=== block 1 ===
Block 1, logic cells by family:
The bar under the picture is 20 µm long.
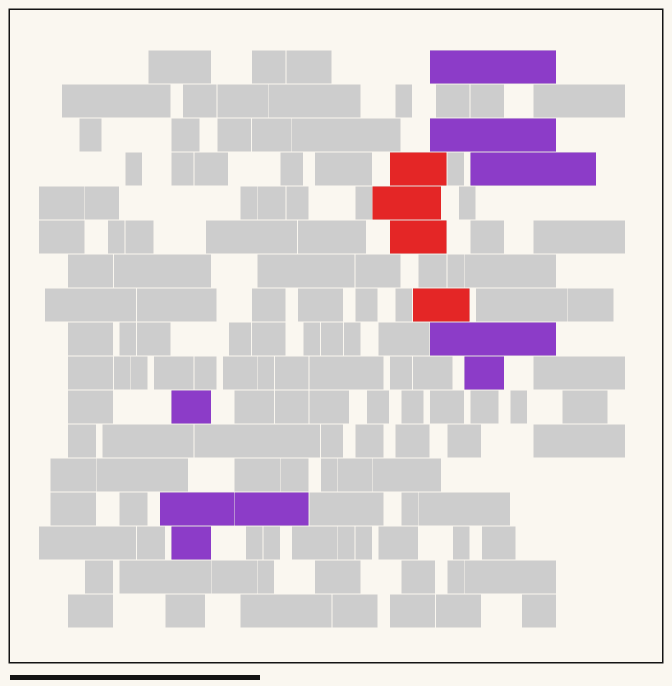

### src/rtl/dma_priority_resolver_pkg.sv
// dma_pkg: shared definitions for the DMA priority resolver slice.
//   NUM_CH        number of DMA channels (only 4 supported)
//   state_t       resolver FSM states (IDLE, REQ, GRANT)
//   CMD_*         bit positions inside commandReg used by the resolver
package dma_pkg;

  localparam int NUM_CH = 4;

  // commandReg bit indices
  localparam int CMD_DISABLE   = 2;
  localparam int CMD_ROTATE    = 4;
  localparam int CMD_DREQ_LOW  = 6;
  localparam int CMD_DACK_HIGH = 7;

  typedef enum logic [1:0] {
    IDLE  = 2'd0,
    REQ   = 2'd1,
    GRANT = 2'd2
  } state_t;

endpackage

### src/rtl/dma_priority_resolver_if.sv
// DmaRegIf: programming-register bundle shared by the DMA controller stages.
//   commandReg  [7:0]  controller command register
//   requestReg  [3:0]  software request bits, one per channel
//   maskReg     [3:0]  per-channel mask bits
// Modports:
//   master  register file side, drives all registers
//   PR      priority resolver view, read-only
//   slave   generic read-only consumer view (same as PR)
interface DmaRegIf;
  import dma_pkg::*;

  logic [7:0]        commandReg;
  logic [NUM_CH-1:0] requestReg;
  logic [NUM_CH-1:0] maskReg;

  modport master (output commandReg, output requestReg, output maskReg);
  modport PR     (input  commandReg, input  requestReg, input  maskReg);
  modport slave  (input  commandReg, input  requestReg, input  maskReg);

endinterface

### src/rtl/dma_priority_resolver_arbiter.sv
// dma_prio_arbiter: purely combinational channel picker.
//   eff        [3:0]  effective per-channel requests
//   ptr        [1:0]  channel holding highest priority in rotating mode
//   rotate_en         1 = rotating priority from ptr, 0 = fixed (ch0 highest)
//   winner     [1:0]  index of the highest-priority requesting channel
//   any_req           at least one eff bit is set
module dma_prio_arbiter
  import dma_pkg::*;
(
  input  logic [NUM_CH-1:0] eff,
  input  logic [1:0]        ptr,
  input  logic              rotate_en,
  output logic [1:0]        winner,
  output logic              any_req
);

  logic [1:0] base;
  logic       found;
  logic [1:0] idx;

  // Walk the channels starting at the highest-priority one; in fixed mode the
  // walk always starts at ch0. Index arithmetic wraps naturally in 2 bits.
  always_comb begin
    base   = rotate_en ? ptr : 2'd0;
    winner = 2'd0;
    found  = 1'b0;
    idx    = 2'd0;
    for (int k = 0; k < NUM_CH; k++) begin
      idx = base + 2'(k);
      if (!found && eff[idx]) begin
        winner = idx;
        found  = 1'b1;
      end
    end
  end

  assign any_req = |eff;

endmodule

### src/rtl/dma_priority_resolver.sv
// dma_priority_resolver: request arbitration and HRQ/HLDA hold handshake of
// an 8237A-style DMA controller. Grants one channel to the timing-control
// stage and returns to arbitration on serviceDone or when HLDA is withdrawn.
// Ports:
//   CLK          system clock, rising edge
//   RESET        synchronous active-high reset
//   regIf        DmaRegIf.PR view of commandReg/requestReg/maskReg
//   DREQ   [3:0] channel requests, polarity set by commandReg[6]
//   HLDA         hold acknowledge from the CPU
//   serviceDone  one-cycle pulse: active channel service finished
//   HRQ          hold request to the CPU (REQ and GRANT)
//   DACK   [3:0] channel acknowledge, polarity set by commandReg[7]
//   activeCh[1:0] granted channel index
//   chValid      activeCh valid (GRANT)
//   reqStatus[3:0] registered per-channel request state for statusReg[7:4]
// Build option:
//   DMA_DREQ_SYNC_EN  adds a 2-flop synchronizer in front of the DREQ
//                     sampling register (2 extra cycles of request latency).
module dma_priority_resolver
  import dma_pkg::*;
(
  input  logic              CLK,
  input  logic              RESET,
  DmaRegIf.PR               regIf,
  input  logic [NUM_CH-1:0] DREQ,
  input  logic              HLDA,
  input  logic              serviceDone,
  output logic              HRQ,
  output logic [NUM_CH-1:0] DACK,
  output logic [1:0]        activeCh,
  output logic              chValid,
  output logic [NUM_CH-1:0] reqStatus
);

  state_t            state, state_next;
  logic [NUM_CH-1:0] dreq_in;
  logic [NUM_CH-1:0] dreq_q;
  logic [NUM_CH-1:0] dreq_act;
  logic [NUM_CH-1:0] eff;
  logic [NUM_CH-1:0] ack;
  logic [1:0]        rot_ptr;
  logic [1:0]        winner;
  logic              any_req;
  logic              grant_load;
  logic              svc_done;
  logic              unused_cmd_bits;

  // Bits 0, 1, 3 and 5 of commandReg belong to other stages.
  assign unused_cmd_bits = ^{regIf.commandReg[5], regIf.commandReg[3],
                             regIf.commandReg[1], regIf.commandReg[0]};

`ifdef DMA_DREQ_SYNC_EN
  logic [NUM_CH-1:0] sync_1;
  logic [NUM_CH-1:0] sync_2;

  // Two-flop synchronizer for DREQ lines that are asynchronous to CLK.
  always_ff @(posedge CLK) begin
    if (RESET) begin
      sync_1 <= '0;
      sync_2 <= '0;
    end else begin
      sync_1 <= DREQ;
      sync_2 <= sync_1;
    end
  end

  assign dreq_in = sync_2;
`else
  assign dreq_in = DREQ;
`endif

  // Request conditioning: polarity, mask, then non-maskable software requests.
  assign dreq_act = dreq_q ^ {NUM_CH{regIf.commandReg[CMD_DREQ_LOW]}};
  assign eff      = (dreq_act & ~regIf.maskReg) | regIf.requestReg;

  dma_prio_arbiter u_arbiter (
    .eff       (eff),
    .ptr       (rot_ptr),
    .rotate_en (regIf.commandReg[CMD_ROTATE]),
    .winner    (winner),
    .any_req   (any_req)
  );

  always_ff @(posedge CLK) begin
    if (RESET) begin
      state <= IDLE;
    end else begin
      state <= state_next;
    end
  end

  // Disable only blocks leaving IDLE; REQ and GRANT run to completion.
  // serviceDone wins over a simultaneous HLDA drop so the rotation advances.
  always_comb begin
    state_next = state;
    grant_load = 1'b0;
    svc_done   = 1'b0;
    case (state)
      IDLE: begin
        if (any_req && !regIf.commandReg[CMD_DISABLE]) begin
          state_next = REQ;
        end
      end
      REQ: begin
        if (!any_req) begin
          state_next = IDLE;
        end else if (HLDA) begin
          state_next = GRANT;
          grant_load = 1'b1;
        end
      end
      GRANT: begin
        if (serviceDone) begin
          state_next = IDLE;
          svc_done   = 1'b1;
        end else if (!HLDA) begin
          state_next = IDLE;
        end
      end
      default: state_next = IDLE;
    endcase
  end

  // Datapath registers: DREQ sample, status, latched grant and rotation pointer.
  always_ff @(posedge CLK) begin
    if (RESET) begin
      dreq_q    <= '0;
      reqStatus <= '0;
      activeCh  <= 2'd0;
      rot_ptr   <= 2'd0;
    end else begin
      dreq_q    <= dreq_in;
      reqStatus <= dreq_act | regIf.requestReg;
      if (grant_load) begin
        activeCh <= winner;
      end
      if (svc_done) begin
        rot_ptr <= activeCh + 2'd1;
      end
    end
  end

  assign HRQ     = (state != IDLE);
  assign chValid = (state == GRANT);
  assign ack     = (state == GRANT) ? (4'b0001 << activeCh) : '0;
  assign DACK    = regIf.commandReg[CMD_DACK_HIGH] ? ack : ~ack;

endmodule

### src/flat_wrapper.sv
// flat-port wrapper written by rule: the top's interface ports become plain ports
module dma_priority_resolver_flat import dma_pkg::*;
  (CLK, RESET, DREQ, HLDA, serviceDone, HRQ, DACK, activeCh, chValid, reqStatus, regIf_commandReg, regIf_requestReg, regIf_maskReg);
  DmaRegIf regIf_i ();
  input  logic CLK;
  input  logic RESET;
  input  logic [NUM_CH-1:0] DREQ;
  input  logic HLDA;
  input  logic serviceDone;
  output logic HRQ;
  output logic [NUM_CH-1:0] DACK;
  output logic [1:0] activeCh;
  output logic chValid;
  output logic [NUM_CH-1:0] reqStatus;
  input wire logic [$bits(regIf_i.commandReg)-1:0] regIf_commandReg;
  input wire logic [$bits(regIf_i.requestReg)-1:0] regIf_requestReg;
  input wire logic [$bits(regIf_i.maskReg)-1:0] regIf_maskReg;
  assign regIf_i.commandReg = regIf_commandReg;
  assign regIf_i.requestReg = regIf_requestReg;
  assign regIf_i.maskReg = regIf_maskReg;
  dma_priority_resolver u_core (.CLK(CLK), .RESET(RESET), .regIf(regIf_i), .DREQ(DREQ), .HLDA(HLDA), .serviceDone(serviceDone), .HRQ(HRQ), .DACK(DACK), .activeCh(activeCh), .chValid(chValid), .reqStatus(reqStatus));
endmodule
### config.mk
export PLATFORM = sky130hd
export DESIGN_NAME = dma_priority_resolver_flat
export DESIGN_NICKNAME = d
export VERILOG_FILES = /design/src/rtl/dma_priority_resolver_pkg.sv /design/src/rtl/dma_priority_resolver_if.sv /design/src/rtl/dma_priority_resolver_arbiter.sv /design/src/rtl/dma_priority_resolver.sv /design/src/flat_wrapper.sv
export SDC_FILE = /design/constraint.sdc
export NUM_CORES = 1
export LEC_CHECK = 0
export ABC_CLOCK_PERIOD_IN_PS = 1600
export CAP_MARGIN = 10
export CORE_MARGIN = 2
export CORE_UTILIZATION = 37
export DETAILED_ROUTE_END_ITERATION = 8
export PLACE_DENSITY_LB_ADDON = 0.08
export SETUP_SLACK_MARGIN = 0.02
export SLEW_MARGIN = 20
export SYNTH_ARGS = -nofsm -noshare
export SYNTH_HDL_FRONTEND = slang
export SYNTH_SLANG_ARGS = --single-unit
### constraint.sdc
create_clock -name CLK -period 1.6 [get_ports CLK]
set_input_delay 0.16 -clock CLK [delete_from_list [all_inputs] [get_ports CLK]]
set_output_delay 0.16 -clock CLK [all_outputs]
set_load 0.05 [all_outputs]
=== block 2 ===
--- src/rtl/sw_result_ctrl.sv ---
// Packs Smith-Waterman parser scores and per-query summaries into one ordered FWFT record FIFO.
// Optional macro RESULT_THRESH_EN adds thresh_i and filters score records below it.
module sw_result_ctrl #(
  parameter int SCORE_W = 16,
  parameter int IDX_W   = 10,
  parameter int DEPTH   = 8,
  parameter int AFULL   = 2
) (
  input  logic               clk,
  input  logic               rst_n,
  input  logic               valid_i,
  input  logic [SCORE_W-1:0] result_i,
  input  logic               change_q_i,
  input  logic [SCORE_W-1:0] max_result_i,
  input  logic [IDX_W-1:0]   match_idx_i,
  input  logic               clr_i,
`ifdef RESULT_THRESH_EN
  input  logic [SCORE_W-1:0] thresh_i,
`endif
  output logic               out_valid_o,
  input  logic               out_ready_i,
  output logic               out_type_o,
  output logic [SCORE_W-1:0] out_score_o,
  output logic [IDX_W-1:0]   out_idx_o,
  output logic               stall_o,
  output logic               overflow_o,
  output logic [15:0]        query_cnt_o
);

  localparam int AW = $clog2(DEPTH);
  localparam int CW = AW + 1;
  localparam int RW = 1 + SCORE_W + IDX_W;
  localparam logic [CW-1:0] DEPTH_C = CW'(DEPTH);
  localparam logic [CW-1:0] STALL_C = CW'(DEPTH - AFULL);
  localparam logic [CW-1:0] TWO_C   = CW'(2);

  logic [RW-1:0]    mem [DEPTH];
  logic [AW-1:0]    rptr, wptr, wptr1;
  logic [CW-1:0]    count, count_nxt, free;
  logic [IDX_W-1:0] tcnt;
  logic             pop, score_req, score_acc, sum_acc, drop;
  logic             w0_en, w1_en;
  logic [RW-1:0]    score_rec, sum_rec, w0_data, head;

  assign out_valid_o = (count != '0);
  assign head        = mem[rptr];
  assign wptr1       = wptr + 1'b1;
  assign score_rec   = {1'b0, result_i, tcnt};
  assign sum_rec     = {1'b1, max_result_i, match_idx_i};

  // Outputs are forced to zero while empty so the reset values hold without resetting the array.
  assign out_type_o  = out_valid_o & head[RW-1];
  assign out_score_o = out_valid_o ? head[RW-2:IDX_W] : '0;
  assign out_idx_o   = out_valid_o ? head[IDX_W-1:0] : '0;

  always_comb begin
    pop       = out_valid_o & out_ready_i;
    free      = DEPTH_C - count + CW'(pop);
`ifdef RESULT_THRESH_EN
    score_req = valid_i && (result_i >= thresh_i);
`else
    score_req = valid_i;
`endif
    // Score record takes the first free slot; the summary only gets the second one.
    score_acc = score_req && (free != '0);
    sum_acc   = change_q_i && (score_acc ? (free >= TWO_C) : (free != '0));
    drop      = (score_req & ~score_acc) | (change_q_i & ~sum_acc);
    w0_en     = score_acc | sum_acc;
    w1_en     = score_acc & sum_acc;
    w0_data   = score_acc ? score_rec : sum_rec;
    count_nxt = count - CW'(pop) + CW'(score_acc) + CW'(sum_acc);
  end

  always_ff @(posedge clk) begin
    if (!clr_i) begin
      if (w0_en) mem[wptr]  <= w0_data;
      if (w1_en) mem[wptr1] <= sum_rec;
    end
  end

  always_ff @(posedge clk or negedge rst_n) begin
    if (!rst_n) begin
      rptr        <= '0;
      wptr        <= '0;
      count       <= '0;
      tcnt        <= '0;
      stall_o     <= 1'b0;
      overflow_o  <= 1'b0;
      query_cnt_o <= '0;
    end else if (clr_i) begin
      rptr        <= '0;
      wptr        <= '0;
      count       <= '0;
      tcnt        <= '0;
      stall_o     <= 1'b0;
      overflow_o  <= 1'b0;
      query_cnt_o <= '0;
    end else begin
      if (pop) rptr <= rptr + 1'b1;
      wptr        <= wptr + AW'(w0_en) + AW'(w1_en);
      count       <= count_nxt;
      stall_o     <= (count_nxt >= STALL_C);
      overflow_o  <= overflow_o | drop;
      query_cnt_o <= query_cnt_o + 16'(sum_acc);
      if (change_q_i)   tcnt <= '0;
      else if (valid_i) tcnt <= tcnt + 1'b1;
    end
  end

endmodule

--- config.mk ---
export PLATFORM = sky130hd
export DESIGN_NAME = sw_result_ctrl
export DESIGN_NICKNAME = d
export VERILOG_FILES = /design/src/rtl/sw_result_ctrl.sv
export SDC_FILE = /design/constraint.sdc
export NUM_CORES = 1
export LEC_CHECK = 0
export CAP_MARGIN = 20
export CORE_ASPECT_RATIO = 0.7
export CORE_MARGIN = 2
export CORE_UTILIZATION = 40
export DETAILED_ROUTE_END_ITERATION = 10
export GPL_ROUTABILITY_DRIVEN = 0
export SLEW_MARGIN = 20
export SYNTH_ARGS = -nofsm -noshare
export SYNTH_HDL_FRONTEND = slang
export SYNTH_SLANG_ARGS = --single-unit
--- constraint.sdc ---
create_clock -name clk -period 10.39 [get_ports clk]
set_input_delay 2.078 -clock clk [delete_from_list [all_inputs] [get_ports clk]]
set_output_delay 2.078 -clock clk [all_outputs]
set_load 0.02 [all_outputs]
=== block 3 ===
File: config.mk
export PLATFORM = sky130hd
export DESIGN_NAME = mem_stage
export DESIGN_NICKNAME = d
export VERILOG_FILES = /design/src/rtl/mem_pkg.sv /design/src/rtl/mem_lsu_align.sv /design/src/rtl/mem_stage.sv
export SDC_FILE = /design/constraint.sdc
export NUM_CORES = 1
export LEC_CHECK = 0
export CORE_MARGIN = 2
export CORE_UTILIZATION = 40
export CTS_CLUSTER_SIZE = 12
export DETAILED_ROUTE_END_ITERATION = 10
export MAX_ROUTING_LAYER = met4
export PLACE_DENSITY = 0.84
export RECOVER_POWER = 50
export SLEW_MARGIN = 40
export SYNTH_ARGS = -nofsm -noshare
export SYNTH_HDL_FRONTEND = slang
export SYNTH_SLANG_ARGS = --single-unit
File: constraint.sdc
create_clock -name clk -period 3.1 [get_ports clk]
set_clock_uncertainty 0.1 [all_clocks]
set_input_delay 0.62 -clock clk [delete_from_list [all_inputs] [get_ports clk]]
set_output_delay 0.62 -clock clk [all_outputs]
set_load 0.1 [all_outputs]
File: src/rtl/mem_pkg.sv
// Shared encodings for the memory-access pipeline stage.
package mem_pkg;

  // Number of byte lanes on the 32-bit data bus
  localparam int unsigned NUM_LANES = 4;

  // Access size as decoded upstream
  typedef enum logic [1:0] {
    MEM_B = 2'b00,
    MEM_H = 2'b01,
    MEM_W = 2'b10,
    MEM_X = 2'b11
  } mem_size_e;

  // Bus transaction state
  typedef enum logic [1:0] {
    S_IDLE = 2'b00,
    S_REQ  = 2'b01,
    S_WAIT = 2'b10
  } mem_state_e;

endpackage

File: src/rtl/mem_lsu_align.sv
// Byte-lane steering for stores, extraction and extension for loads,
// and alignment checking for the memory stage.
module mem_lsu_align
  import mem_pkg::*;
(
  input  logic [1:0]           size,
  input  logic [1:0]           addr_lo,
  input  logic                 is_unsigned,
  input  logic [31:0]          wdata,
  input  logic [31:0]          rdata,
  output logic [NUM_LANES-1:0] be,
  output logic [31:0]          wdata_aligned,
  output logic [31:0]          load_data,
  output logic                 misalign
);

  logic [31:0] shifted;

  // Steer store data onto lanes, right-justify and extend load data, flag bad alignment
  always_comb begin
    be            = '0;
    wdata_aligned = '0;
    load_data     = '0;
    misalign      = 1'b0;
    shifted       = rdata >> {addr_lo, 3'b000};
    case (size)
      MEM_B: begin
        be            = 4'b0001 << addr_lo;
        wdata_aligned = {4{wdata[7:0]}};
        load_data     = is_unsigned ? {24'b0, shifted[7:0]}
                                    : {{24{shifted[7]}}, shifted[7:0]};
      end
      MEM_H: begin
        misalign      = addr_lo[0];
        be            = 4'b0011 << {addr_lo[1], 1'b0};
        wdata_aligned = {2{wdata[15:0]}};
        load_data     = is_unsigned ? {16'b0, shifted[15:0]}
                                    : {{16{shifted[15]}}, shifted[15:0]};
      end
      MEM_W: begin
        misalign      = |addr_lo;
        be            = 4'b1111;
        wdata_aligned = wdata;
        load_data     = rdata;
      end
      default: begin
        misalign = 1'b1;
      end
    endcase
  end

endmodule

File: src/rtl/mem_stage.sv
// Memory-access pipeline stage: drives the req/gnt/rvalid data bus for
// loads and stores, stalls upstream while a transaction is outstanding,
// and registers the writeback result toward MEM/WB.
module mem_stage
  import mem_pkg::*;
#(
  parameter int AW = 32,
  parameter int DW = 32
) (
  input  logic                 clk,
  input  logic                 rst,
  input  logic [31:0]          ex_mem_reg_op_c_i,
  input  logic [4:0]           ex_mem_reg_reg_waddr_i,
  input  logic                 ex_mem_reg_reg_we_i,
  input  logic                 ex_mem_reg_mem_rd_i,
  input  logic                 ex_mem_reg_mem_wr_i,
  input  logic [1:0]           ex_mem_reg_mem_size_i,
  input  logic                 ex_mem_reg_mem_unsigned_i,
  input  logic [DW-1:0]        ex_mem_reg_wdata_i,
  output logic                 dbus_req_o,
  output logic                 dbus_we_o,
  output logic [AW-1:0]        dbus_addr_o,
  output logic [NUM_LANES-1:0] dbus_be_o,
  output logic [DW-1:0]        dbus_wdata_o,
  input  logic                 dbus_gnt_i,
  input  logic                 dbus_rvalid_i,
  input  logic [DW-1:0]        dbus_rdata_i,
  output logic                 mem_stall_o,
  output logic [DW-1:0]        mem_wb_data_o,
  output logic [4:0]           mem_wb_reg_waddr_o,
  output logic                 mem_wb_reg_we_o,
  output logic                 mem_misalign_o
);

  mem_state_e           state;
  mem_state_e           state_next;
  logic                 mem_active;
  logic                 is_store;
  logic                 misalign;
  logic [NUM_LANES-1:0] lane_be;
  logic [31:0]          lane_wdata;
  logic [31:0]          load_data;

  // A load wins when both rd and wr are raised
  assign mem_active = ex_mem_reg_mem_rd_i | ex_mem_reg_mem_wr_i;
  assign is_store   = ex_mem_reg_mem_wr_i & ~ex_mem_reg_mem_rd_i;

  mem_lsu_align u_align (
    .size          (ex_mem_reg_mem_size_i),
    .addr_lo       (ex_mem_reg_op_c_i[1:0]),
    .is_unsigned   (ex_mem_reg_mem_unsigned_i),
    .wdata         (ex_mem_reg_wdata_i),
    .rdata         (dbus_rdata_i),
    .be            (lane_be),
    .wdata_aligned (lane_wdata),
    .load_data     (load_data),
    .misalign      (misalign)
  );

  // Bus handshake decode: request and stall are combinational so an immediate gnt costs no cycle
  always_comb begin
    state_next  = state;
    dbus_req_o  = 1'b0;
    mem_stall_o = 1'b0;
    case (state)
      S_IDLE: begin
        if (mem_active && !misalign) begin
          dbus_req_o  = 1'b1;
          mem_stall_o = 1'b1;
          state_next  = dbus_gnt_i ? S_WAIT : S_REQ;
        end
      end
      S_REQ: begin
        dbus_req_o  = 1'b1;
        mem_stall_o = 1'b1;
        if (dbus_gnt_i) state_next = S_WAIT;
      end
      S_WAIT: begin
        mem_stall_o = ~dbus_rvalid_i;
        if (dbus_rvalid_i) state_next = S_IDLE;
      end
      default: begin
        state_next = S_IDLE;
      end
    endcase
  end

  // Address and lane data are only driven while requesting so the bus idles at zero
  always_comb begin
    dbus_we_o    = 1'b0;
    dbus_addr_o  = '0;
    dbus_be_o    = '0;
    dbus_wdata_o = '0;
    if (dbus_req_o) begin
      dbus_we_o   = is_store;
      dbus_addr_o = {ex_mem_reg_op_c_i[AW-1:2], 2'b00};
      dbus_be_o   = lane_be;
      if (is_store) dbus_wdata_o = lane_wdata;
    end
  end

  // Transaction state; reset abandons any access in flight
  always_ff @(posedge clk or posedge rst) begin
    if (rst) state <= S_IDLE;
    else     state <= state_next;
  end

  // Writeback register: bubble while stalled, flag misaligned ops, otherwise pass the result
  always_ff @(posedge clk or posedge rst) begin
    if (rst) begin
      mem_wb_data_o      <= '0;
      mem_wb_reg_waddr_o <= '0;
      mem_wb_reg_we_o    <= 1'b0;
      mem_misalign_o     <= 1'b0;
    end else if (mem_stall_o) begin
      mem_wb_reg_we_o <= 1'b0;
      mem_misalign_o  <= 1'b0;
    end else if (state == S_IDLE && mem_active && misalign) begin
      mem_wb_data_o      <= ex_mem_reg_op_c_i;
      mem_wb_reg_waddr_o <= ex_mem_reg_reg_waddr_i;
      mem_wb_reg_we_o    <= 1'b0;
      mem_misalign_o     <= 1'b1;
    end else begin
      mem_wb_data_o      <= ex_mem_reg_mem_rd_i ? load_data : ex_mem_reg_op_c_i;
      mem_wb_reg_waddr_o <= ex_mem_reg_reg_waddr_i;
      mem_wb_reg_we_o    <= ex_mem_reg_reg_we_i;
      mem_misalign_o     <= 1'b0;
    end
  end

endmodule

Block 2, logic cells by family:
The bar under the picture is 50 µm long.
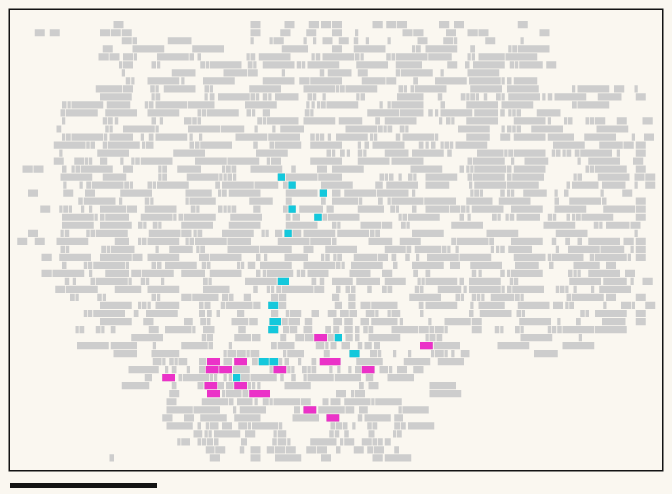
magenta -> fa/ha/maj cells  # cells 16
cyan -> non-inverting ao/oa cells  # cells 15
most numerous logic cell after layout: nand2_1
final cell count without fillers: 1639
Comb area share: 0.343

==> Slide: Implementation Results, block 2 <==
Key Metrics from the Run

Clocking
  – Clock Tree Buf Depth: 3
  – CTS Buf Count: 27
  – Worst-Skew Late Latency: 0.55 ns

Worst setup path
  – Largest stage delay, worst path: 0.71 ns
  – Max FO, Critical Path: 15
  – CP Capture Type: register

STA
  – Hold WS: a little under 0.5 ns
  – Worst Setup Slack, final: ~4.7 ns
  – RSZ-0062 raised after global routing: no

Die
  – Die Ht: 156 µm
  – Initial Util: 0.407
  – Core area: 32400 µm²

Status
  – Status: complete, no violations

Final layout
  – Largest regs: mem (216), query_cnt_o (16), tcnt (10)

Synthesis
  – Post-synth EDFFs: roughly 210
  – Adder Area Share: 0.0163
  – Post-synth mux share: 0.132
  – Post-synth top cells: o21ai_0 (231), nand2_1 (224), edfxtp_1 (208)
  – FFs w/ async S/R, synth: 0.150
  – AND-OR/OR-AND Cells, Area Fraction: 0.115

Detailed routing
  – Vias per cell: approximately 5.7
  – DR vias: ~9300

Placement
  – DP Worst Slack: 4.11 ns
  – Port bufs: 93

Global route
  – Tot GR Track Use: 0.211
## block 2: worst paths after layout
check / from / endpoint / slack (ns) / cells after the start
worst max-delay path: out_ready_i / stall_o$_DFF_PN0_ / 4.68 / 17
min in group asynchronous: rst_n / tcnt[6]$_DFFE_PN0P_ / 1.66 / 1
max in group asynchronous: rst_n / rptr[0]$_DFFE_PN0P_ / 8.08 / 1
worst max register to register: count[2]$_DFF_PN0_ / stall_o$_DFF_PN0_ / 5.77 / 20
worst min-delay path: mem[3][26]$_SDFFE_PP1P_ / mem[3][26]$_SDFFE_PP1P_ / 0.49 / 2
worst min register to register: mem[3][26]$_SDFFE_PP1P_ / mem[3][26]$_SDFFE_PP1P_ / 0.49 / 2
## block 2: power breakdown
| group | switching (mW) | internal [mW] | leakage [nW] |
|---|---|---|---|
| clock | 0.400 | 0.537 | 0.410 |
| combinational | 0.728 | 0.498 | 2.15 |
| sequential | 0.0613 | 1.27 | 2.63 |
| total | 1.19 | 2.30 | 5.19 |
## block 2: layout make-up
type	instances	area, µm²
well taps	427	534
multi-input cells	769	5180
fillers	2924	17300
repair buffers	122	1140
flip-flops and latches	254	7360
clock inverters	11	108
inverters	18	67.6
clock buffers	38	727
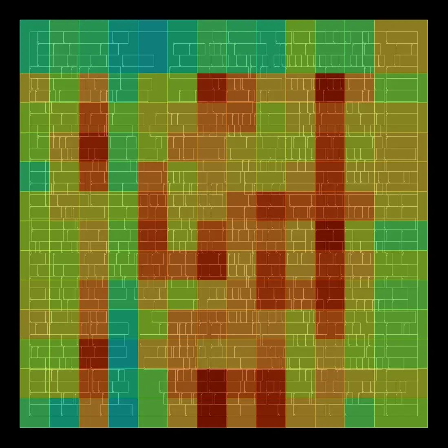
Block 3: congestion heat map
Tot GR Track Use: 0.313
GR Util met2: 0.556
GRT met3 Usage: 0.0838
fin util: 0.788

==> Slide: Implementation Results, block 3 <==
Key Metrics from the Run

Clocking
  – Clock Tree Buf Depth: 2
  – H-tree levels: 2

Worst setup path
  – CP cell instances: clkdlybuf4s50_1 -> inv_2 -> a22o_4 -> buf_4 -> o211ai_4 -> nor2_4 -> and2_1 -> buf_12
  – Crit path DRT: 2.38 ns
  – Max FO, Critical Path: 8
  – Crit path to: dbus_wdata_o[0]
  – Reg-to-Reg End: mem_wb_data_o[4]$_DFFE_PP0N_

Power and ir drop
  – Clock Power Share: 0.107
  – Top power group: combinational cells
  – Pwr/cell area: 662 nW/µm²

Detailed routing
  – Routed len/inst: roughly 19 µm
  – DRC: 0

Synthesis
  – Dominant comb cell: AND-OR/OR-AND gates
  – Top_reg_cell synth: dfrtp_1
  – Post-synth mux share: 0.0631
  – Register area share after synthesis: 0.308

Status
  – Status: complete, no violations

Die
  – Row Count: 33

Min path
  – Type of the worst min-delay path: reg -> reg
  – Worst Hold Path EP: mem_wb_reg_waddr_o[1]$_DFFE_PP0N_
  – Min-delay src: mem_wb_reg_waddr_o[1]$_DFFE_PP0N_

Final layout
  – Antenna fix cells: 0
  – Share of layout cells above drive strength 1: 0.251
block 3: per-layer routing:
layer / track usage / share of wire / routed length [µm] / vias up
met1: 0.348 / 0.35 / 4880 / 1968
li1: - / - / - / 1938
met2: 0.556 / 0.52 / 7280 / 266
met5: - / 0 / 0 / -
met4: 0.0773 / 0.015 / 214 / 0
met3: 0.0838 / 0.12 / 1660 / 22
block 3: layout make-up:
cell class | instances | area, µm²
repair buffers | 242 | 2840
multi-input cells | 346 | 2260
fillers | 555 | 1720
flip-flops and latches | 41 | 1030
well taps | 105 | 131
clock buffers | 6 | 82.6
inverters | 8 | 38.8
clock inverters | 2 | 37.5
block 3: cell families after synthesis:
kind of cell	count (synthesis)
and+or+nand+nor	166
AOI/OAI and AO/OA	158
buffers and inverters	48
DFF	41
muxes	19
xor gates and xnor gates	1
other	1
block 3: worst max-delay path: cells and delay by family:
family                 cells  cell delay (ns)
AND-OR/OR-AND              2             0.51
AND/OR/NAND/NOR            2             0.32
buffers and inverters      4             0.86
block 3: state kept, by name, indices dropped and copies added, names as in the netlist:
| register | count |
|---|---|
| mem_wb_data_o | 32 |
| mem_wb_reg_waddr_o | 5 |
| state | 2 |
| mem_wb_reg_we_o | 1 |
| mem_misalign_o | 1 |
Block 1, cell classes on the final placement:
The bar under the picture is 20 µm long.
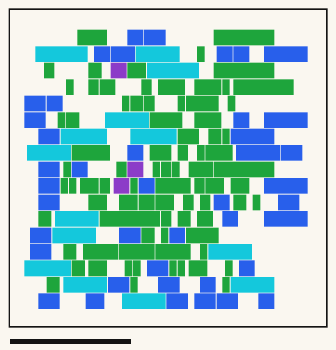
green -> remaining logic cells  # cells 81, share of their area 47%
blue -> remaining buffers and delay cells  # cells 42, share of their area 31%
cyan -> registers  # cells 14, share of their area 20%
purple -> clock-net drivers  # cells 3, share of their area 1.6%
Row Count: 17
sequential share of cell area: 0.197
Finished Cell Area: 1480 µm²
fin util: 0.667
core area: 2210 µm²

## Picture notes: 'logic cells by family' of block 1
purple -> xor and xnor cells  # cells 9
red -> fa/ha/maj cells  # cells 4
Comb area share: 0.443
final cell count without fillers: 168

==> Slide: Implementation Results, block 1 <==
Key Metrics from the Run

Status
  – Status: complete, no violations

Detailed routing
  – Drt total wl: about 2000 µm
  – Top Layer Used: met4
  – DRC: 0

STA
  – Final Cycle Share: 0.970
  – Min Tclk post-route: approximately 1.6 ns
  – Setup violations, final: 0
  – Slew Limit Headroom: 0.670

Worst setup path
  – Max FO, Critical Path: 4
  – CP cell instances: xor2_1 -> a21oi_2 -> buf_4 -> o21ai_0 -> a21oi_1 -> nor3_2 -> a211oi_2
  – Worst Path Buf+Inv: 1
  – Crit path from: u_core.dreq_q[0]$_SDFF_PP0_
  – Slowest-stage cell, CP: dfxtp_1
  – Crit path DRT: approximately 1.8 ns

Global route
  – GRT met3 Usage: 0.0230

Power and ir drop
  – Pwr/cell area: 642 nW/µm²

Placement
  – RePlAce Congestion: 0.788
## block 1: area by class of cell
class | count | area [µm²] | share of cell area
multi-input combinational | 73 | 654 | 0.443
timing repair buffer | 42 | 443 | 0.300
clock buffer | 3 | 22.5 | 0.0153
tap | 28 | 35.0 | 0.0237
inverter | 8 | 30.0 | 0.0203
sequential | 14 | 292 | 0.197
## block 1: timing repair
item / CTS / global route
setup buffers: 2 / 0
gates resized: 8 / 10
pin swaps: 6 / 3
setup endpoints to repair: 6 / 6
## block 1: logic make-up after synthesis
group	share of synthesized area
AND-OR/OR-AND	0.248
buffers and inverters	0.0481
adder cells (fa/ha/maj)	0.0583
flip-flops	0.327
AND/OR/NAND/NOR	0.214
XOR/XNOR	0.0918
multiplexers	0.0131
## block 1: worst paths after layout
path | end | slack [ns] | cells past startpoint
setup / recovery | u_core.activeCh[0]$_SDFFE_PP0P_ | 0.05 | 7
hold reg to reg | u_core.rot_ptr[0]$_SDFFE_PP0P_ | 0.50 | 1
hold / removal | u_core.dreq_q[2]$_SDFF_PP0_ | 0.43 | 2
setup reg to reg | u_core.activeCh[0]$_SDFFE_PP0P_ | 0.05 | 7

## Gallery

Drive-strength map.
(a)
The bar under the picture is 20 µm long.
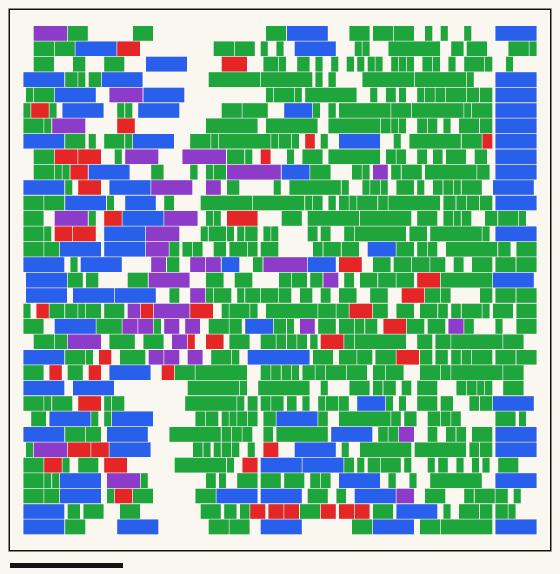
(b)
The bar under the picture is 20 µm long.
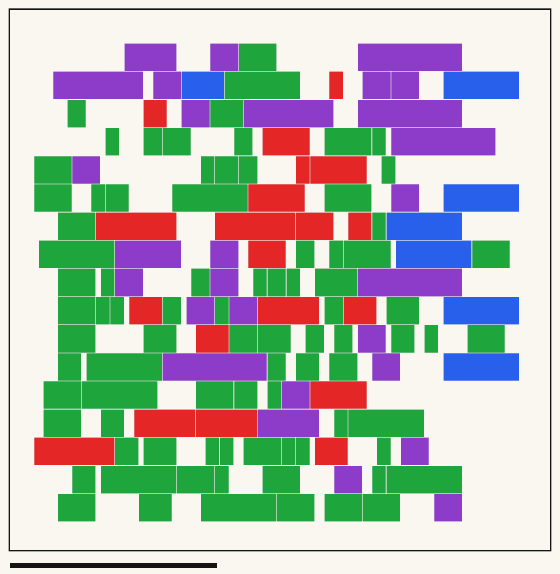
(c)
The bar under the picture is 50 µm long.
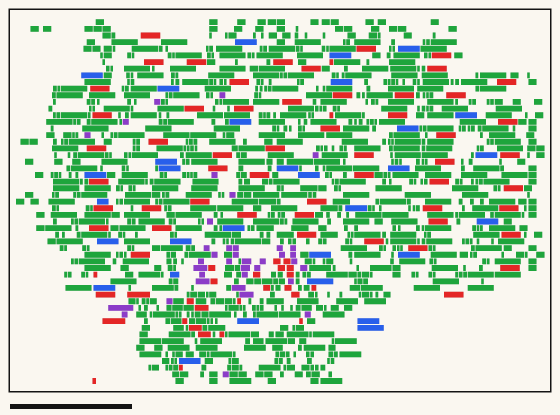
- (a) = block 3
- (c) = block 2
- (b) = block 1
The one with the largest die is (c).


=== block 4 ===
Block 4, cell classes on the final placement:
The bar under the picture is 20 µm long.
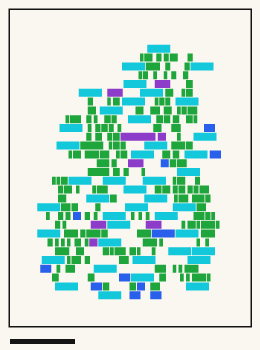

**src/rtl/traffic_pkg.sv**
```systemverilog
// Shared types and defaults for the traffic detector and signal controller.
package traffic_pkg;

  localparam int DEB_DEF   = 4;
  localparam int HOLD_DEF  = 8;
  localparam int STUCK_DEF = 64;

  typedef enum logic [1:0] {
    ST_IDLE,
    ST_PRESENT,
    ST_HOLD,
    ST_FAULT
  } det_state_t;

  typedef enum logic [1:0] {
    LT_GREEN,
    LT_YELLOW,
    LT_RED
  } light_t;

endpackage

```
**src/rtl/detector_channel.sv**
```systemverilog
// One loop-detector channel: synchronizer, debouncer,
// presence FSM with hold extension and stuck-detector fault.
module detector_channel
  import traffic_pkg::*;
#(
  parameter int DEB   = DEB_DEF,
  parameter int HOLD  = HOLD_DEF,
  parameter int STUCK = STUCK_DEF
) (
  input  logic clk,
  input  logic rst,
  input  logic det,
  output logic t,
  output logic fault
);

  localparam int DW = $clog2(DEB + 1);
  localparam int HW = $clog2(HOLD + 1);
  localparam int SW = $clog2(STUCK + 1);

  localparam logic [DW-1:0] DEB_LAST   = DW'(DEB - 1);
  localparam logic [DW-1:0] DEB_ONE    = DW'(1);
  localparam logic [HW-1:0] HOLD_LD    = HW'(HOLD);
  localparam logic [HW-1:0] HOLD_ONE   = HW'(1);
  localparam logic [SW-1:0] STUCK_LAST = SW'(STUCK - 1);
  localparam logic [SW-1:0] STUCK_ONE  = SW'(1);

  logic [1:0]    sync;
  logic          deb;
  logic [DW-1:0] deb_cnt;
  logic [HW-1:0] hold_cnt, hold_n;
  logic [SW-1:0] stuck_cnt, stuck_n;
  det_state_t    state, state_n;
  logic          t_n, fault_n;

  always_ff @(posedge clk) begin
    if (rst) begin
      sync    <= '0;
      deb     <= 1'b0;
      deb_cnt <= '0;
    end else begin
      sync <= {sync[0], det};
      if (sync[1] == deb) begin
        deb_cnt <= '0;
      end else if (deb_cnt == DEB_LAST) begin
        deb     <= sync[1];
        deb_cnt <= '0;
      end else begin
        deb_cnt <= deb_cnt + DEB_ONE;
      end
    end
  end

  always_ff @(posedge clk) begin
    if (rst) begin
      state     <= ST_IDLE;
      hold_cnt  <= '0;
      stuck_cnt <= '0;
      t         <= 1'b0;
      fault     <= 1'b0;
    end else begin
      state     <= state_n;
      hold_cnt  <= hold_n;
      stuck_cnt <= stuck_n;
      t         <= t_n;
      fault     <= fault_n;
    end
  end

  // Retrigger in HOLD wins over hold expiry.
  always_comb begin
    state_n = state;
    hold_n  = hold_cnt;
    stuck_n = stuck_cnt;
    unique case (state)
      ST_IDLE: begin
        if (deb) begin
          state_n = ST_PRESENT;
          stuck_n = '0;
        end
      end
      ST_PRESENT: begin
        if (!deb) begin
          state_n = ST_HOLD;
          hold_n  = HOLD_LD;
          stuck_n = '0;
        end else if (stuck_cnt == STUCK_LAST) begin
          state_n = ST_FAULT;
          stuck_n = '0;
        end else begin
          stuck_n = stuck_cnt + STUCK_ONE;
        end
      end
      ST_HOLD: begin
        if (deb) begin
          state_n = ST_PRESENT;
          hold_n  = '0;
        end else if (hold_cnt <= HOLD_ONE) begin
          state_n = ST_IDLE;
          hold_n  = '0;
        end else begin
          hold_n = hold_cnt - HOLD_ONE;
        end
      end
      ST_FAULT: begin
        if (!deb) begin
          state_n = ST_IDLE;
        end
      end
      default: begin
        state_n = ST_IDLE;
        hold_n  = '0;
        stuck_n = '0;
      end
    endcase
    t_n     = (state_n == ST_PRESENT) ||
              (state_n == ST_HOLD);
    fault_n = (state_n == ST_FAULT);
  end

endmodule

```
**src/rtl/traffic_detector.sv**
```systemverilog
// Two independent vehicle-presence channels feeding the
// signal controller's TA/TB inputs.
module traffic_detector
  import traffic_pkg::*;
#(
  parameter int DEB   = DEB_DEF,
  parameter int HOLD  = HOLD_DEF,
  parameter int STUCK = STUCK_DEF
) (
  input  logic clk,
  input  logic rst,
  input  logic det_a,
  input  logic det_b,
  output logic TA,
  output logic TB,
  output logic fault_a,
  output logic fault_b
);

  detector_channel #(
    .DEB   (DEB),
    .HOLD  (HOLD),
    .STUCK (STUCK)
  ) u_a (
    .clk   (clk),
    .rst   (rst),
    .det   (det_a),
    .t     (TA),
    .fault (fault_a)
  );

  detector_channel #(
    .DEB   (DEB),
    .HOLD  (HOLD),
    .STUCK (STUCK)
  ) u_b (
    .clk   (clk),
    .rst   (rst),
    .det   (det_b),
    .t     (TB),
    .fault (fault_b)
  );

endmodule

```
**config.mk**
```make
export PLATFORM = sky130hd
export DESIGN_NAME = traffic_detector
export DESIGN_NICKNAME = d
export VERILOG_FILES = /design/src/rtl/traffic_pkg.sv /design/src/rtl/detector_channel.sv /design/src/rtl/traffic_detector.sv
export SDC_FILE = /design/constraint.sdc
export NUM_CORES = 1
export LEC_CHECK = 0
export CORE_ASPECT_RATIO = 1.4
export CORE_MARGIN = 8
export CORE_UTILIZATION = 41
export CTS_BUF_LIST = sky130_fd_sc_hd__clkbuf_4 sky130_fd_sc_hd__clkbuf_8
export CTS_CLUSTER_DIAMETER = 100
export DETAILED_ROUTE_END_ITERATION = 7
export GPL_ROUTABILITY_DRIVEN = 1
export PLACE_DENSITY_LB_ADDON = 0.2
export SLEW_MARGIN = 20
export SYNTH_ARGS = -nofsm -noshare
export SYNTH_HDL_FRONTEND = slang
export SYNTH_SLANG_ARGS = --single-unit
```
**constraint.sdc**
```tcl
create_clock -name clk -period 2.15 [get_ports clk]
set_input_delay 0.645 -clock clk [delete_from_list [all_inputs] [get_ports clk]]
set_output_delay 0.645 -clock clk [all_outputs]
set_load 0.01 [all_outputs]
```
=== block 5 ===
[config.mk]
export PLATFORM = sky130hd
export DESIGN_NAME = ram_march_tester_flat
export DESIGN_NICKNAME = d
export VERILOG_FILES = /design/src/rtl/ram_march_tester_pkg.sv /design/src/rtl/ram_march_tester_if.sv /design/src/rtl/march_addr_counter.sv /design/src/rtl/ram_march_tester.sv /design/src/flat_wrapper.sv
export SDC_FILE = /design/constraint.sdc
export NUM_CORES = 1
export LEC_CHECK = 0
export CAP_MARGIN = 0
export CORE_MARGIN = 2
export CORE_UTILIZATION = 34
export DETAILED_ROUTE_END_ITERATION = 6
export PLACE_DENSITY_LB_ADDON = 0.3
export SLEW_MARGIN = 20
export SYNTH_ARGS = -nofsm -noshare
export SYNTH_HDL_FRONTEND = slang
export SYNTH_SLANG_ARGS = --single-unit
[constraint.sdc]
create_clock -name clock -period 2.5 [get_ports clock]
set_clock_uncertainty 0.05 [all_clocks]
set_input_delay 0.5 -clock clock [delete_from_list [all_inputs] [get_ports clock]]
set_output_delay 0.5 -clock clock [all_outputs]
set_load 0.01 [all_outputs]
[src/rtl/ram_march_tester_pkg.sv]
// Shared types and constants for the RAM march tester.
// State encoding, phase codes and default geometry.
package ram_march_tester_pkg;

  localparam int DEF_ADDR_W = 5;
  localparam int DEF_DATA_W = 8;

  typedef enum logic [2:0] {
    S_IDLE,
    S_FILL,
    S_RMW_RD,
    S_RMW_WR,
    S_VER_RD,
    S_VER_CHK,
    S_DONE
  } state_e;

  localparam logic [1:0] PH_IDLE = 2'd0;
  localparam logic [1:0] PH_FILL = 2'd1;
  localparam logic [1:0] PH_RMW  = 2'd2;
  localparam logic [1:0] PH_VER  = 2'd3;

  function automatic logic [1:0] phase_of(state_e s);
    logic [1:0] ph;
    ph = PH_IDLE;
    unique case (1'b1)
      (s == S_FILL):                     ph = PH_FILL;
      (s == S_RMW_RD || s == S_RMW_WR):  ph = PH_RMW;
      (s == S_VER_RD || s == S_VER_CHK): ph = PH_VER;
      default:                           ph = PH_IDLE;
    endcase
    return ph;
  endfunction

endpackage

[src/rtl/ram_march_tester_if.sv]
// RAM port bundle between the march tester and the RAM.
// The tester is master; the RAM answers on rdata.
interface ram_march_tester_if #(
  parameter int ADDR_W = 5,
  parameter int DATA_W = 8
);
  logic [ADDR_W-1:0] addr;
  logic [DATA_W-1:0] wdata;
  logic [DATA_W-1:0] rdata;
  logic              wren;

  modport master (
    output addr, wdata, wren,
    input  rdata
  );

  modport slave (
    input  addr, wdata, wren,
    output rdata
  );
endinterface

[src/rtl/march_addr_counter.sv]
// Loadable up/down address counter for the march sequencer.
// Terminal flag marks the last address in the current direction.
module march_addr_counter #(
  parameter int ADDR_W = 5
) (
  input  logic              clk,
  input  logic              rst_n,
  input  logic              load_i,
  input  logic [ADDR_W-1:0] load_val_i,
  input  logic              up_i,
  input  logic              en_i,
  output logic [ADDR_W-1:0] count_o,
  output logic              term_o
);

  logic [ADDR_W-1:0] count_q;
  logic [ADDR_W-1:0] count_d;

  // next count: load wins over stepping
  always_comb begin
    count_d = count_q;
    if (load_i) begin
      count_d = load_val_i;
    end else if (en_i) begin
      count_d = up_i ? count_q + 1'b1 : count_q - 1'b1;
    end
  end

  // count register
  always_ff @(posedge clk or negedge rst_n) begin
    if (!rst_n) begin
      count_q <= '0;
    end else begin
      count_q <= count_d;
    end
  end

  assign count_o = count_q;
  assign term_o  = up_i ? (count_q == {ADDR_W{1'b1}})
                        : (count_q == '0);

endmodule

[src/rtl/ram_march_tester.sv]
// Three-phase march BIST sequencer for the 32 x 8 RAM.
// Reports pass/fail and the first failing address/data.
module ram_march_tester
  import ram_march_tester_pkg::*;
#(
  parameter int ADDR_W = DEF_ADDR_W,
  parameter int DATA_W = DEF_DATA_W
) (
  input  logic               clock,
  input  logic               resetn,
  input  logic               start,
  input  logic [DATA_W-1:0]  pattern,
  ram_march_tester_if.master ram,
  output logic               busy,
  output logic               done,
  output logic               pass,
  output logic [ADDR_W-1:0]  fail_addr,
  output logic [DATA_W-1:0]  fail_data,
  output logic [1:0]         phase
);

  state_e            state_q;
  logic [DATA_W-1:0] p_q;
  logic              done_q;
  logic              pass_q;
  logic [ADDR_W-1:0] fail_addr_q;
  logic [DATA_W-1:0] fail_data_q;

  logic              cnt_load;
  logic [ADDR_W-1:0] cnt_val;
  logic              cnt_up;
  logic              cnt_en;
  logic [ADDR_W-1:0] cnt;
  logic              cnt_term;

  logic rmw_ok;
  logic ver_ok;

  assign rmw_ok = (ram.rdata == p_q);
  assign ver_ok = (ram.rdata == ~p_q);

  march_addr_counter #(
    .ADDR_W(ADDR_W)
  ) u_cnt (
    .clk       (clock),
    .rst_n     (resetn),
    .load_i    (cnt_load),
    .load_val_i(cnt_val),
    .up_i      (cnt_up),
    .en_i      (cnt_en),
    .count_o   (cnt),
    .term_o    (cnt_term)
  );

  // address sequencing decoded from the current state
  always_comb begin
    cnt_load = 1'b0;
    cnt_val  = '0;
    cnt_en   = 1'b0;
    cnt_up   = (state_q == S_FILL)
            || (state_q == S_RMW_RD)
            || (state_q == S_RMW_WR);
    unique case (1'b1)
      (state_q == S_IDLE || state_q == S_DONE): begin
        cnt_load = start;
      end
      (state_q == S_FILL): begin
        cnt_load = cnt_term;
        cnt_en   = !cnt_term;
      end
      (state_q == S_RMW_WR): begin
        cnt_load = rmw_ok && cnt_term;
        cnt_val  = {ADDR_W{1'b1}};
        cnt_en   = rmw_ok && !cnt_term;
      end
      (state_q == S_VER_CHK): begin
        cnt_en = ver_ok && !cnt_term;
      end
      default: begin
      end
    endcase
  end

  // march FSM with pattern and result capture
  always_ff @(posedge clock or negedge resetn) begin
    if (!resetn) begin
      state_q     <= S_IDLE;
      p_q         <= '0;
      done_q      <= 1'b0;
      pass_q      <= 1'b0;
      fail_addr_q <= '0;
      fail_data_q <= '0;
    end else begin
      unique case (state_q)
        S_IDLE, S_DONE: begin
          if (start) begin
            state_q     <= S_FILL;
            p_q         <= pattern;
            done_q      <= 1'b0;
            pass_q      <= 1'b0;
            fail_addr_q <= '0;
            fail_data_q <= '0;
          end
        end
        S_FILL: begin
          if (cnt_term) state_q <= S_RMW_RD;
        end
        S_RMW_RD: state_q <= S_RMW_WR;
        S_RMW_WR: begin
          if (!rmw_ok) begin
            state_q     <= S_DONE;
            done_q      <= 1'b1;
            pass_q      <= 1'b0;
            fail_addr_q <= cnt;
            fail_data_q <= ram.rdata;
          end else if (cnt_term) begin
            state_q <= S_VER_RD;
          end else begin
            state_q <= S_RMW_RD;
          end
        end
        S_VER_RD: state_q <= S_VER_CHK;
        S_VER_CHK: begin
          if (!ver_ok) begin
            state_q     <= S_DONE;
            done_q      <= 1'b1;
            pass_q      <= 1'b0;
            fail_addr_q <= cnt;
            fail_data_q <= ram.rdata;
          end else if (cnt_term) begin
            state_q <= S_DONE;
            done_q  <= 1'b1;
            pass_q  <= 1'b1;
          end else begin
            state_q <= S_VER_RD;
          end
        end
        default: state_q <= S_IDLE;
      endcase
    end
  end

  // a failing compare must never write, so wren is gated live
  assign ram.wren  = (state_q == S_FILL)
                  || (state_q == S_RMW_WR && rmw_ok);
  assign ram.wdata = (state_q == S_FILL)   ? p_q
                   : (state_q == S_RMW_WR) ? ~p_q
                   : '0;
  assign ram.addr  = cnt;

  assign busy      = (state_q != S_IDLE) && (state_q != S_DONE);
  assign done      = done_q;
  assign pass      = pass_q;
  assign fail_addr = fail_addr_q;
  assign fail_data = fail_data_q;
  assign phase     = phase_of(state_q);

endmodule

[src/flat_wrapper.sv]
// flat-port wrapper written by rule: the top's interface ports become plain ports
module ram_march_tester_flat import ram_march_tester_pkg::*;
#(
  parameter int ADDR_W = DEF_ADDR_W,
  parameter int DATA_W = DEF_DATA_W
)
  (clock, resetn, start, pattern, busy, done, pass, fail_addr, fail_data, phase, ram_addr, ram_wdata, ram_wren, ram_rdata);
  ram_march_tester_if #(.ADDR_W(ADDR_W), .DATA_W(DATA_W)) ram_i ();
  input  logic clock;
  input  logic resetn;
  input  logic start;
  input  logic [DATA_W-1:0] pattern;
  output logic busy;
  output logic done;
  output logic pass;
  output logic [ADDR_W-1:0] fail_addr;
  output logic [DATA_W-1:0] fail_data;
  output logic [1:0] phase;
  output wire logic [$bits(ram_i.addr)-1:0] ram_addr;
  output wire logic [$bits(ram_i.wdata)-1:0] ram_wdata;
  output wire logic [$bits(ram_i.wren)-1:0] ram_wren;
  input wire logic [$bits(ram_i.rdata)-1:0] ram_rdata;
  assign ram_addr = ram_i.addr;
  assign ram_wdata = ram_i.wdata;
  assign ram_wren = ram_i.wren;
  assign ram_i.rdata = ram_rdata;
  ram_march_tester #(.ADDR_W(ADDR_W), .DATA_W(DATA_W)) u_core (.clock(clock), .resetn(resetn), .start(start), .pattern(pattern), .ram(ram_i), .busy(busy), .done(done), .pass(pass), .fail_addr(fail_addr), .fail_data(fail_data), .phase(phase));
endmodule

==> notes/layouts.md <==
Pictures saved along the way, in no particular order.

Sequential cells coloured by netlist name.
The bar under the picture is 20 µm long.
Plate I
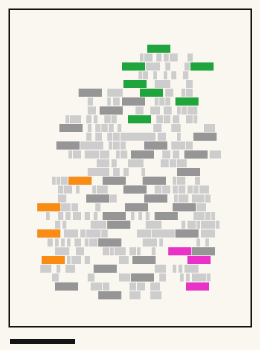
Plate II
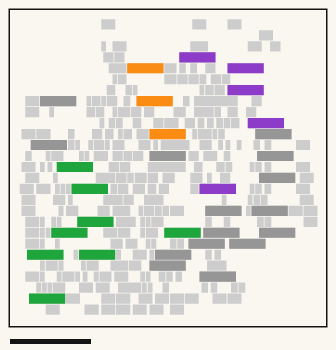
- Plate I = block 4
- Plate II = block 5

Key to Plate I:
magenta -> `u_a.deb_cnt`  # flops 3
orange -> `u_b.hold_cnt`  # flops 4
green -> `u_a.stuck_cnt`  # flops 7, where top middle

Block 4, logic cells by family:
The bar under the picture is 20 µm long.
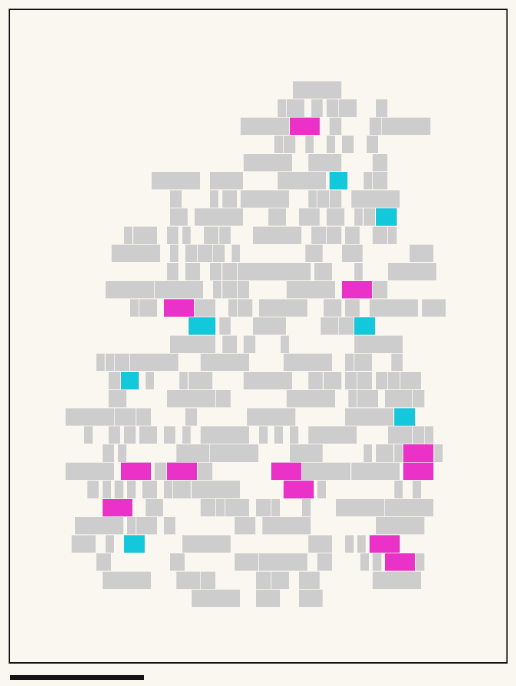
cyan -> non-inverting ao/oa cells  # cells 7
magenta -> fa/ha/maj cells  # cells 12
Comb area share: 0.455
final cell count without fillers: 290
most numerous logic cell after layout: dfxtp_1

## Picture notes: 'cell classes on the final placement' of block 4
cyan -> registers  # cells 42, share of their area 40%
purple -> clock drivers and dummy loads  # cells 8, share of their area 5.4%
green -> remaining logic cells  # cells 167, share of their area 50%
blue -> remaining buffers and delay cells  # cells 11, share of their area 5.3%
sequential share of cell area: 0.382
core area: 4570 µm²
Finished Cell Area: 2200 µm²
fin util: 0.481

==> Slide: Implementation Results, block 4 <==
Key Metrics from the Run

Synthesis
  – #FFs+latches synth: 42
  – Adder Area Share: 0.0769
  – AND-OR/OR-AND Cells, Area Fraction: 0.147
  – Chip Area, Yosys: 1950 µm²

Detailed routing
  – Routed len/inst: 11.3 µm
  – DRT Pass-1 Iters: 4
  – DRC: 0

Worst setup path
  – Slowest-stage cell, CP: dfxtp_1

Power and ir drop
  – Tot Pwr: 1.44 mW
  – Sw frac: 0.189

STA
  – Slew @ Worst Pin: roughly 0.55 ns
  – Hold WS: 0.435 ns

Clocking
  – Clock Tree Buf Depth: 2
  – Root Buffer: clkbuf_8

Status
  – Status: complete, no violations

Final layout
  – Fin nets: 243
  – Area Overhead vs Synth: 12.6%
## block 4: layout make-up
type	instances	area (µm²)
clock buffers	7	83.8
clock inverters	1	30.0
fillers	482	2370
inverters	14	52.6
multi-input cells	153	1000
flip-flops and latches	42	841
well taps	62	77.6
repair buffers	11	113
## block 4: worst register-to-register path, delay by kind of cell, from the launching register on
family	cells	cell delay, ns
adders and majority gates	2	0.45
DFF	1	0.37
and+or+nand+nor	3	0.55
buffers and inverters	1	0.08
AOI/OAI and AO/OA	2	0.31
## block 4: worst paths after layout
| kind | startpoint | end | slack (ns) | depth (start not counted) |
|---|---|---|---|---|
| worst max-delay path | u_b.hold_cnt[0]$_SDFFE_PP0P_ | u_b.t$_SDFF_PP0_ | 0.28 | 8 |
| worst min-delay path | u_a.deb_cnt[0]$_SDFF_PP0_ | u_a.deb_cnt[0]$_SDFF_PP0_ | 0.44 | 1 |
| worst max register to register | u_b.hold_cnt[0]$_SDFFE_PP0P_ | u_b.t$_SDFF_PP0_ | 0.28 | 8 |
| worst min register to register | u_a.deb_cnt[0]$_SDFF_PP0_ | u_a.deb_cnt[0]$_SDFF_PP0_ | 0.44 | 1 |
Block 5, drive-strength map:
The bar under the picture is 20 µm long.
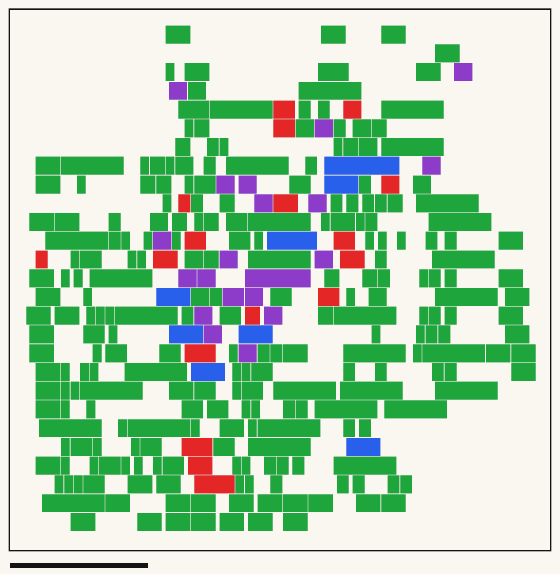
green -> x1 and smaller  # cells 241, share 84%
red -> x2  # cells 17, share 5.9%
purple -> x3 and x4  # cells 20, share 7.0%
blue -> x6 and larger  # cells 8, share 2.8%
Worst Setup Slack, final: 0.0650 ns
Area Overhead vs Synth: 42.5%
nonclk buf count: 69
Finished Cell Area: 2680 µm²

Block 5, congestion heat map:
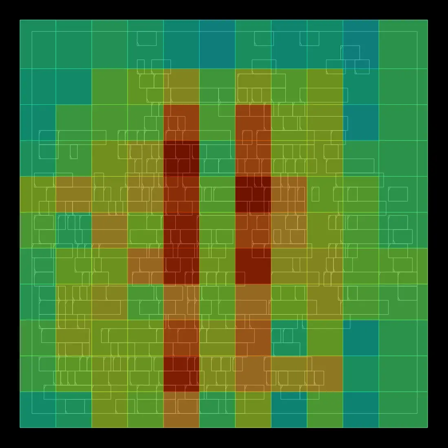
GRT met3 Usage: 0.0299
GR Util met2: 0.270
grt peak-use layer: met2
fin util: 0.493
routed len/inst: 13.6 µm

==> Slide: Implementation Results, block 5 <==
Key Metrics from the Run

Die
  – Die ar.: between 6000 and 7000 µm²
  – Initial Util: 0.346

Status
  – Status: complete, no violations

STA
  – Min Tclk post-route: 2.44 ns

Placement
  – RePlAce Congestion: 0.822

Run
  – Max-cap viol count: 0

Final layout
  – Fill count: approximately 540
  – Share of layout cells above drive strength 1: 0.157

Detailed routing
  – DRT iter0 DRCs: 109
  – Wire length on met3: between 150 and 200 µm
  – DRC: 0

Worst setup path
  – Crit path from: ram_rdata[6]
  – Worst R2R Start: u_core.state_q[0]$_DFFE_PN0P_
  – Top delay family on crit path: buffers and inverters

Min path
  – Min-delay src: u_core.fail_addr[1]$_DFFE_PN0P_

Synthesis
  – FFs w/ async S/R, synth: 1.00
## block 5: kinds of logic after synthesis
family / Yosys count
compound gates: 51
xor+xnor: 18
fa+ha+maj: 2
buf+inv: 21
flops: 31
simple gates: 100
## block 5: sequential cells by signal (all words and copies together) (netlist names)
signal                flops
u_core.fail_data          8
u_core.p_q                8
u_core.fail_addr          5
u_core.u_cnt.count_o      5
u_core.state_q            3
u_core.done               1
u_core.pass               1
## block 5: worst min-delay path: cells and delay by family (launching register included)
kind | cells | cell delay (ns)
flip-flops | 1 | 0.34
AND/OR/NAND/NOR | 1 | 0.06
AND-OR/OR-AND | 1 | 0.06
## block 5: per-stage QoR
stage | std cells | power [mW] | worst slack, ns | util
4_1_cts | 358 | 3.23 | 0.0264 | 0.490
2_1_floorplan | 223 | 1.94 | 0.253 | -
3_3_place_gp | 350 | 2.69 | -0.336 | 0.469
5_1_grt | 358 | 3.49 | -0.0645 | 0.493
6_report | 358 | 3.23 | 0.0650 | 0.493
3_5_place_dp | 350 | 2.69 | -0.338 | 0.469
## block 5: where the power goes
part / leakage, nW / internal, mW / switching [mW]
combinational: 0.678 / 0.928 / 0.896
sequential: 0.405 / 0.667 / 0.223
clock: 0.0612 / 0.322 / 0.195

=== block 6 ===
Block 6, congestion heat map:
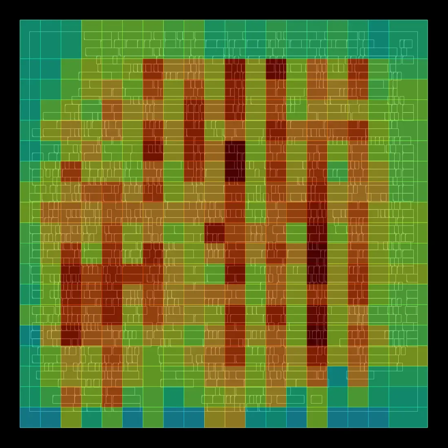

### src/rtl/inst_fetch_router_if.sv
// Fetch-router bundle: jump/stall control, instruction-memory request/response, decode output.
// The master side is whoever drives control and memory responses; the router is the slave.
interface inst_fetch_router_if #(
   parameter int ADDR_W = 16,
   parameter int INST_W = 32
);
   logic              jumpEn;
   logic [ADDR_W-1:0] jumpTarget;
   logic              stallEn;
   logic              memReq;
   logic [ADDR_W-1:0] memAddr;
   logic              memRspValid;
   logic [INST_W-1:0] memInstIn;
   logic              instValid;
   logic [ADDR_W-1:0] pcOut;
   logic [INST_W-1:0] instOut;

   modport master (
      output jumpEn, jumpTarget, stallEn, memRspValid, memInstIn,
      input  memReq, memAddr, instValid, pcOut, instOut
   );

   modport slave (
      input  jumpEn, jumpTarget, stallEn, memRspValid, memInstIn,
      output memReq, memAddr, instValid, pcOut, instOut
   );
endinterface

### src/rtl/inst_fetch_router.sv
// Instruction fetch router: owns the fetch PC, keeps pipelined reads in flight, queues returned words.
// Optional INST_ROUTER_PERF_EN adds saturating bubble/flush counters.
module inst_fetch_router #(
   parameter int                 ADDR_W     = 16,
   parameter int                 INST_W     = 32,
   parameter int                 DEPTH      = 4,
   parameter logic [ADDR_W-1:0]  RESET_PC   = 16'h0000,
   parameter logic [INST_W-1:0]  STALL_INST = 32'h00000013
) (
   input  logic               clk,
   input  logic               rst_n,
   inst_fetch_router_if.slave bus
`ifdef INST_ROUTER_PERF_EN
   ,
   output logic [15:0]        perfBubbles,
   output logic [15:0]        perfFlushes
`endif
);
   localparam int PW = $clog2(DEPTH);
   localparam int CW = PW + 1;

   logic [ADDR_W-1:0] q_addr_q [DEPTH];
   logic [INST_W-1:0] q_inst_q [DEPTH];

   logic [PW-1:0]     rd_ptr_q, rd_ptr_d, wr_ptr_q, wr_ptr_d;
   logic [CW-1:0]     count_q, count_d;
   logic [CW-1:0]     outst_q, outst_d;
   logic [CW-1:0]     drop_q, drop_d;
   logic [ADDR_W-1:0] fetch_pc_q, fetch_pc_d;
   logic [ADDR_W-1:0] rsp_pc_q, rsp_pc_d;
   logic [ADDR_W-1:0] last_pc_q, last_pc_d;

   logic              rsp_acc, issue, push, pop, inst_valid;
   logic [CW:0]       credit;
   logic [ADDR_W-1:0] jump_pc;

   assign jump_pc    = bus.jumpTarget & ~ADDR_W'(3);
   assign rsp_acc    = bus.memRspValid && (outst_q != '0);
   assign credit     = {1'b0, count_q} + {1'b0, outst_q};
   // Gated by rst_n so the request line is quiet while reset is held asynchronously.
   assign issue      = rst_n && !bus.jumpEn && (credit < (CW+1)'(DEPTH));
   assign inst_valid = (count_q != '0) && !bus.jumpEn;
   assign pop        = inst_valid && !bus.stallEn;
   assign push       = rsp_acc && (drop_q == '0) && !bus.jumpEn;

   always_comb begin
      count_d    = count_q;
      outst_d    = outst_q;
      drop_d     = drop_q;
      rd_ptr_d   = rd_ptr_q;
      wr_ptr_d   = wr_ptr_q;
      fetch_pc_d = fetch_pc_q;
      rsp_pc_d   = rsp_pc_q;
      last_pc_d  = inst_valid ? q_addr_q[rd_ptr_q] : last_pc_q;
      if (bus.jumpEn) begin
         // Every read still in flight after this edge belongs to the abandoned stream.
         count_d    = '0;
         rd_ptr_d   = '0;
         wr_ptr_d   = '0;
         outst_d    = outst_q - CW'(rsp_acc);
         drop_d     = outst_q - CW'(rsp_acc);
         fetch_pc_d = jump_pc;
         rsp_pc_d   = jump_pc;
      end else begin
         count_d = count_q + CW'(push) - CW'(pop);
         outst_d = outst_q + CW'(issue) - CW'(rsp_acc);
         drop_d  = drop_q - CW'(rsp_acc && (drop_q != '0));
         if (push) begin
            wr_ptr_d = wr_ptr_q + 1'b1;
            rsp_pc_d = rsp_pc_q + ADDR_W'(4);
         end
         if (pop)   rd_ptr_d   = rd_ptr_q + 1'b1;
         if (issue) fetch_pc_d = fetch_pc_q + ADDR_W'(4);
      end
   end

   always_ff @(posedge clk or negedge rst_n) begin
      if (!rst_n) begin
         count_q    <= '0;
         outst_q    <= '0;
         drop_q     <= '0;
         rd_ptr_q   <= '0;
         wr_ptr_q   <= '0;
         fetch_pc_q <= RESET_PC;
         rsp_pc_q   <= RESET_PC;
         last_pc_q  <= RESET_PC;
      end else begin
         count_q    <= count_d;
         outst_q    <= outst_d;
         drop_q     <= drop_d;
         rd_ptr_q   <= rd_ptr_d;
         wr_ptr_q   <= wr_ptr_d;
         fetch_pc_q <= fetch_pc_d;
         rsp_pc_q   <= rsp_pc_d;
         last_pc_q  <= last_pc_d;
      end
   end

   // Queue storage carries no reset; the count alone says which entries are live.
   always_ff @(posedge clk) begin
      if (push) begin
         q_addr_q[wr_ptr_q] <= rsp_pc_q;
         q_inst_q[wr_ptr_q] <= bus.memInstIn;
      end
   end

   assign bus.memReq    = issue;
   assign bus.memAddr   = fetch_pc_q;
   assign bus.instValid = inst_valid;
   assign bus.instOut   = inst_valid ? q_inst_q[rd_ptr_q] : STALL_INST;
   assign bus.pcOut     = inst_valid ? q_addr_q[rd_ptr_q] : last_pc_q;

`ifdef INST_ROUTER_PERF_EN
   logic [15:0] bubbles_q, flushes_q;
   logic        bubble;

   assign bubble = !inst_valid && !bus.stallEn;

   always_ff @(posedge clk or negedge rst_n) begin
      if (!rst_n) begin
         bubbles_q <= '0;
         flushes_q <= '0;
      end else begin
         if (bubble && (bubbles_q != 16'hFFFF))     bubbles_q <= bubbles_q + 16'd1;
         if (bus.jumpEn && (flushes_q != 16'hFFFF)) flushes_q <= flushes_q + 16'd1;
      end
   end

   assign perfBubbles = bubbles_q;
   assign perfFlushes = flushes_q;
`endif
endmodule

### src/flat_wrapper.sv
// flat-port wrapper written by rule: the top's interface ports become plain ports
module inst_fetch_router_flat 
#(
   parameter int                 ADDR_W     = 16,
   parameter int                 INST_W     = 32,
   parameter int                 DEPTH      = 4,
   parameter logic [ADDR_W-1:0]  RESET_PC   = 16'h0000,
   parameter logic [INST_W-1:0]  STALL_INST = 32'h00000013
)
  (clk, rst_n, bus_jumpEn, bus_jumpTarget, bus_stallEn, bus_memRspValid, bus_memInstIn, bus_memReq, bus_memAddr, bus_instValid, bus_pcOut, bus_instOut);
  inst_fetch_router_if #(.ADDR_W(ADDR_W), .INST_W(INST_W)) bus_i ();
  input  logic clk;
  input  logic rst_n;
  input wire logic [$bits(bus_i.jumpEn)-1:0] bus_jumpEn;
  input wire logic [$bits(bus_i.jumpTarget)-1:0] bus_jumpTarget;
  input wire logic [$bits(bus_i.stallEn)-1:0] bus_stallEn;
  input wire logic [$bits(bus_i.memRspValid)-1:0] bus_memRspValid;
  input wire logic [$bits(bus_i.memInstIn)-1:0] bus_memInstIn;
  output wire logic [$bits(bus_i.memReq)-1:0] bus_memReq;
  output wire logic [$bits(bus_i.memAddr)-1:0] bus_memAddr;
  output wire logic [$bits(bus_i.instValid)-1:0] bus_instValid;
  output wire logic [$bits(bus_i.pcOut)-1:0] bus_pcOut;
  output wire logic [$bits(bus_i.instOut)-1:0] bus_instOut;
  assign bus_i.jumpEn = bus_jumpEn;
  assign bus_i.jumpTarget = bus_jumpTarget;
  assign bus_i.stallEn = bus_stallEn;
  assign bus_i.memRspValid = bus_memRspValid;
  assign bus_i.memInstIn = bus_memInstIn;
  assign bus_memReq = bus_i.memReq;
  assign bus_memAddr = bus_i.memAddr;
  assign bus_instValid = bus_i.instValid;
  assign bus_pcOut = bus_i.pcOut;
  assign bus_instOut = bus_i.instOut;
  inst_fetch_router #(.ADDR_W(ADDR_W), .INST_W(INST_W), .DEPTH(DEPTH), .RESET_PC(RESET_PC), .STALL_INST(STALL_INST)) u_core (.clk(clk), .rst_n(rst_n), .bus(bus_i));
endmodule
### config.mk
export PLATFORM = sky130hd
export DESIGN_NAME = inst_fetch_router_flat
export DESIGN_NICKNAME = d
export VERILOG_FILES = /design/src/rtl/inst_fetch_router_if.sv /design/src/rtl/inst_fetch_router.sv /design/src/flat_wrapper.sv
export SDC_FILE = /design/constraint.sdc
export NUM_CORES = 1
export LEC_CHECK = 0
export ABC_AREA = 1
export CORE_MARGIN = 3
export CORE_UTILIZATION = 60
export DETAILED_ROUTE_END_ITERATION = 16
export GPL_TIMING_DRIVEN = 0
export MAX_ROUTING_LAYER = met4
export PLACE_DENSITY = 0.83
export SLEW_MARGIN = 15
export SYNTH_ARGS = -nofsm -noshare
export SYNTH_HDL_FRONTEND = slang
export SYNTH_SLANG_ARGS = --single-unit
### constraint.sdc
create_clock -name clk -period 5.6 [get_ports clk]
set_clock_uncertainty 0.15 [all_clocks]
set_input_delay 1.12 -clock clk [delete_from_list [all_inputs] [get_ports clk]]
set_output_delay 1.12 -clock clk [all_outputs]
set_load 0.01 [all_outputs]
=== block 7 ===
<file path="config.mk">
export PLATFORM = sky130hd
export DESIGN_NAME = bus_arbiter_flat
export DESIGN_NICKNAME = d
export VERILOG_FILES = /design/src/rtl/bus_arbiter_if.sv /design/src/rtl/bus_arbiter.sv /design/src/flat_wrapper.sv
export SDC_FILE = /design/constraint.sdc
export NUM_CORES = 1
export LEC_CHECK = 0
export ABC_AREA = 1
export CAP_MARGIN = 20
export CORE_MARGIN = 3
export CORE_UTILIZATION = 39
export DETAILED_ROUTE_END_ITERATION = 7
export PLACE_DENSITY = 0.89
export SYNTH_ARGS = -nofsm -noshare
export SYNTH_HDL_FRONTEND = slang
export SYNTH_SLANG_ARGS = --single-unit
</file>
<file path="constraint.sdc">
create_clock -name clock -period 1.6 [get_ports clock]
set_clock_uncertainty 0.15 [all_clocks]
set_input_delay 0.32 -clock clock [delete_from_list [all_inputs] [get_ports clock]]
set_output_delay 0.32 -clock clock [all_outputs]
set_load 0.01 [all_outputs]
</file>
<file path="src/rtl/bus_arbiter_if.sv">
// Handshake bundle between the fetch unit, the execute unit and the memory bus.
// The arbiter connects through the master modport; the environment uses slave.
interface bus_arbiter_if;
  logic        f_req;
  logic [31:0] f_addr;
  logic        f_done;
  logic [31:0] f_rdata;
  logic        f_error;

  logic        e_req;
  logic        e_write;
  logic [31:0] e_addr;
  logic [31:0] e_wdata;
  logic [3:0]  e_wstrb;
  logic        e_done;
  logic [31:0] e_rdata;
  logic        e_error;

  logic        m_req;
  logic        m_write;
  logic [31:0] m_addr;
  logic [31:0] m_wdata;
  logic [3:0]  m_wstrb;
  logic        m_done;
  logic [31:0] m_rdata;

  modport master (
    input  f_req, f_addr, e_req, e_write, e_addr, e_wdata, e_wstrb, m_done, m_rdata,
    output f_done, f_rdata, f_error, e_done, e_rdata, e_error,
           m_req, m_write, m_addr, m_wdata, m_wstrb
  );

  modport slave (
    output f_req, f_addr, e_req, e_write, e_addr, e_wdata, e_wstrb, m_done, m_rdata,
    input  f_done, f_rdata, f_error, e_done, e_rdata, e_error,
           m_req, m_write, m_addr, m_wdata, m_wstrb
  );
endinterface

</file>
<file path="src/rtl/bus_arbiter.sv">
// Serialises fetch and execute transactions onto one bus master port: execute
// wins ties, fetch gets a forced grant after STARVE_LIMIT contended losses.
module bus_arbiter #(
  parameter int STARVE_LIMIT   = 4,
  parameter int TIMEOUT_CYCLES = 64
) (
  input  logic          clock,
  input  logic          nreset,
  input  logic          flush,
  bus_arbiter_if.master bus
);

  typedef enum logic [1:0] {IDLE, BUSY_F, BUSY_E} state_t;

  localparam logic [3:0] STARVE_MAX = 4'(STARVE_LIMIT);
  localparam logic [7:0] TO_LAST    = 8'(TIMEOUT_CYCLES - 1);
  localparam bit         TO_EN      = (TIMEOUT_CYCLES != 0);

  state_t      state;
  logic [3:0]  starve_cnt;
  logic [7:0]  to_cnt;
  logic        discard;

  logic        fetch_vld;
  logic        grant_e;
  logic        grant_f;
  logic        to_hit;
  logic        finish;

  always_comb begin
    fetch_vld = bus.f_req && !flush;
    grant_e   = bus.e_req && !(fetch_vld && (starve_cnt >= STARVE_MAX));
    grant_f   = fetch_vld && !grant_e;
    // to_cnt counts completed m_req cycles, so TO_LAST marks the final allowed one
    to_hit    = TO_EN && (to_cnt == TO_LAST);
    finish    = bus.m_req && (bus.m_done || to_hit);
  end

  always_ff @(posedge clock or negedge nreset) begin
    if (!nreset) begin
      state       <= IDLE;
      starve_cnt  <= '0;
      to_cnt      <= '0;
      discard     <= 1'b0;
      bus.m_req   <= 1'b0;
      bus.m_write <= 1'b0;
      bus.m_addr  <= '0;
      bus.m_wdata <= '0;
      bus.m_wstrb <= '0;
      bus.f_done  <= 1'b0;
      bus.f_error <= 1'b0;
      bus.f_rdata <= '0;
      bus.e_done  <= 1'b0;
      bus.e_error <= 1'b0;
      bus.e_rdata <= '0;
    end else begin
      bus.f_done  <= 1'b0;
      bus.f_error <= 1'b0;
      bus.e_done  <= 1'b0;
      bus.e_error <= 1'b0;
      case (state)
        IDLE: begin
          to_cnt <= '0;
          if (grant_e) begin
            state       <= BUSY_E;
            bus.m_req   <= 1'b1;
            bus.m_write <= bus.e_write;
            bus.m_addr  <= bus.e_addr;
            bus.m_wdata <= bus.e_wdata;
            bus.m_wstrb <= bus.e_write ? bus.e_wstrb : 4'b0000;
            if (fetch_vld) starve_cnt <= starve_cnt + 4'd1;
          end else if (grant_f) begin
            state       <= BUSY_F;
            bus.m_req   <= 1'b1;
            bus.m_write <= 1'b0;
            bus.m_addr  <= bus.f_addr;
            bus.m_wdata <= '0;
            bus.m_wstrb <= 4'b0000;
            starve_cnt  <= '0;
          end
        end
        BUSY_F, BUSY_E: begin
          to_cnt <= to_cnt + 8'd1;
          // A flushed fetch still runs to completion on the bus; only its result is dropped
          if ((state == BUSY_F) && flush) discard <= 1'b1;
          if (finish) begin
            state     <= IDLE;
            bus.m_req <= 1'b0;
            discard   <= 1'b0;
            if (state == BUSY_F) begin
              if (!(discard || flush)) begin
                bus.f_done  <= 1'b1;
                bus.f_error <= !bus.m_done;
                bus.f_rdata <= bus.m_done ? bus.m_rdata : 32'h0;
              end
            end else begin
              bus.e_done  <= 1'b1;
              bus.e_error <= !bus.m_done;
              bus.e_rdata <= (bus.m_done && !bus.m_write) ? bus.m_rdata : 32'h0;
            end
          end
        end
        default: state <= IDLE;
      endcase
    end
  end

endmodule

</file>
<file path="src/flat_wrapper.sv">
// flat-port wrapper written by rule: the top's interface ports become plain ports
module bus_arbiter_flat 
#(
  parameter int STARVE_LIMIT   = 4,
  parameter int TIMEOUT_CYCLES = 64
)
  (clock, nreset, flush, bus_f_req, bus_f_addr, bus_e_req, bus_e_write, bus_e_addr, bus_e_wdata, bus_e_wstrb, bus_m_done, bus_m_rdata, bus_f_done, bus_f_rdata, bus_f_error, bus_e_done, bus_e_rdata, bus_e_error, bus_m_req, bus_m_write, bus_m_addr, bus_m_wdata, bus_m_wstrb);
  bus_arbiter_if bus_i ();
  input  logic clock;
  input  logic nreset;
  input  logic flush;
  input wire logic [$bits(bus_i.f_req)-1:0] bus_f_req;
  input wire logic [$bits(bus_i.f_addr)-1:0] bus_f_addr;
  input wire logic [$bits(bus_i.e_req)-1:0] bus_e_req;
  input wire logic [$bits(bus_i.e_write)-1:0] bus_e_write;
  input wire logic [$bits(bus_i.e_addr)-1:0] bus_e_addr;
  input wire logic [$bits(bus_i.e_wdata)-1:0] bus_e_wdata;
  input wire logic [$bits(bus_i.e_wstrb)-1:0] bus_e_wstrb;
  input wire logic [$bits(bus_i.m_done)-1:0] bus_m_done;
  input wire logic [$bits(bus_i.m_rdata)-1:0] bus_m_rdata;
  output wire logic [$bits(bus_i.f_done)-1:0] bus_f_done;
  output wire logic [$bits(bus_i.f_rdata)-1:0] bus_f_rdata;
  output wire logic [$bits(bus_i.f_error)-1:0] bus_f_error;
  output wire logic [$bits(bus_i.e_done)-1:0] bus_e_done;
  output wire logic [$bits(bus_i.e_rdata)-1:0] bus_e_rdata;
  output wire logic [$bits(bus_i.e_error)-1:0] bus_e_error;
  output wire logic [$bits(bus_i.m_req)-1:0] bus_m_req;
  output wire logic [$bits(bus_i.m_write)-1:0] bus_m_write;
  output wire logic [$bits(bus_i.m_addr)-1:0] bus_m_addr;
  output wire logic [$bits(bus_i.m_wdata)-1:0] bus_m_wdata;
  output wire logic [$bits(bus_i.m_wstrb)-1:0] bus_m_wstrb;
  assign bus_i.f_req = bus_f_req;
  assign bus_i.f_addr = bus_f_addr;
  assign bus_i.e_req = bus_e_req;
  assign bus_i.e_write = bus_e_write;
  assign bus_i.e_addr = bus_e_addr;
  assign bus_i.e_wdata = bus_e_wdata;
  assign bus_i.e_wstrb = bus_e_wstrb;
  assign bus_i.m_done = bus_m_done;
  assign bus_i.m_rdata = bus_m_rdata;
  assign bus_f_done = bus_i.f_done;
  assign bus_f_rdata = bus_i.f_rdata;
  assign bus_f_error = bus_i.f_error;
  assign bus_e_done = bus_i.e_done;
  assign bus_e_rdata = bus_i.e_rdata;
  assign bus_e_error = bus_i.e_error;
  assign bus_m_req = bus_i.m_req;
  assign bus_m_write = bus_i.m_write;
  assign bus_m_addr = bus_i.m_addr;
  assign bus_m_wdata = bus_i.m_wdata;
  assign bus_m_wstrb = bus_i.m_wstrb;
  bus_arbiter #(.STARVE_LIMIT(STARVE_LIMIT), .TIMEOUT_CYCLES(TIMEOUT_CYCLES)) u_core (.clock(clock), .nreset(nreset), .flush(flush), .bus(bus_i));
endmodule
</file>
=== block 8 ===
## config.mk

```make
export PLATFORM = sky130hd
export DESIGN_NAME = pri_range_gate_capture
export DESIGN_NICKNAME = d
export VERILOG_FILES = /design/src/rtl/pri_range_gate_capture.sv
export SDC_FILE = /design/constraint.sdc
export NUM_CORES = 1
export LEC_CHECK = 0
export CAP_MARGIN = 20
export CORE_MARGIN = 2
export CORE_UTILIZATION = 46
export CTS_CLUSTER_SIZE = 24
export DETAILED_ROUTE_END_ITERATION = 6
export GPL_ROUTABILITY_DRIVEN = 0
export PLACE_DENSITY = 0.69
export SLEW_MARGIN = 0
export SYNTH_ARGS = -nofsm -noshare
export SYNTH_HDL_FRONTEND = slang
export SYNTH_SLANG_ARGS = --single-unit
```

## constraint.sdc

```tcl
create_clock -name clk -period 6.3 [get_ports clk]
set_clock_uncertainty 0.2 [all_clocks]
set_input_delay 1.26 -clock clk [delete_from_list [all_inputs] [get_ports clk]]
set_output_delay 1.26 -clock clk [all_outputs]
set_load 0.03 [all_outputs]
```

## src/rtl/pri_range_gate_capture.sv

```systemverilog
// Range-gate capture: per PRI, skip a programmable number of ADC samples, then frame
// a fixed-length range line tagged with PRI index, first-PRI flag, bank and waveform.
module pri_range_gate_capture #(
  parameter int DW    = 16,
  parameter int IDX_W = 16
) (
  input  logic             clk,
  input  logic             rstn,
  input  logic             i_pri_p,
  input  logic             i_cpi_p,
  input  logic             i_mem_sel,
  input  logic [2:0]       i_waveform_type,
  input  logic [15:0]      i_valid_start_idx,
  input  logic [15:0]      i_nsample_pri,
  input  logic [DW-1:0]    i_adc_data,
  input  logic             i_adc_valid,
  output logic [DW-1:0]    o_data,
  output logic             o_valid,
  output logic             o_sop,
  output logic             o_eop,
  output logic [IDX_W-1:0] o_pri_idx,
  output logic             o_first_pri,
  output logic             o_mem_sel,
  output logic [2:0]       o_wave_type,
  output logic             o_busy,
  output logic             o_abort
);

  localparam logic [1:0] ST_IDLE = 2'd0;
  localparam logic [1:0] ST_SKIP = 2'd1;
  localparam logic [1:0] ST_CAPT = 2'd2;

  logic [1:0]  state;
  logic [15:0] cnt;
  logic [15:0] start_idx;
  logic [15:0] nsample;
  logic        cpi_pending;
  logic        skip_done;
  logic        last_capt;

  assign skip_done = (cnt == start_idx - 16'd1);
  assign last_capt = (cnt == nsample - 16'd1);
  assign o_busy    = (state != ST_IDLE);

  // Control: state, sample counter, CPI bookkeeping and per-line tags.
  always_ff @(posedge clk or negedge rstn) begin
    if (!rstn) begin
      state       <= ST_IDLE;
      cnt         <= '0;
      start_idx   <= '0;
      nsample     <= '0;
      cpi_pending <= 1'b1;
      o_pri_idx   <= '0;
      o_first_pri <= 1'b0;
      o_mem_sel   <= 1'b0;
      o_wave_type <= '0;
      o_abort     <= 1'b0;
    end else begin
      o_abort <= 1'b0;
      if (i_pri_p) begin
        // A new PRI always wins; an unfinished line is cut and flagged.
        o_abort     <= (state != ST_IDLE);
        start_idx   <= i_valid_start_idx;
        nsample     <= i_nsample_pri;
        o_mem_sel   <= i_mem_sel;
        o_wave_type <= i_waveform_type;
        cnt         <= '0;
        if (cpi_pending || i_cpi_p) begin
          o_pri_idx   <= '0;
          o_first_pri <= 1'b1;
          cpi_pending <= 1'b0;
        end else begin
          o_pri_idx   <= o_pri_idx + IDX_W'(1);
          o_first_pri <= 1'b0;
        end
        if (i_valid_start_idx != 16'd0)
          state <= ST_SKIP;
        else if (i_nsample_pri != 16'd0)
          state <= ST_CAPT;
        else
          state <= ST_IDLE;
      end else begin
        if (i_cpi_p)
          cpi_pending <= 1'b1;
        case (state)
          ST_SKIP: begin
            if (i_adc_valid) begin
              if (skip_done) begin
                state <= ST_CAPT;
                cnt   <= '0;
              end else begin
                cnt <= cnt + 16'd1;
              end
            end
          end
          ST_CAPT: begin
            if (i_adc_valid) begin
              if (last_capt)
                state <= ST_IDLE;
              else
                cnt <= cnt + 16'd1;
            end
          end
          default: ;
        endcase
      end
    end
  end

  // Output beat: one registered sample per captured ADC strobe.
  always_ff @(posedge clk or negedge rstn) begin
    if (!rstn) begin
      o_data  <= '0;
      o_valid <= 1'b0;
      o_sop   <= 1'b0;
      o_eop   <= 1'b0;
    end else begin
      o_valid <= 1'b0;
      o_sop   <= 1'b0;
      o_eop   <= 1'b0;
      if (!i_pri_p && state == ST_CAPT && i_adc_valid) begin
        o_data  <= i_adc_data;
        o_valid <= 1'b1;
        o_sop   <= (cnt == 16'd0);
        o_eop   <= last_capt;
      end
    end
  end

endmodule

```

=== block 9 ===
==> config.mk <==
export PLATFORM = sky130hd
export DESIGN_NAME = uart_tx_sched
export DESIGN_NICKNAME = d
export VERILOG_FILES = /design/src/rtl/uart_tx_sched_pkg.sv /design/src/rtl/uart_tx_sched_rr_arbiter.sv /design/src/rtl/uart_tx_sched.sv
export SDC_FILE = /design/constraint.sdc
export NUM_CORES = 1
export LEC_CHECK = 0
export ABC_CLOCK_PERIOD_IN_PS = 2280
export CAP_MARGIN = 20
export CORE_MARGIN = 1
export CORE_UTILIZATION = 40
export CTS_CLUSTER_SIZE = 8
export DETAILED_ROUTE_END_ITERATION = 8
export PLACE_DENSITY = 0.84
export SYNTH_ARGS = -nofsm -noshare
export SYNTH_HDL_FRONTEND = slang
export SYNTH_SLANG_ARGS = --single-unit
==> constraint.sdc <==
create_clock -name clk -period 2.28 [get_ports clk]
set_input_delay 0.456 -clock clk [delete_from_list [all_inputs] [get_ports clk]]
set_output_delay 0.456 -clock clk [all_outputs]
set_load 0.03 [all_outputs]
==> src/rtl/uart_tx_sched_pkg.sv <==
// ============================================================================
// Module      : uart_tx_sched_pkg
// Description : Shared state encoding and default sizing for uart_tx_sched.
// Revision    : 1.0 - initial release
// ============================================================================
`default_nettype none

package uart_tx_sched_pkg;

    typedef enum logic [1:0] {
        IDLE    = 2'd0,
        LAUNCH  = 2'd1,
        WAIT_HI = 2'd2,
        WAIT_LO = 2'd3
    } sched_state_e;

    localparam int DEFAULT_NUM_REQ     = 2;
    localparam int DEFAULT_DATA_W      = 8;
    localparam int DEFAULT_TIMEOUT_CYC = 16;

endpackage

`default_nettype wire

==> src/rtl/uart_tx_sched_rr_arbiter.sv <==
// ============================================================================
// Module      : rr_arbiter
// Description : Combinational round-robin pick: first active request at or
//               above the pointer, wrapping around.
// Revision    : 1.0 - initial release
// ============================================================================
`default_nettype none

module rr_arbiter
    import uart_tx_sched_pkg::*;
#(
    parameter int NUM_REQ = DEFAULT_NUM_REQ,
    localparam int IDX_W  = $clog2(NUM_REQ)
) (
    input  logic [NUM_REQ-1:0] req_i,
    input  logic [IDX_W-1:0]   ptr_i,
    output logic [NUM_REQ-1:0] grant_o,
    output logic [IDX_W-1:0]   grant_idx_o,
    output logic               any_grant_o
);

    always_comb begin
        int               idx;
        logic [IDX_W-1:0] sel;
        grant_o     = '0;
        grant_idx_o = '0;
        any_grant_o = 1'b0;
        idx         = 0;
        sel         = '0;
        for (int k = 0; k < NUM_REQ; k++) begin
            idx = int'(ptr_i) + k;
            if (idx >= NUM_REQ) begin
                idx = idx - NUM_REQ;
            end
            sel = IDX_W'(idx);
            if (!any_grant_o && req_i[sel]) begin
                any_grant_o  = 1'b1;
                grant_o[sel] = 1'b1;
                grant_idx_o  = sel;
            end
        end
    end

endmodule

`default_nettype wire

==> src/rtl/uart_tx_sched.sv <==
// ============================================================================
// Module      : uart_tx_sched
// Description : Round-robin scheduler sharing one UART transmitter among
//               NUM_REQ requesters; one grant per transmitted frame.
//               Optional WAIT_HI watchdog: define UART_TX_SCHED_TIMEOUT_EN.
// Revision    : 1.0 - initial release
// ============================================================================
`default_nettype none

module uart_tx_sched
    import uart_tx_sched_pkg::*;
#(
    parameter int NUM_REQ     = DEFAULT_NUM_REQ,
    parameter int DATA_W      = DEFAULT_DATA_W,
    parameter int TIMEOUT_CYC = DEFAULT_TIMEOUT_CYC,
    localparam int IDX_W      = $clog2(NUM_REQ)
) (
    input  logic                      clk,
    input  logic                      reset,
    input  logic [NUM_REQ-1:0]        req_valid,
    input  logic [NUM_REQ*DATA_W-1:0] req_data,
    output logic [NUM_REQ-1:0]        req_ready,
    output logic                      uart_tx_en,
    output logic [DATA_W-1:0]         uart_tx_data,
    input  logic                      uart_tx_busy,
    output logic [IDX_W-1:0]          grant_id,
    output logic                      sched_busy,
    output logic                      tx_timeout
);

    if (NUM_REQ < 2 || NUM_REQ > 8 || TIMEOUT_CYC < 2) begin : g_bad_params
        $error("uart_tx_sched: unsupported parameter set");
    end

    sched_state_e        state_q, state_d;
    logic [NUM_REQ-1:0]  ready_q, ready_d;
    logic                en_q, en_d;
    logic [DATA_W-1:0]   data_q, data_d;
    logic [IDX_W-1:0]    gid_q, gid_d;
    logic [IDX_W-1:0]    ptr_q, ptr_d;

    logic [NUM_REQ-1:0]  arb_grant;
    logic [IDX_W-1:0]    arb_idx;
    logic                arb_any;
    logic [IDX_W-1:0]    ptr_after;
    logic                wait_hi_expired;
    logic [DATA_W-1:0]   req_word [NUM_REQ];

    for (genvar g = 0; g < NUM_REQ; g++) begin : g_unpack
        assign req_word[g] = req_data[g*DATA_W +: DATA_W];
    end

    rr_arbiter #(
        .NUM_REQ     (NUM_REQ)
    ) u_arb (
        .req_i       (req_valid),
        .ptr_i       (ptr_q),
        .grant_o     (arb_grant),
        .grant_idx_o (arb_idx),
        .any_grant_o (arb_any)
    );

    // Priority moves to the requester just after the one that owned the frame.
    assign ptr_after = (gid_q == IDX_W'(NUM_REQ - 1)) ? '0 : gid_q + 1'b1;

`ifdef UART_TX_SCHED_TIMEOUT_EN
    localparam int CNT_W = $clog2(TIMEOUT_CYC + 1);

    logic [CNT_W-1:0] cnt_q;
    logic             timeout_q;

    // Terminal count is offset so the error pulse lands TIMEOUT_CYC cycles
    // after the launch pulse (LAUNCH plus the first WAIT_HI cycle).
    assign wait_hi_expired = (cnt_q == CNT_W'(TIMEOUT_CYC - 2));

    always_ff @(posedge clk) begin
        if (reset) begin
            cnt_q     <= '0;
            timeout_q <= 1'b0;
        end else begin
            cnt_q     <= (state_q == WAIT_HI) ? cnt_q + 1'b1 : '0;
            timeout_q <= (state_q == WAIT_HI) && !uart_tx_busy && wait_hi_expired;
        end
    end

    assign tx_timeout = timeout_q;
`else
    assign wait_hi_expired = 1'b0;
    assign tx_timeout      = 1'b0;
`endif

    always_comb begin
        state_d = state_q;
        ptr_d   = ptr_q;
        ready_d = '0;
        en_d    = 1'b0;
        data_d  = data_q;
        gid_d   = gid_q;
        case (state_q)
            IDLE: begin
                if (arb_any && !uart_tx_busy) begin
                    state_d = LAUNCH;
                    ready_d = arb_grant;
                    en_d    = 1'b1;
                    data_d  = req_word[arb_idx];
                    gid_d   = arb_idx;
                end
            end
            LAUNCH: begin
                state_d = WAIT_HI;
            end
            WAIT_HI: begin
                if (uart_tx_busy) begin
                    state_d = WAIT_LO;
                end else if (wait_hi_expired) begin
                    state_d = IDLE;
                    ptr_d   = ptr_after;
                end
            end
            WAIT_LO: begin
                if (!uart_tx_busy) begin
                    state_d = IDLE;
                    ptr_d   = ptr_after;
                end
            end
            default: begin
                state_d = IDLE;
            end
        endcase
    end

    always_ff @(posedge clk) begin
        if (reset) begin
            state_q <= IDLE;
            ptr_q   <= '0;
            ready_q <= '0;
            en_q    <= 1'b0;
            data_q  <= '0;
            gid_q   <= '0;
        end else begin
            state_q <= state_d;
            ptr_q   <= ptr_d;
            ready_q <= ready_d;
            en_q    <= en_d;
            data_q  <= data_d;
            gid_q   <= gid_d;
        end
    end

    assign req_ready    = ready_q;
    assign uart_tx_en   = en_q;
    assign uart_tx_data = data_q;
    assign grant_id     = gid_q;
    assign sched_busy   = (state_q != IDLE);

endmodule

`default_nettype wire

Block 9, sequential cells coloured by netlist name:
The bar under the picture is 10 µm long.
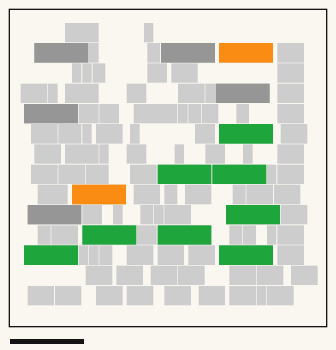
green -> `uart_tx_data`  # flops 8
orange -> `req_ready`  # flops 2
FF+latch area: 300 µm²
sequential share of cell area: 0.291
sequential cell power: 344 µW
fin util: 0.678

==> Slide: Implementation Results, block 9 <==
Key Metrics from the Run

Status
  – Status: complete, no violations

Placement
  – Post-DP HPWL: 1170 µm
  – Port bufs: 33

Global route
  – GRT overflow: 0
  – First-pass GRT wire length: 2400 µm

Die
  – Row Count: 14
  – Initial Util: 0.430

Worst setup path
  – CP cell instances: inv_1 -> ha_1 -> inv_1 -> clkdlybuf4s50_1

Power and ir drop
  – Net Switching: ~350 µW
  – Internal power: 569 µW
  – Comb power: 421 µW
  – Tot Pwr: 915 µW
  – Clk power: 149 µW
  – Peak VDD IR: 0.636 mV

STA
  – Min Tclk post-route: 2.18 ns
  – Achievable Freq: 458 MHz
  – Hold WS: 0.458 ns

Synthesis
  – #FFs+latches synth: 15
  – FFs w/ async S/R, synth: 0
  – Cell Area, Synth: 656 µm²
  – Register area share after synthesis: 0.458
  – Area leader share: 0.458
  – Synth Warn #: 0

Clocking
  – Clock sink total: 15

Detailed routing
  – DR vias: ~590

Run
  – Max-cap viol count: 0
[block 9: registers in the layout (all words and copies together) (netlist names)]
signal        cells
req_ready         2
uart_tx_data      8
state_q           2
uart_tx_en        1
ptr_q             1
grant_id          1
[block 9: per-layer routing]
metal  vias to the layer above  share of wire  track usage
met5                         -              0            0
met4                         0              0       0.0750
met3                         0          0.046       0.0345
met2                        15           0.55        0.326
met1                       272           0.41        0.187
li1                        302              -            -
[block 9: cell families (layout without fill, tap and decap cells)]
| logic type | count (synthesis) | in the layout | share of synthesized area |
|---|---|---|---|
| other | 1 | 1 | 0.00572 |
| buffers and inverters | 8 | 45 | 0.0572 |
| multiplexers | 10 | 10 | 0.153 |
| flip-flops | 15 | 15 | 0.458 |
| AND/OR/NAND/NOR | 16 | 16 | 0.115 |
| AND-OR/OR-AND | 15 | 15 | 0.155 |
| adder cells (fa/ha/maj) | 3 | 3 | 0.0573 |
[block 9: layout make-up]
type	instances	area [µm²]
flip-flops and latches	15	300
clock buffers	3	22.5
well taps	16	20.0
fillers	128	490
inverters	6	22.5
repair buffers	35	345
multi-input cells	45	318
clock inverters	1	5.00
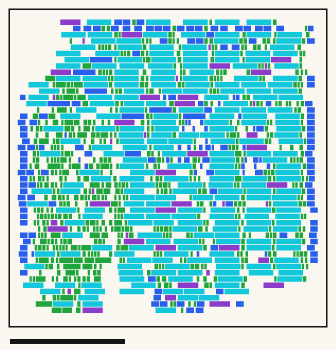
Block 6: cell classes on the final placement
The bar under the picture is 50 µm long.
green -> remaining logic cells  # cells 643, share of their area 25%
blue -> remaining buffers and delay cells  # cells 168, share of their area 13%
purple -> clock drivers and dummy loads  # cells 43, share of their area 5.9%
cyan -> registers  # cells 241, share of their area 56%
Row Count: 47
fin util: 0.761
core area: 16700 µm²

Block 6, drive-strength map:
The bar under the picture is 50 µm long.
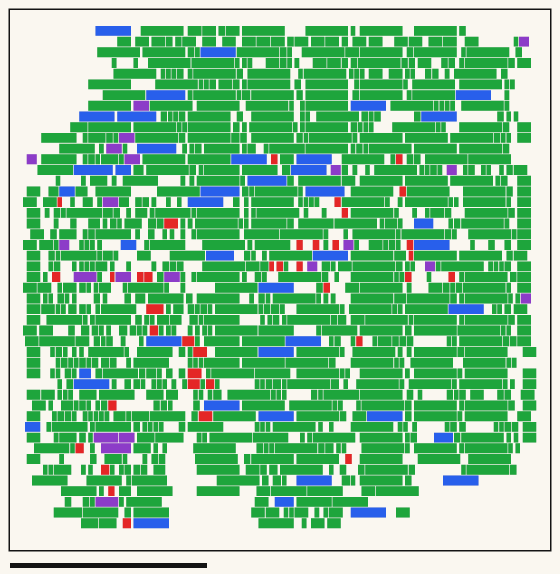
blue -> x6 and larger  # cells 41, share 3.7%
red -> x2  # cells 37, share 3.4%
green -> x1 and smaller  # cells 996, share 91%
purple -> x3 and x4  # cells 21, share 1.9%
Area Overhead vs Synth: 23.1%
Finished Cell Area: 12700 µm²
nonclk buf count: 168
Worst Setup Slack, final: 1.38 ns

Notes on 'congestion heat map' of block 6 above:
grt peak-use layer: met2
GR Util met2: 0.443
GRT met3 Usage: 0.0373

==> Slide: Implementation Results, block 6 <==
Key Metrics from the Run

Status
  – Status: complete, no violations

STA
  – Min Tclk post-route: 4.22 ns
  – Final Cycle Share: 0.754
  – Slew Viols, Final: 0
  – Setup violations, final: 0

Final layout
  – Most frequent cells in the layout: nor2_1 (219), edfxtp_1 (184), clkdlybuf4s50_1 (112), o21ai_0 (104), nand2_1 (97)

Clocking
  – Clk pin slew, worst setup/hold paths: approximately 0.060 ns
  – # Post-CTS Setup Buffers: 0
  – CTS Buf Count: 24
  – H-tree levels: 1
  – CTS Hold Buffers Added: 0

Power and ir drop
  – Internal power: ~3.7 mW

Global route
  – Number of global-route vias before repair: 7555

Worst setup path
  – FF-to-FF setup slack: 2.74 ns
  – CP cell instances: buf_6 -> inv_2 -> nand2_2 -> inv_2 -> buf_2 -> nor2_1 -> a31oi_1 -> clkdlybuf4s50_1

Synthesis
  – Top_reg_cell synth: edfxtp_1
  – Synth Area per Inst: 11.1 µm²
  – #FFs+latches synth: 241
  – Yosys xor share: 0.0102
  – Mapped Cells: between 900 and 1000
  – FFs w/ async S/R, synth: 0.237

Die
  – Initial Util: 0.619
  – Top Ports: ~120

Placement
  – Port bufs: 113
  – Post-DP HPWL: 15600 µm

Detailed routing
  – Routed len/inst: 18.5 µm
  – Drt total wl: 24300 µm
  – DRC: 0
  – Vias per cell: around 5.7
==> block 6: metal layers <==
layer | part of all wire | up-vias | GRT usage
met4 | 0.031 | 0 | 0.109
li1 | - | 3483 | -
met1 | 0.38 | 3589 | 0.333
met2 | 0.50 | 392 | 0.443
met5 | 0 | - | -
met3 | 0.085 | 61 | 0.0373
==> block 6: stage by stage <==
stage,hold WS [ns],utilization,setup slack (ns),instance area (µm²)
6_report,0.334,0.761,1.38,12700
5_1_grt,0.327,0.761,1.35,12700
4_1_cts,0.324,0.761,1.43,12700
3_5_place_dp,0.326,0.717,1.45,12000
3_3_place_gp,0.325,0.703,-0.675,11700
2_1_floorplan,0.354,-,1.63,10300
==> block 6: cell type report <==
| class | instances | area [µm²] | share of cell area |
|---|---|---|---|
| Tap cell | 220 | 275 | 0.0216 |
| Antenna cell | 1 | 2.50 | 0.000197 |
| Timing Repair Buffer | 121 | 1340 | 0.105 |
| Inverter | 51 | 191 | 0.0151 |
| Clock inverter | 5 | 26.3 | 0.00207 |
| Buffer | 47 | 256 | 0.0202 |
| Sequential cell | 241 | 6950 | 0.547 |
| Clock buffer | 38 | 704 | 0.0554 |
| Multi-Input combinational cell | 592 | 2970 | 0.233 |
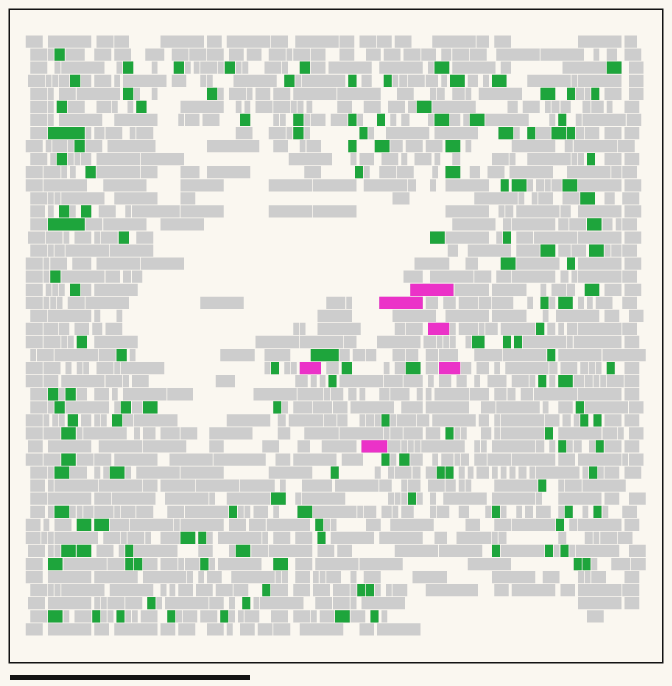
Block 7: logic cells by family
The bar under the picture is 50 µm long.
magenta -> fa/ha/maj cells  # cells 6
green -> aoi and oai cells  # cells 147, where widely spread
Comb area share: 0.234
most numerous logic cell after layout: nand2_1
final cell count without fillers: 1305

Block 7, congestion heat map:
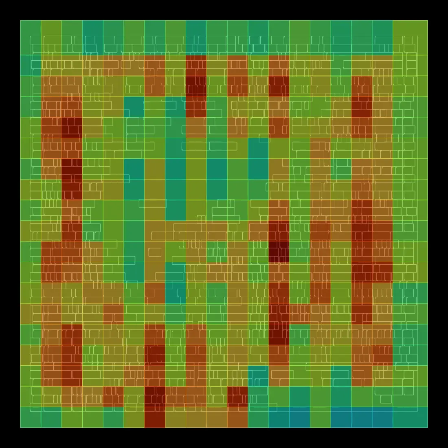
met1 Use GR: 0.256
routed len/inst: 17.4 µm

==> Slide: Implementation Results, block 7 <==
Key Metrics from the Run

Synthesis
  – Post-synth area hogs: dfrtp_1 (58%), nand2_1 (13%), o21ai_0 (5.8%)
  – Post-Syn Nets: 885
  – Top_reg_cell synth: dfrtp_1
  – Yosys xor share: 0.00133
  – Area leader share: 0.583

Worst setup path
  – R2R cell count: 9
  – CP cell instances: ha_2 -> nand2_2 -> nor2_2 -> nand2_1 -> nand2_2 -> nand2_4 -> buf_4 -> o21ai_0 -> nand2_1

Clocking
  – H-tree levels: 4
  – CTS Buf Count: 17
  – TritonCTS clock tree: built

Die
  – Initial Util: 0.406

Detailed routing
  – DR vias: 6589

Final layout
  – Sequential share of cell area: 0.334
  – Area Overhead vs Synth: 74.5%

Status
  – Status: finished with violations
  – Failing checks: negative setup slack

STA
  – Worst Setup Slack, final: -0.104 ns
  – Setup violations, final: 120

Power and ir drop
  – Sequential cell power: approximately 6.6 mW
  – Combinational power share: 0.465

Global route
  – Tot GR Track Use: 0.213
## block 7: metrics by stage
step                power, mW  cell area, µm²
floorplan                9.93            6650
global placement         14.5            9910
detailed placement       14.8            9910
CTS                      18.3           10600
global route             21.3           11500
finish                   20.2           11500
## block 7: layout by cell type (no fill, tap or decap), types with 28 or more instances in the layout
| master | n |
|---|---|
| a31oi_1 | 32 |
| clkbuf_16 | 31 |
| clkdlybuf4s50_1 | 135 |
| nand2_2 | 28 |
| o21ai_0 | 35 |
| o21ai_1 | 29 |
| o21ai_2 | 43 |
| buf_4 | 39 |
| inv_1 | 55 |
| clkdlybuf4s15_1 | 35 |
| nand2_1 | 198 |
| dfrtp_1 | 153 |
| dlygate4sd2_1 | 102 |
| nand3_1 | 32 |
## block 7: worst min-delay path, delay by kind of cell
| kind | cells | cell delay, ns |
|---|---|---|
| AND-OR/OR-AND | 1 | 0.08 |
| buffers and inverters | 2 | 0.18 |
| AND/OR/NAND/NOR | 1 | 0.07 |
## block 7: routing by layer
metal	vias up	wire length [µm]	track usage
met1	3165	8750	0.256
met2	323	11500	0.368
met3	31	1970	0.0639
met4	0	425	0.0661
met5	-	0	0
li1	3070	-	-
Block 8, congestion heat map:
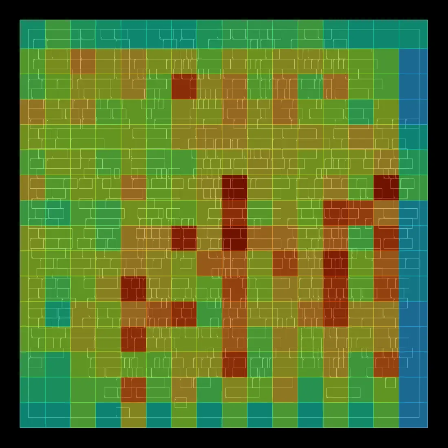
grt peak-use layer: met2
GRT met3 Usage: 0.0711
met1 Use GR: 0.270
routed len/inst: 16.5 µm

==> Slide: Implementation Results, block 8 <==
Key Metrics from the Run

Synthesis
  – Post-synth mux share: 0.109
  – Count leader, synth: dfrtp_1
  – Adder Area Share: 0.0118

Worst setup path
  – Max FO, Critical Path: 16
  – Top delay family on crit path: simple AND/OR/NAND/NOR gates
  – Reg-to-Reg End: cnt[7]$_DFFE_PN0P_
  – Crit path from: nsample[0]$_DFFE_PN0P_

Power and ir drop
  – Sw frac: 0.281

Final layout
  – Most numerous logic cell after layout: clkdlybuf4s50_1

Clocking
  – Root Buffer: clkbuf_16
  – CTS Hold Buffers Added: 0

Die
  – Core area: roughly 11000 µm²
  – Row Count: 39

Status
  – Status: complete, no violations

STA
  – Setup TNS: 0 ns

Placement
  – Post-DP HPWL: 9010 µm
block 8: power groups by stage:
stage	clock [mW]	sequential, mW	combinational (mW)
after floorplan	0	0.770	0.167
after global placement	0	0.714	0.371
after detailed placement	0	0.719	0.377
after CTS	0.605	0.709	0.380
after global routing	0.627	0.719	0.407
final	0.592	0.709	0.376
block 8: metal layers:
| layer | GRT usage | vias up |
|---|---|---|
| met5 | 0 | - |
| met2 | 0.331 | 123 |
| li1 | - | 2032 |
| met1 | 0.270 | 2052 |
| met3 | 0.0711 | 12 |
| met4 | 0.0527 | 0 |
block 8: sequential cells by signal (all words and copies together), names as in the netlist:
| register | count |
|---|---|
| o_data | 16 |
| o_eop | 1 |
| state | 2 |
| o_sop | 1 |
| o_first_pri | 1 |
| cnt | 16 |
| start_idx | 16 |
| o_pri_idx | 16 |
| o_wave_type | 3 |
| nsample | 16 |
| o_mem_sel | 1 |
| cpi_pending | 1 |
| o_valid | 1 |
| o_abort | 1 |
block 8: layout make-up:
type / count / share of cell area
clock inverter: 3 / 0.0103
timing repair buffer: 101 / 0.150
clock buffer: 13 / 0.0391
multi-input combinational: 380 / 0.420
sequential: 92 / 0.346
tap: 143 / 0.0269
inverter: 15 / 0.00846

=== block 10 ===
Block 10, cell classes on the final placement:
The bar under the picture is 20 µm long.
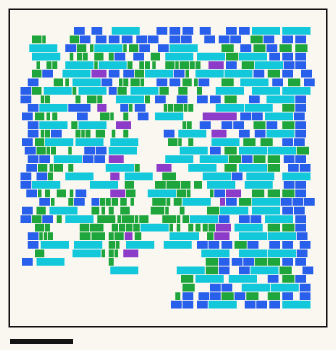

<file path="config.mk">
export PLATFORM = sky130hd
export DESIGN_NAME = up_master_bridge
export DESIGN_NICKNAME = d
export VERILOG_FILES = /design/src/rtl/up_master_bridge_pkg.sv /design/src/rtl/up_tout_cnt.sv /design/src/rtl/up_master_bridge.sv
export SDC_FILE = /design/constraint.sdc
export NUM_CORES = 1
export LEC_CHECK = 0
export CAP_MARGIN = 20
export CORE_MARGIN = 3
export CORE_UTILIZATION = 43
export CTS_CLUSTER_DIAMETER = 50
export DETAILED_ROUTE_END_ITERATION = 6
export GPL_ROUTABILITY_DRIVEN = 1
export PLACE_DENSITY = 0.8
export SLEW_MARGIN = 10
export SYNTH_ARGS = -nofsm -noshare
export SYNTH_HDL_FRONTEND = slang
export SYNTH_SLANG_ARGS = --single-unit
</file>
<file path="constraint.sdc">
create_clock -name clk -period 3.6 [get_ports clk]
set_input_delay 0.9 -clock clk [delete_from_list [all_inputs] [get_ports clk]]
set_output_delay 0.9 -clock clk [all_outputs]
set_load 0.01 [all_outputs]
</file>
<file path="src/rtl/up_master_bridge_pkg.sv">
// Shared encodings for the up master bridge: FSM state values and command type.
package up_master_bridge_pkg;
  typedef enum logic [1:0] {
    IDLE = 2'd0,
    STRB = 2'd1,
    WAIT = 2'd2,
    GAP  = 2'd3
  } state_t;

  localparam logic CMD_RD = 1'b0;
  localparam logic CMD_WR = 1'b1;
endpackage

</file>
<file path="src/rtl/up_tout_cnt.sv">
// Timeout counter for the up bridge: cleared by clr_i, counts while en_i is high.
// expire_o marks the last allowed wait cycle (count == G_TOUT-1 while enabled); combinational.
module up_tout_cnt #(
  parameter int G_TWIDTH = 8,
  parameter int G_TOUT   = 255
) (
  input  logic clk,
  input  logic rst,
  input  logic clr_i,
  input  logic en_i,
  output logic expire_o
);
  localparam logic [G_TWIDTH-1:0] C_LAST = G_TWIDTH'(G_TOUT - 1);

  logic [G_TWIDTH-1:0] cnt_q, cnt_d;

  always_comb begin
    cnt_d = cnt_q;
    if (clr_i) begin
      cnt_d = '0;
    end else if (en_i) begin
      cnt_d = cnt_q + 1'b1;
    end
  end

  always_ff @(posedge clk or posedge rst) begin
    if (rst) begin
      cnt_q <= '0;
    end else begin
      cnt_q <= cnt_d;
    end
  end

  assign expire_o = en_i && (cnt_q == C_LAST);
endmodule

</file>
<file path="src/rtl/up_master_bridge.sv">
// up protocol initiator: one register access per accepted command, response strobe after uprdy/timeout (accept->rsp = 2 + wait cycles).
// No response backpressure; requests ignored while busy. UP_MASTER_BRIDGE_RETRY_EN re-strobes once after a first timeout.
module up_master_bridge #(
  parameter int G_ADDR   = 10,
  parameter int G_WIDTH  = 32,
  parameter int G_TOUT   = 255,
  parameter int G_TWIDTH = 8
) (
  input  logic               clk,
  input  logic               rst,
  input  logic               req_vld,
  output logic               req_rdy,
  input  logic               req_wr,
  input  logic [G_ADDR-1:0]  req_addr,
  input  logic [G_WIDTH-1:0] req_wdata,
  output logic               rsp_vld,
  output logic               rsp_err,
  output logic [G_WIDTH-1:0] rsp_rdata,
  output logic               upen,
  output logic [G_ADDR-1:0]  upa,
  output logic               upws,
  output logic               uprs,
  output logic [G_WIDTH-1:0] updi,
  input  logic [G_WIDTH-1:0] updo,
  input  logic               uprdy
);
  import up_master_bridge_pkg::*;

  state_t               state_q, state_d;
  logic                 cmd_wr_q, cmd_wr_d;
  logic [G_ADDR-1:0]    upa_q, upa_d;
  logic [G_WIDTH-1:0]   updi_q, updi_d;
  logic [G_WIDTH-1:0]   rsp_rdata_q, rsp_rdata_d;
  logic                 req_rdy_q, req_rdy_d;
  logic                 rsp_vld_q, rsp_vld_d;
  logic                 rsp_err_q, rsp_err_d;
  logic                 upen_q, upen_d;
  logic                 upws_q, upws_d;
  logic                 uprs_q, uprs_d;
  logic                 expire;
`ifdef UP_MASTER_BRIDGE_RETRY_EN
  logic                 retry_q, retry_d;
`endif

  up_tout_cnt #(
    .G_TWIDTH (G_TWIDTH),
    .G_TOUT   (G_TOUT)
  ) u_tout (
    .clk      (clk),
    .rst      (rst),
    .clr_i    (state_q == STRB),
    .en_i     (state_q == WAIT),
    .expire_o (expire)
  );

  always_comb begin
    state_d     = state_q;
    cmd_wr_d    = cmd_wr_q;
    upa_d       = upa_q;
    updi_d      = updi_q;
    rsp_rdata_d = rsp_rdata_q;
    rsp_err_d   = rsp_err_q;
    req_rdy_d   = 1'b0;
    rsp_vld_d   = 1'b0;
    upen_d      = upen_q;
    upws_d      = 1'b0;
    uprs_d      = 1'b0;
`ifdef UP_MASTER_BRIDGE_RETRY_EN
    retry_d     = retry_q;
`endif
    case (state_q)
      IDLE: begin
        req_rdy_d = 1'b1;
`ifdef UP_MASTER_BRIDGE_RETRY_EN
        retry_d   = 1'b0;
`endif
        if (req_vld) begin
          state_d   = STRB;
          req_rdy_d = 1'b0;
          cmd_wr_d  = req_wr;
          upa_d     = req_addr;
          updi_d    = req_wdata;
          upen_d    = 1'b1;
          upws_d    = (req_wr == CMD_WR);
          uprs_d    = (req_wr == CMD_RD);
        end
      end
      STRB, WAIT: begin
        if (state_q == STRB) begin
          state_d = WAIT;
        end
        // uprdy takes priority over an expiring counter in the same cycle
        if (uprdy) begin
          state_d     = GAP;
          upen_d      = 1'b0;
          rsp_vld_d   = 1'b1;
          rsp_err_d   = 1'b0;
          rsp_rdata_d = (cmd_wr_q == CMD_WR) ? '0 : updo;
        end else if (expire) begin
          state_d = GAP;
          upen_d  = 1'b0;
`ifdef UP_MASTER_BRIDGE_RETRY_EN
          retry_d = 1'b1;
          if (retry_q) begin
            rsp_vld_d   = 1'b1;
            rsp_err_d   = 1'b1;
            rsp_rdata_d = '0;
          end
`else
          rsp_vld_d   = 1'b1;
          rsp_err_d   = 1'b1;
          rsp_rdata_d = '0;
`endif
        end
      end
      GAP: begin
        state_d   = IDLE;
        req_rdy_d = 1'b1;
`ifdef UP_MASTER_BRIDGE_RETRY_EN
        // a silent GAP means the first attempt timed out: strobe the same command again
        if (!rsp_vld_q) begin
          state_d   = STRB;
          req_rdy_d = 1'b0;
          upen_d    = 1'b1;
          upws_d    = (cmd_wr_q == CMD_WR);
          uprs_d    = (cmd_wr_q == CMD_RD);
        end
`endif
      end
      default: state_d = IDLE;
    endcase
  end

  always_ff @(posedge clk or posedge rst) begin
    if (rst) begin
      state_q     <= IDLE;
      cmd_wr_q    <= CMD_RD;
      upa_q       <= '0;
      updi_q      <= '0;
      rsp_rdata_q <= '0;
      rsp_err_q   <= 1'b0;
      req_rdy_q   <= 1'b1;
      rsp_vld_q   <= 1'b0;
      upen_q      <= 1'b0;
      upws_q      <= 1'b0;
      uprs_q      <= 1'b0;
`ifdef UP_MASTER_BRIDGE_RETRY_EN
      retry_q     <= 1'b0;
`endif
    end else begin
      state_q     <= state_d;
      cmd_wr_q    <= cmd_wr_d;
      upa_q       <= upa_d;
      updi_q      <= updi_d;
      rsp_rdata_q <= rsp_rdata_d;
      rsp_err_q   <= rsp_err_d;
      req_rdy_q   <= req_rdy_d;
      rsp_vld_q   <= rsp_vld_d;
      upen_q      <= upen_d;
      upws_q      <= upws_d;
      uprs_q      <= uprs_d;
`ifdef UP_MASTER_BRIDGE_RETRY_EN
      retry_q     <= retry_d;
`endif
    end
  end

  assign req_rdy   = req_rdy_q;
  assign rsp_vld   = rsp_vld_q;
  assign rsp_err   = rsp_err_q;
  assign rsp_rdata = rsp_rdata_q;
  assign upen      = upen_q;
  assign upa       = upa_q;
  assign upws      = upws_q;
  assign uprs      = uprs_q;
  assign updi      = updi_q;
endmodule

</file>
=== block 11 ===
`config.mk`:
```
export PLATFORM = sky130hd
export DESIGN_NAME = f_d_pipe_reg
export DESIGN_NICKNAME = d
export VERILOG_FILES = /design/src/rtl/f_d_pipe_reg.sv
export SDC_FILE = /design/constraint.sdc
export NUM_CORES = 1
export LEC_CHECK = 0
export ABC_AREA = 1
export CAP_MARGIN = 10
export CORE_AREA = 5 5 135 137
export DETAILED_ROUTE_END_ITERATION = 6
export DIE_AREA = 0 0 140 142
export PLACE_DENSITY = 0.76
export SLEW_MARGIN = 30
export SYNTH_ARGS = -nofsm -noshare
export SYNTH_HDL_FRONTEND = slang
export SYNTH_SLANG_ARGS = --single-unit
```
`constraint.sdc`:
```
create_clock -name clk -period 4.3 [get_ports clk]
set_input_delay 0.645 -clock clk [delete_from_list [all_inputs] [get_ports clk]]
set_output_delay 0.645 -clock clk [all_outputs]
set_load 0.03 [all_outputs]
```
`src/rtl/f_d_pipe_reg.sv`:
```
// Fetch-to-decode pipeline register: one-cycle F->D capture with flush > stall > load priority.
// Faulting fetches reach decode as NOP_INSTR; saturating stall/flush debug counters run alongside.
module f_d_pipe_reg #(
   parameter logic [31:0] NOP_INSTR = 32'h0000_0000,
   parameter logic [31:0] BUBBLE_PC = 32'h0000_0000,
   parameter int          CNT_W     = 32
) (
   input  logic             clk,
   input  logic             reset,
   input  logic             stall,
   input  logic             flush,
   input  logic [31:0]      f_pc,
   input  logic [31:0]      f_instr,
   input  logic [6:2]       f_exc_code,
   input  logic             f_bd,
   output logic [31:0]      d_pc,
   output logic [31:0]      d_instr,
   output logic [6:2]       d_exc_code,
   output logic             d_bd,
   output logic             d_valid,
   output logic [CNT_W-1:0] stall_cnt,
   output logic [CNT_W-1:0] flush_cnt
);

   logic [31:0]      r_pc;
   logic [31:0]      r_instr;
   logic [6:2]       r_exc_code;
   logic             r_bd;
   logic             r_valid;
   logic [CNT_W-1:0] r_stall_cnt;
   logic [CNT_W-1:0] r_flush_cnt;

   logic             w_load;
   logic             w_stall_hit;
   logic [31:0]      w_instr;

   assign w_load      = !flush && !stall;
   assign w_stall_hit = stall && !flush;
   // A fetch from a bad address returns junk; only its PC and code matter to CP0.
   assign w_instr     = (f_exc_code == 5'd0) ? f_instr : NOP_INSTR;

   always_ff @(posedge clk or posedge reset) begin
      if (reset) begin
         r_pc       <= BUBBLE_PC;
         r_instr    <= NOP_INSTR;
         r_exc_code <= 5'd0;
         r_bd       <= 1'b0;
         r_valid    <= 1'b0;
      end else if (flush) begin
         r_pc       <= BUBBLE_PC;
         r_instr    <= NOP_INSTR;
         r_exc_code <= 5'd0;
         r_bd       <= 1'b0;
         r_valid    <= 1'b0;
      end else if (w_load) begin
         r_pc       <= f_pc;
         r_instr    <= w_instr;
         r_exc_code <= f_exc_code;
         r_bd       <= f_bd;
         r_valid    <= 1'b1;
      end
   end

   always_ff @(posedge clk or posedge reset) begin
      if (reset) begin
         r_stall_cnt <= '0;
         r_flush_cnt <= '0;
      end else begin
         if (w_stall_hit && (r_stall_cnt != {CNT_W{1'b1}}))
            r_stall_cnt <= r_stall_cnt + CNT_W'(1);
         if (flush && (r_flush_cnt != {CNT_W{1'b1}}))
            r_flush_cnt <= r_flush_cnt + CNT_W'(1);
      end
   end

   assign d_pc       = r_pc;
   assign d_instr    = r_instr;
   assign d_exc_code = r_exc_code;
   assign d_bd       = r_bd;
   assign d_valid    = r_valid;
   assign stall_cnt  = r_stall_cnt;
   assign flush_cnt  = r_flush_cnt;

endmodule

```
Block 10, drive-strength map:
The bar under the picture is 20 µm long.
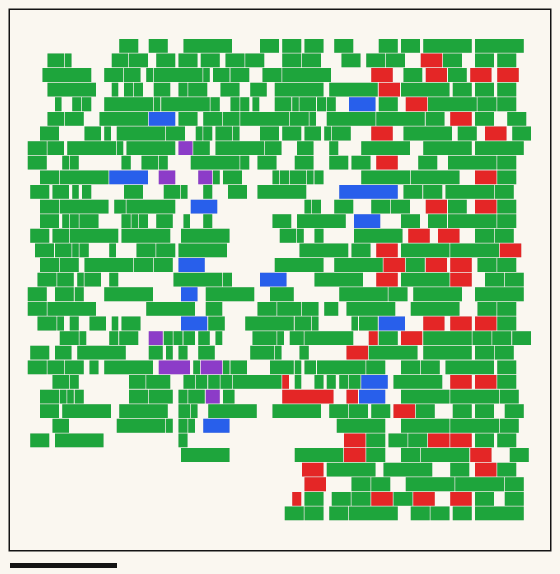
red -> x2  # cells 47, share 10%
blue -> x6 and larger  # cells 14, share 3.0%
green -> x1 and smaller  # cells 402, share 86%
purple -> x3 and x4  # cells 7, share 1.5%
nonclk buf count: 162
Worst Setup Slack, final: 1.28 ns
Finished Cell Area: 5710 µm²
Area Overhead vs Synth: 48.6%

## Picture notes: 'cell classes on the final placement' of block 10
cyan -> registers  # cells 91, share of their area 41%
blue -> remaining buffers and delay cells  # cells 162, share of their area 29%
purple -> clock drivers and dummy loads  # cells 16, share of their area 3.8%
green -> remaining logic cells  # cells 201, share of their area 26%
core area: 8420 µm²
Row Count: 33
fin util: 0.678
sequential share of cell area: 0.399

==> Slide: Implementation Results, block 10 <==
Key Metrics from the Run

STA
  – Min Tclk post-route: 2.32 ns
  – Setup TNS: 0 ns
  – Achievable Freq: 431 MHz
  – Slew @ Worst Pin: 0.995 ns
  – Worst Clk Skew: ~0.0084 ns

Clocking
  – Clock sink total: 91
  – CTS Buf Count: 9

Die
  – Die ar.: 10100 µm²

Synthesis
  – Post-synth mux share: 0.128
  – Post-Syn Nets: 401
  – Post-Synth Simple-Gate Area: 0.133

Detailed routing
  – Routed len/inst: 17.2 µm
  – DRT Pass-1 Iters: 4
  – Top Layer Used: met4

Run
  – Max-cap viol count: 0

Status
  – Status: complete, no violations

Worst setup path
  – CP Depth: 3
  – CP Capture Type: register
  – R2R cell count: 5
  – Largest stage delay, worst path: between 0.7 and 0.8 ns
  – Top delay family on crit path: simple AND/OR/NAND/NOR gates

Final layout
  – Most frequent cells in the layout: clkdlybuf4s50_1 (158), dfrtp_1 (90), mux2_2 (42), nand2_1 (36), o21ai_0 (34)
  – FF+latch area: 2280 µm²
  – Fill count: approximately 630

Power and ir drop
  – Tot Pwr: 4.79 mW
  – Net Switching: between 1.5 and 2 mW

Min path
  – Hold Path Cell Cnt: 2

Placement
  – Post-DP HPWL: between 7000 and 8000 µm

Global route
  – GR Util met2: 0.323
## block 10: cells in the mapped netlist
master,number,share of area
nor2_1,4,0.0039
dfrtp_1,90,0.59
dfstp_2,1,0.0068
o2bb2ai_1,2,0.0046
and3_1,4,0.0065
o21ai_0,34,0.044
xor2_1,2,0.0046
inv_1,7,0.0068
buf_2,13,0.017
clkbuf_1,10,0.0098
mux2_2,42,0.12
a22o_1,2,0.0046
nor2b_1,1,0.0016
inv_2,1,0.00098
and4_4,1,0.0029
nand2_1,37,0.036
o311ai_0,1,0.0023
nand4b_1,32,0.073
o31ai_1,1,0.0020
a21oi_1,5,0.0065
o21ai_1,6,0.0078
a21o_1,2,0.0039
a31oi_1,2,0.0033
nand2b_1,3,0.0049
and4_1,1,0.0023
a21oi_4,1,0.0042
nand4_1,1,0.0016
mux2i_1,2,0.0052
ha_1,7,0.023
## block 10: power by group through the flow
| stage | logic [mW] | registers, mW | clock network, mW |
|---|---|---|---|
| final | 2.31 | 1.76 | 0.721 |
| after CTS | 2.34 | 1.76 | 0.737 |
| after global routing | 2.51 | 1.82 | 0.786 |
| after global placement | 2.26 | 1.77 | 0 |
| after detailed placement | 2.34 | 1.78 | 0 |
| after floorplan | 1.02 | 1.92 | 0 |
Block 11, cell classes on the final placement:
The bar under the picture is 50 µm long.
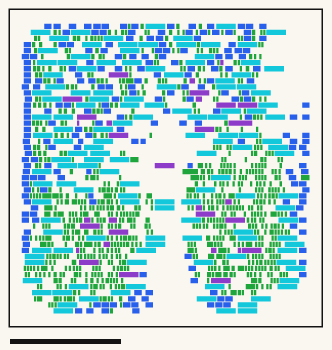
purple -> clock drivers and dummy loads  # cells 31, share of their area 5.7%
green -> remaining logic cells  # cells 817, share of their area 37%
cyan -> registers  # cells 135, share of their area 35%
blue -> remaining buffers and delay cells  # cells 213, share of their area 22%
sequential share of cell area: 0.342
Row Count: 48

Block 11, drive-strength map:
The bar under the picture is 50 µm long.
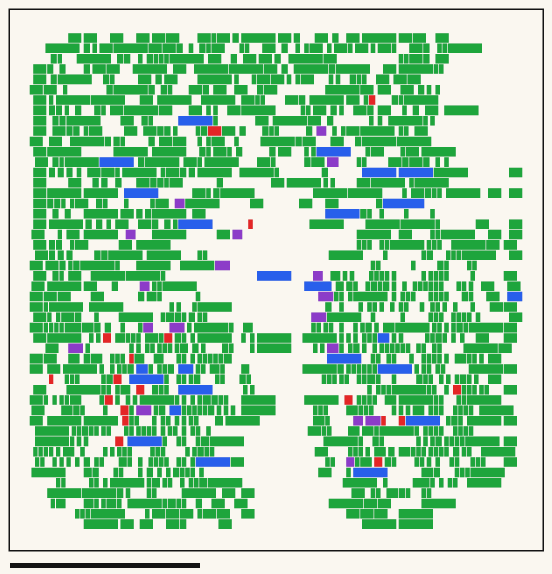
red -> x2  # cells 18, share 1.5%
green -> x1 and smaller  # cells 1136, share 95%
purple -> x3 and x4  # cells 18, share 1.5%
blue -> x6 and larger  # cells 24, share 2.0%
Finished Cell Area: 9890 µm²
nonclk buf count: 213
Worst Setup Slack, final: 1.98 ns

==> Slide: Implementation Results, block 11 <==
Key Metrics from the Run

Final layout
  – Comb area share: 0.334
  – # clk buffers: 18
  – Multi-input gate count: 753
  – Gate Area: 3310 µm²

STA
  – RSZ-0062 raised after global routing: no
  – Worst Clk Skew: 0.00932 ns
  – Slew Viols, Final: 0

Synthesis
  – Mapped Cells: 986
  – Dominant comb cell: simple AND/OR/NAND/NOR gates
  – Post-synth EDFFs: 0
  – #FFs+latches synth: 135
  – Yosys xor share: 0.0234
  – FFs w/ async S/R, synth: 1.00

Detailed routing
  – DRT iter0 DRCs: 606

Worst setup path
  – Slowest-stage cell, CP: clkdlybuf4s50_1
  – Crit path to: flush_cnt[15]
  – Crit path DRT: 3.65 ns
  – Worst R2R Start: stall_cnt[0]$_DFFE_PP0P_
  – Max FO, Critical Path: 5
  – Crit path arrival time: roughly 1.7 ns

Placement
  – DP Worst Slack: 1.61 ns

Clocking
  – Root Buffer: clkbuf_16

Global route
  – Initial antenna violation count: 0
  – First-pass GRT wire length: about 35000 µm

Status
  – Status: complete, no violations

Power and ir drop
  – Clock Power Share: 0.421
[block 11: through the flow]
step           utilization  std cells
6_report             0.584       1421
3_3_place_gp         0.551       1390
5_1_grt              0.584       1421
4_1_cts              0.584       1421
2_1_floorplan            -        986
3_5_place_dp         0.551       1390
[block 11: cells in the final DEF, fill, tap and decap left out, drive strengths merged, types with 14 or more instances in the layout]
cell / instances
dfrtp: 135
nand4: 14
nand2: 444
nor2: 109
nand3: 108
o21ai: 44
clkdlybuf4s50: 208
clkbuf: 18
inv: 68
[block 11: registers in the layout, summed over array words and instances (netlist names)]
register / flops
d_instr: 32
d_pc: 32
flush_cnt: 32
stall_cnt: 32
d_exc_code: 5
d_bd: 1
d_valid: 1
[block 11: metal layers]
layer	global-route usage	wire length, µm	up-vias
met5	0	0	-
met4	0.0887	745	0
met3	0.0554	1280	52
met2	0.350	10300	233
met1	0.281	9140	3236
li1	-	-	3492
[block 11: power groups by stage]
stage / Combinational [mW] / Sequential, mW / Clock [mW]
floorplan: 0.172 / 1.53 / 0
global placement: 0.519 / 1.42 / 0
detailed placement: 0.522 / 1.43 / 0
CTS: 0.525 / 1.41 / 1.42
global route: 0.562 / 1.42 / 1.48
finish: 0.518 / 1.41 / 1.40

## Gallery

Congestion heat map.
picture 1
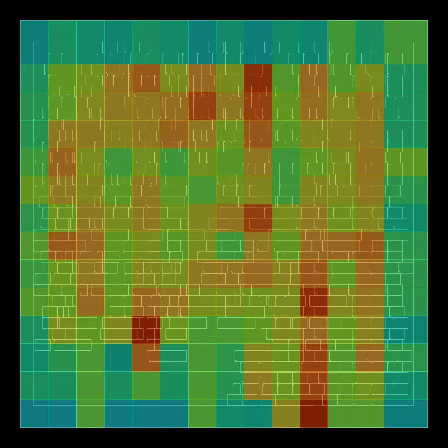
picture 2
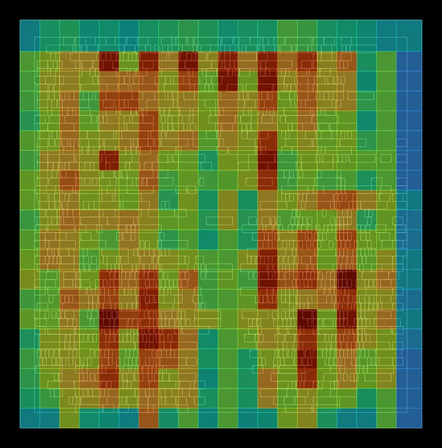
- picture 1 = block 10
- picture 2 = block 11
The one with the highest utilization is picture 1.



==> notes/layouts.md <==
Pictures saved along the way, in no particular order.

Sequential cells coloured by netlist name.
panel A
The bar under the picture is 50 µm long.
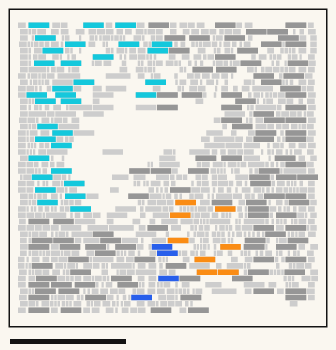
panel B
The bar under the picture is 20 µm long.
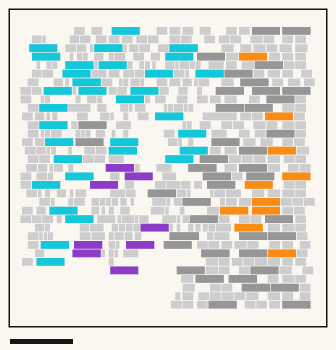
panel C
The bar under the picture is 20 µm long.
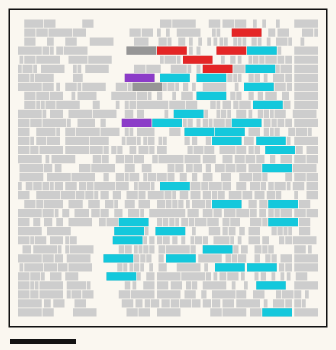
panel D
The bar under the picture is 50 µm long.
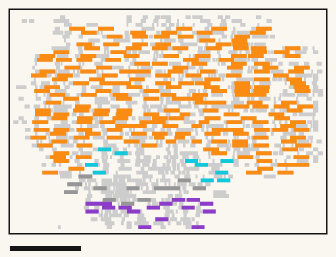
panel E
The bar under the picture is 50 µm long.
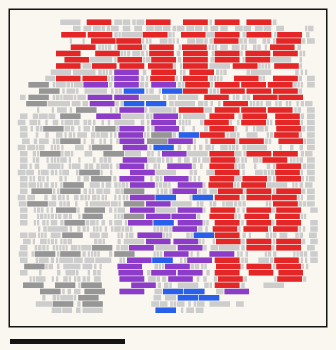
panel F
The bar under the picture is 50 µm long.
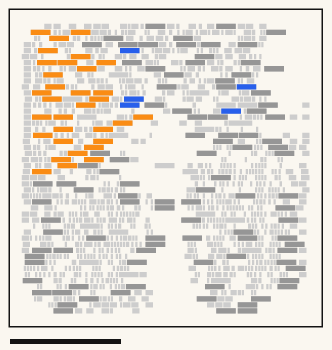
Of these, largest die: panel D
Of these, most cells: panel D
For block 3, see panel C.
For block 2, see panel D.
For block 7, see panel A.
For block 10, see panel B.
For block 6, see panel E.
For block 11, see panel F.


## Gallery

Logic cells by family.
shot_01.png
The bar under the picture is 50 µm long.
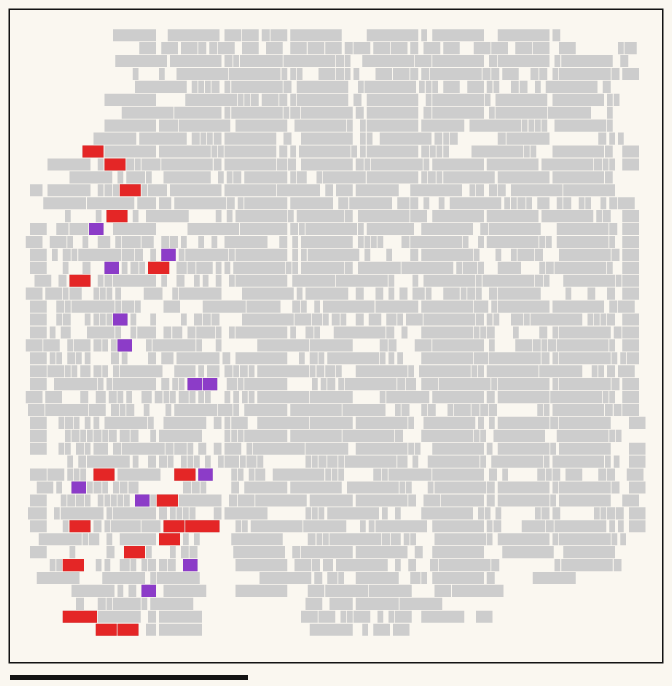
shot_02.png
The bar under the picture is 20 µm long.
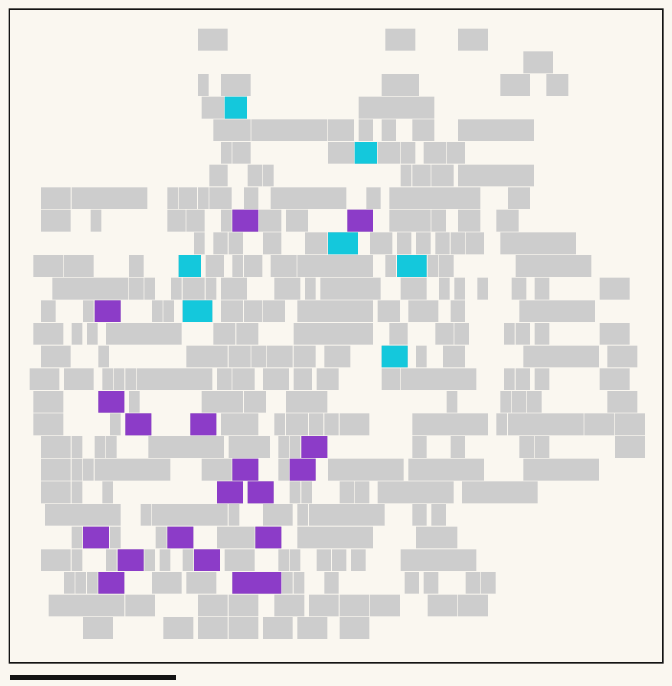
shot_03.png
The bar under the picture is 20 µm long.
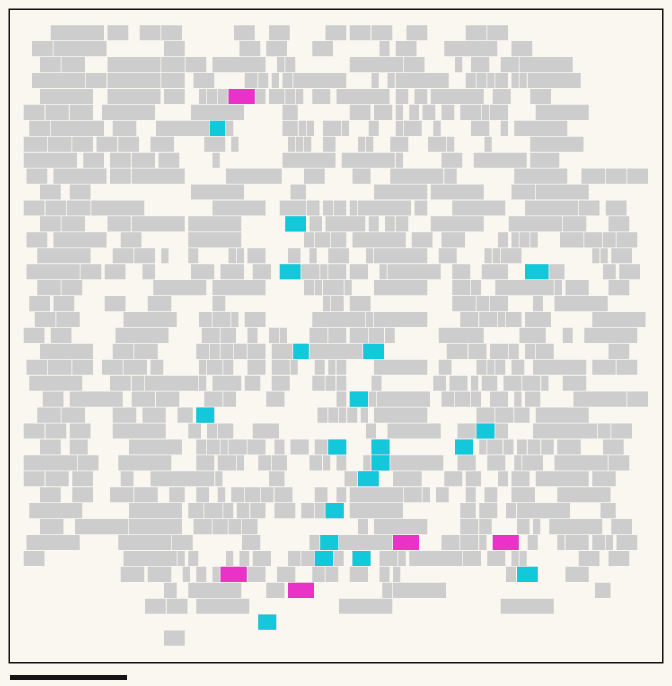
shot_04.png
The bar under the picture is 20 µm long.
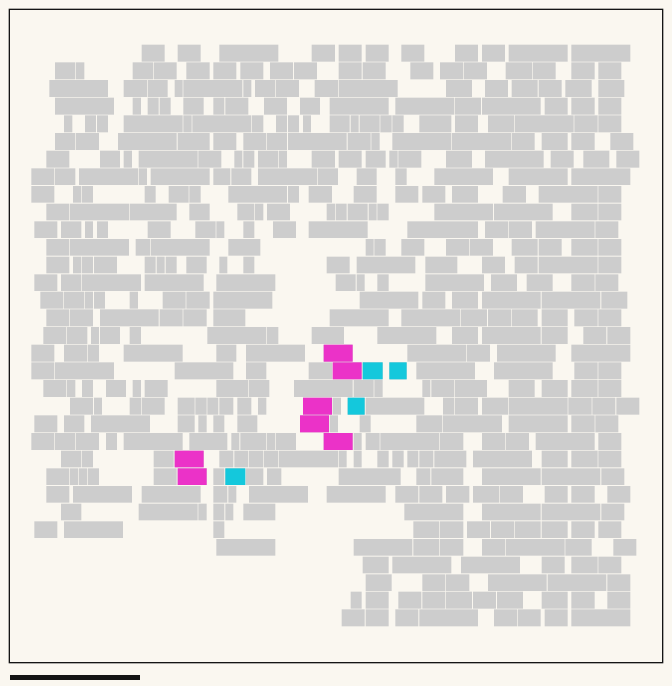
- largest die: shot_01.png
- smallest die: shot_02.png
shot_04.png: block 10
shot_03.png: block 8
shot_02.png: block 5
shot_01.png: block 6

Key to shot_03.png:
magenta -> fa/ha/maj cells  # cells 5
cyan -> non-inverting ao/oa cells  # cells 20

Power is estimated from default activity; no workload was simulated.
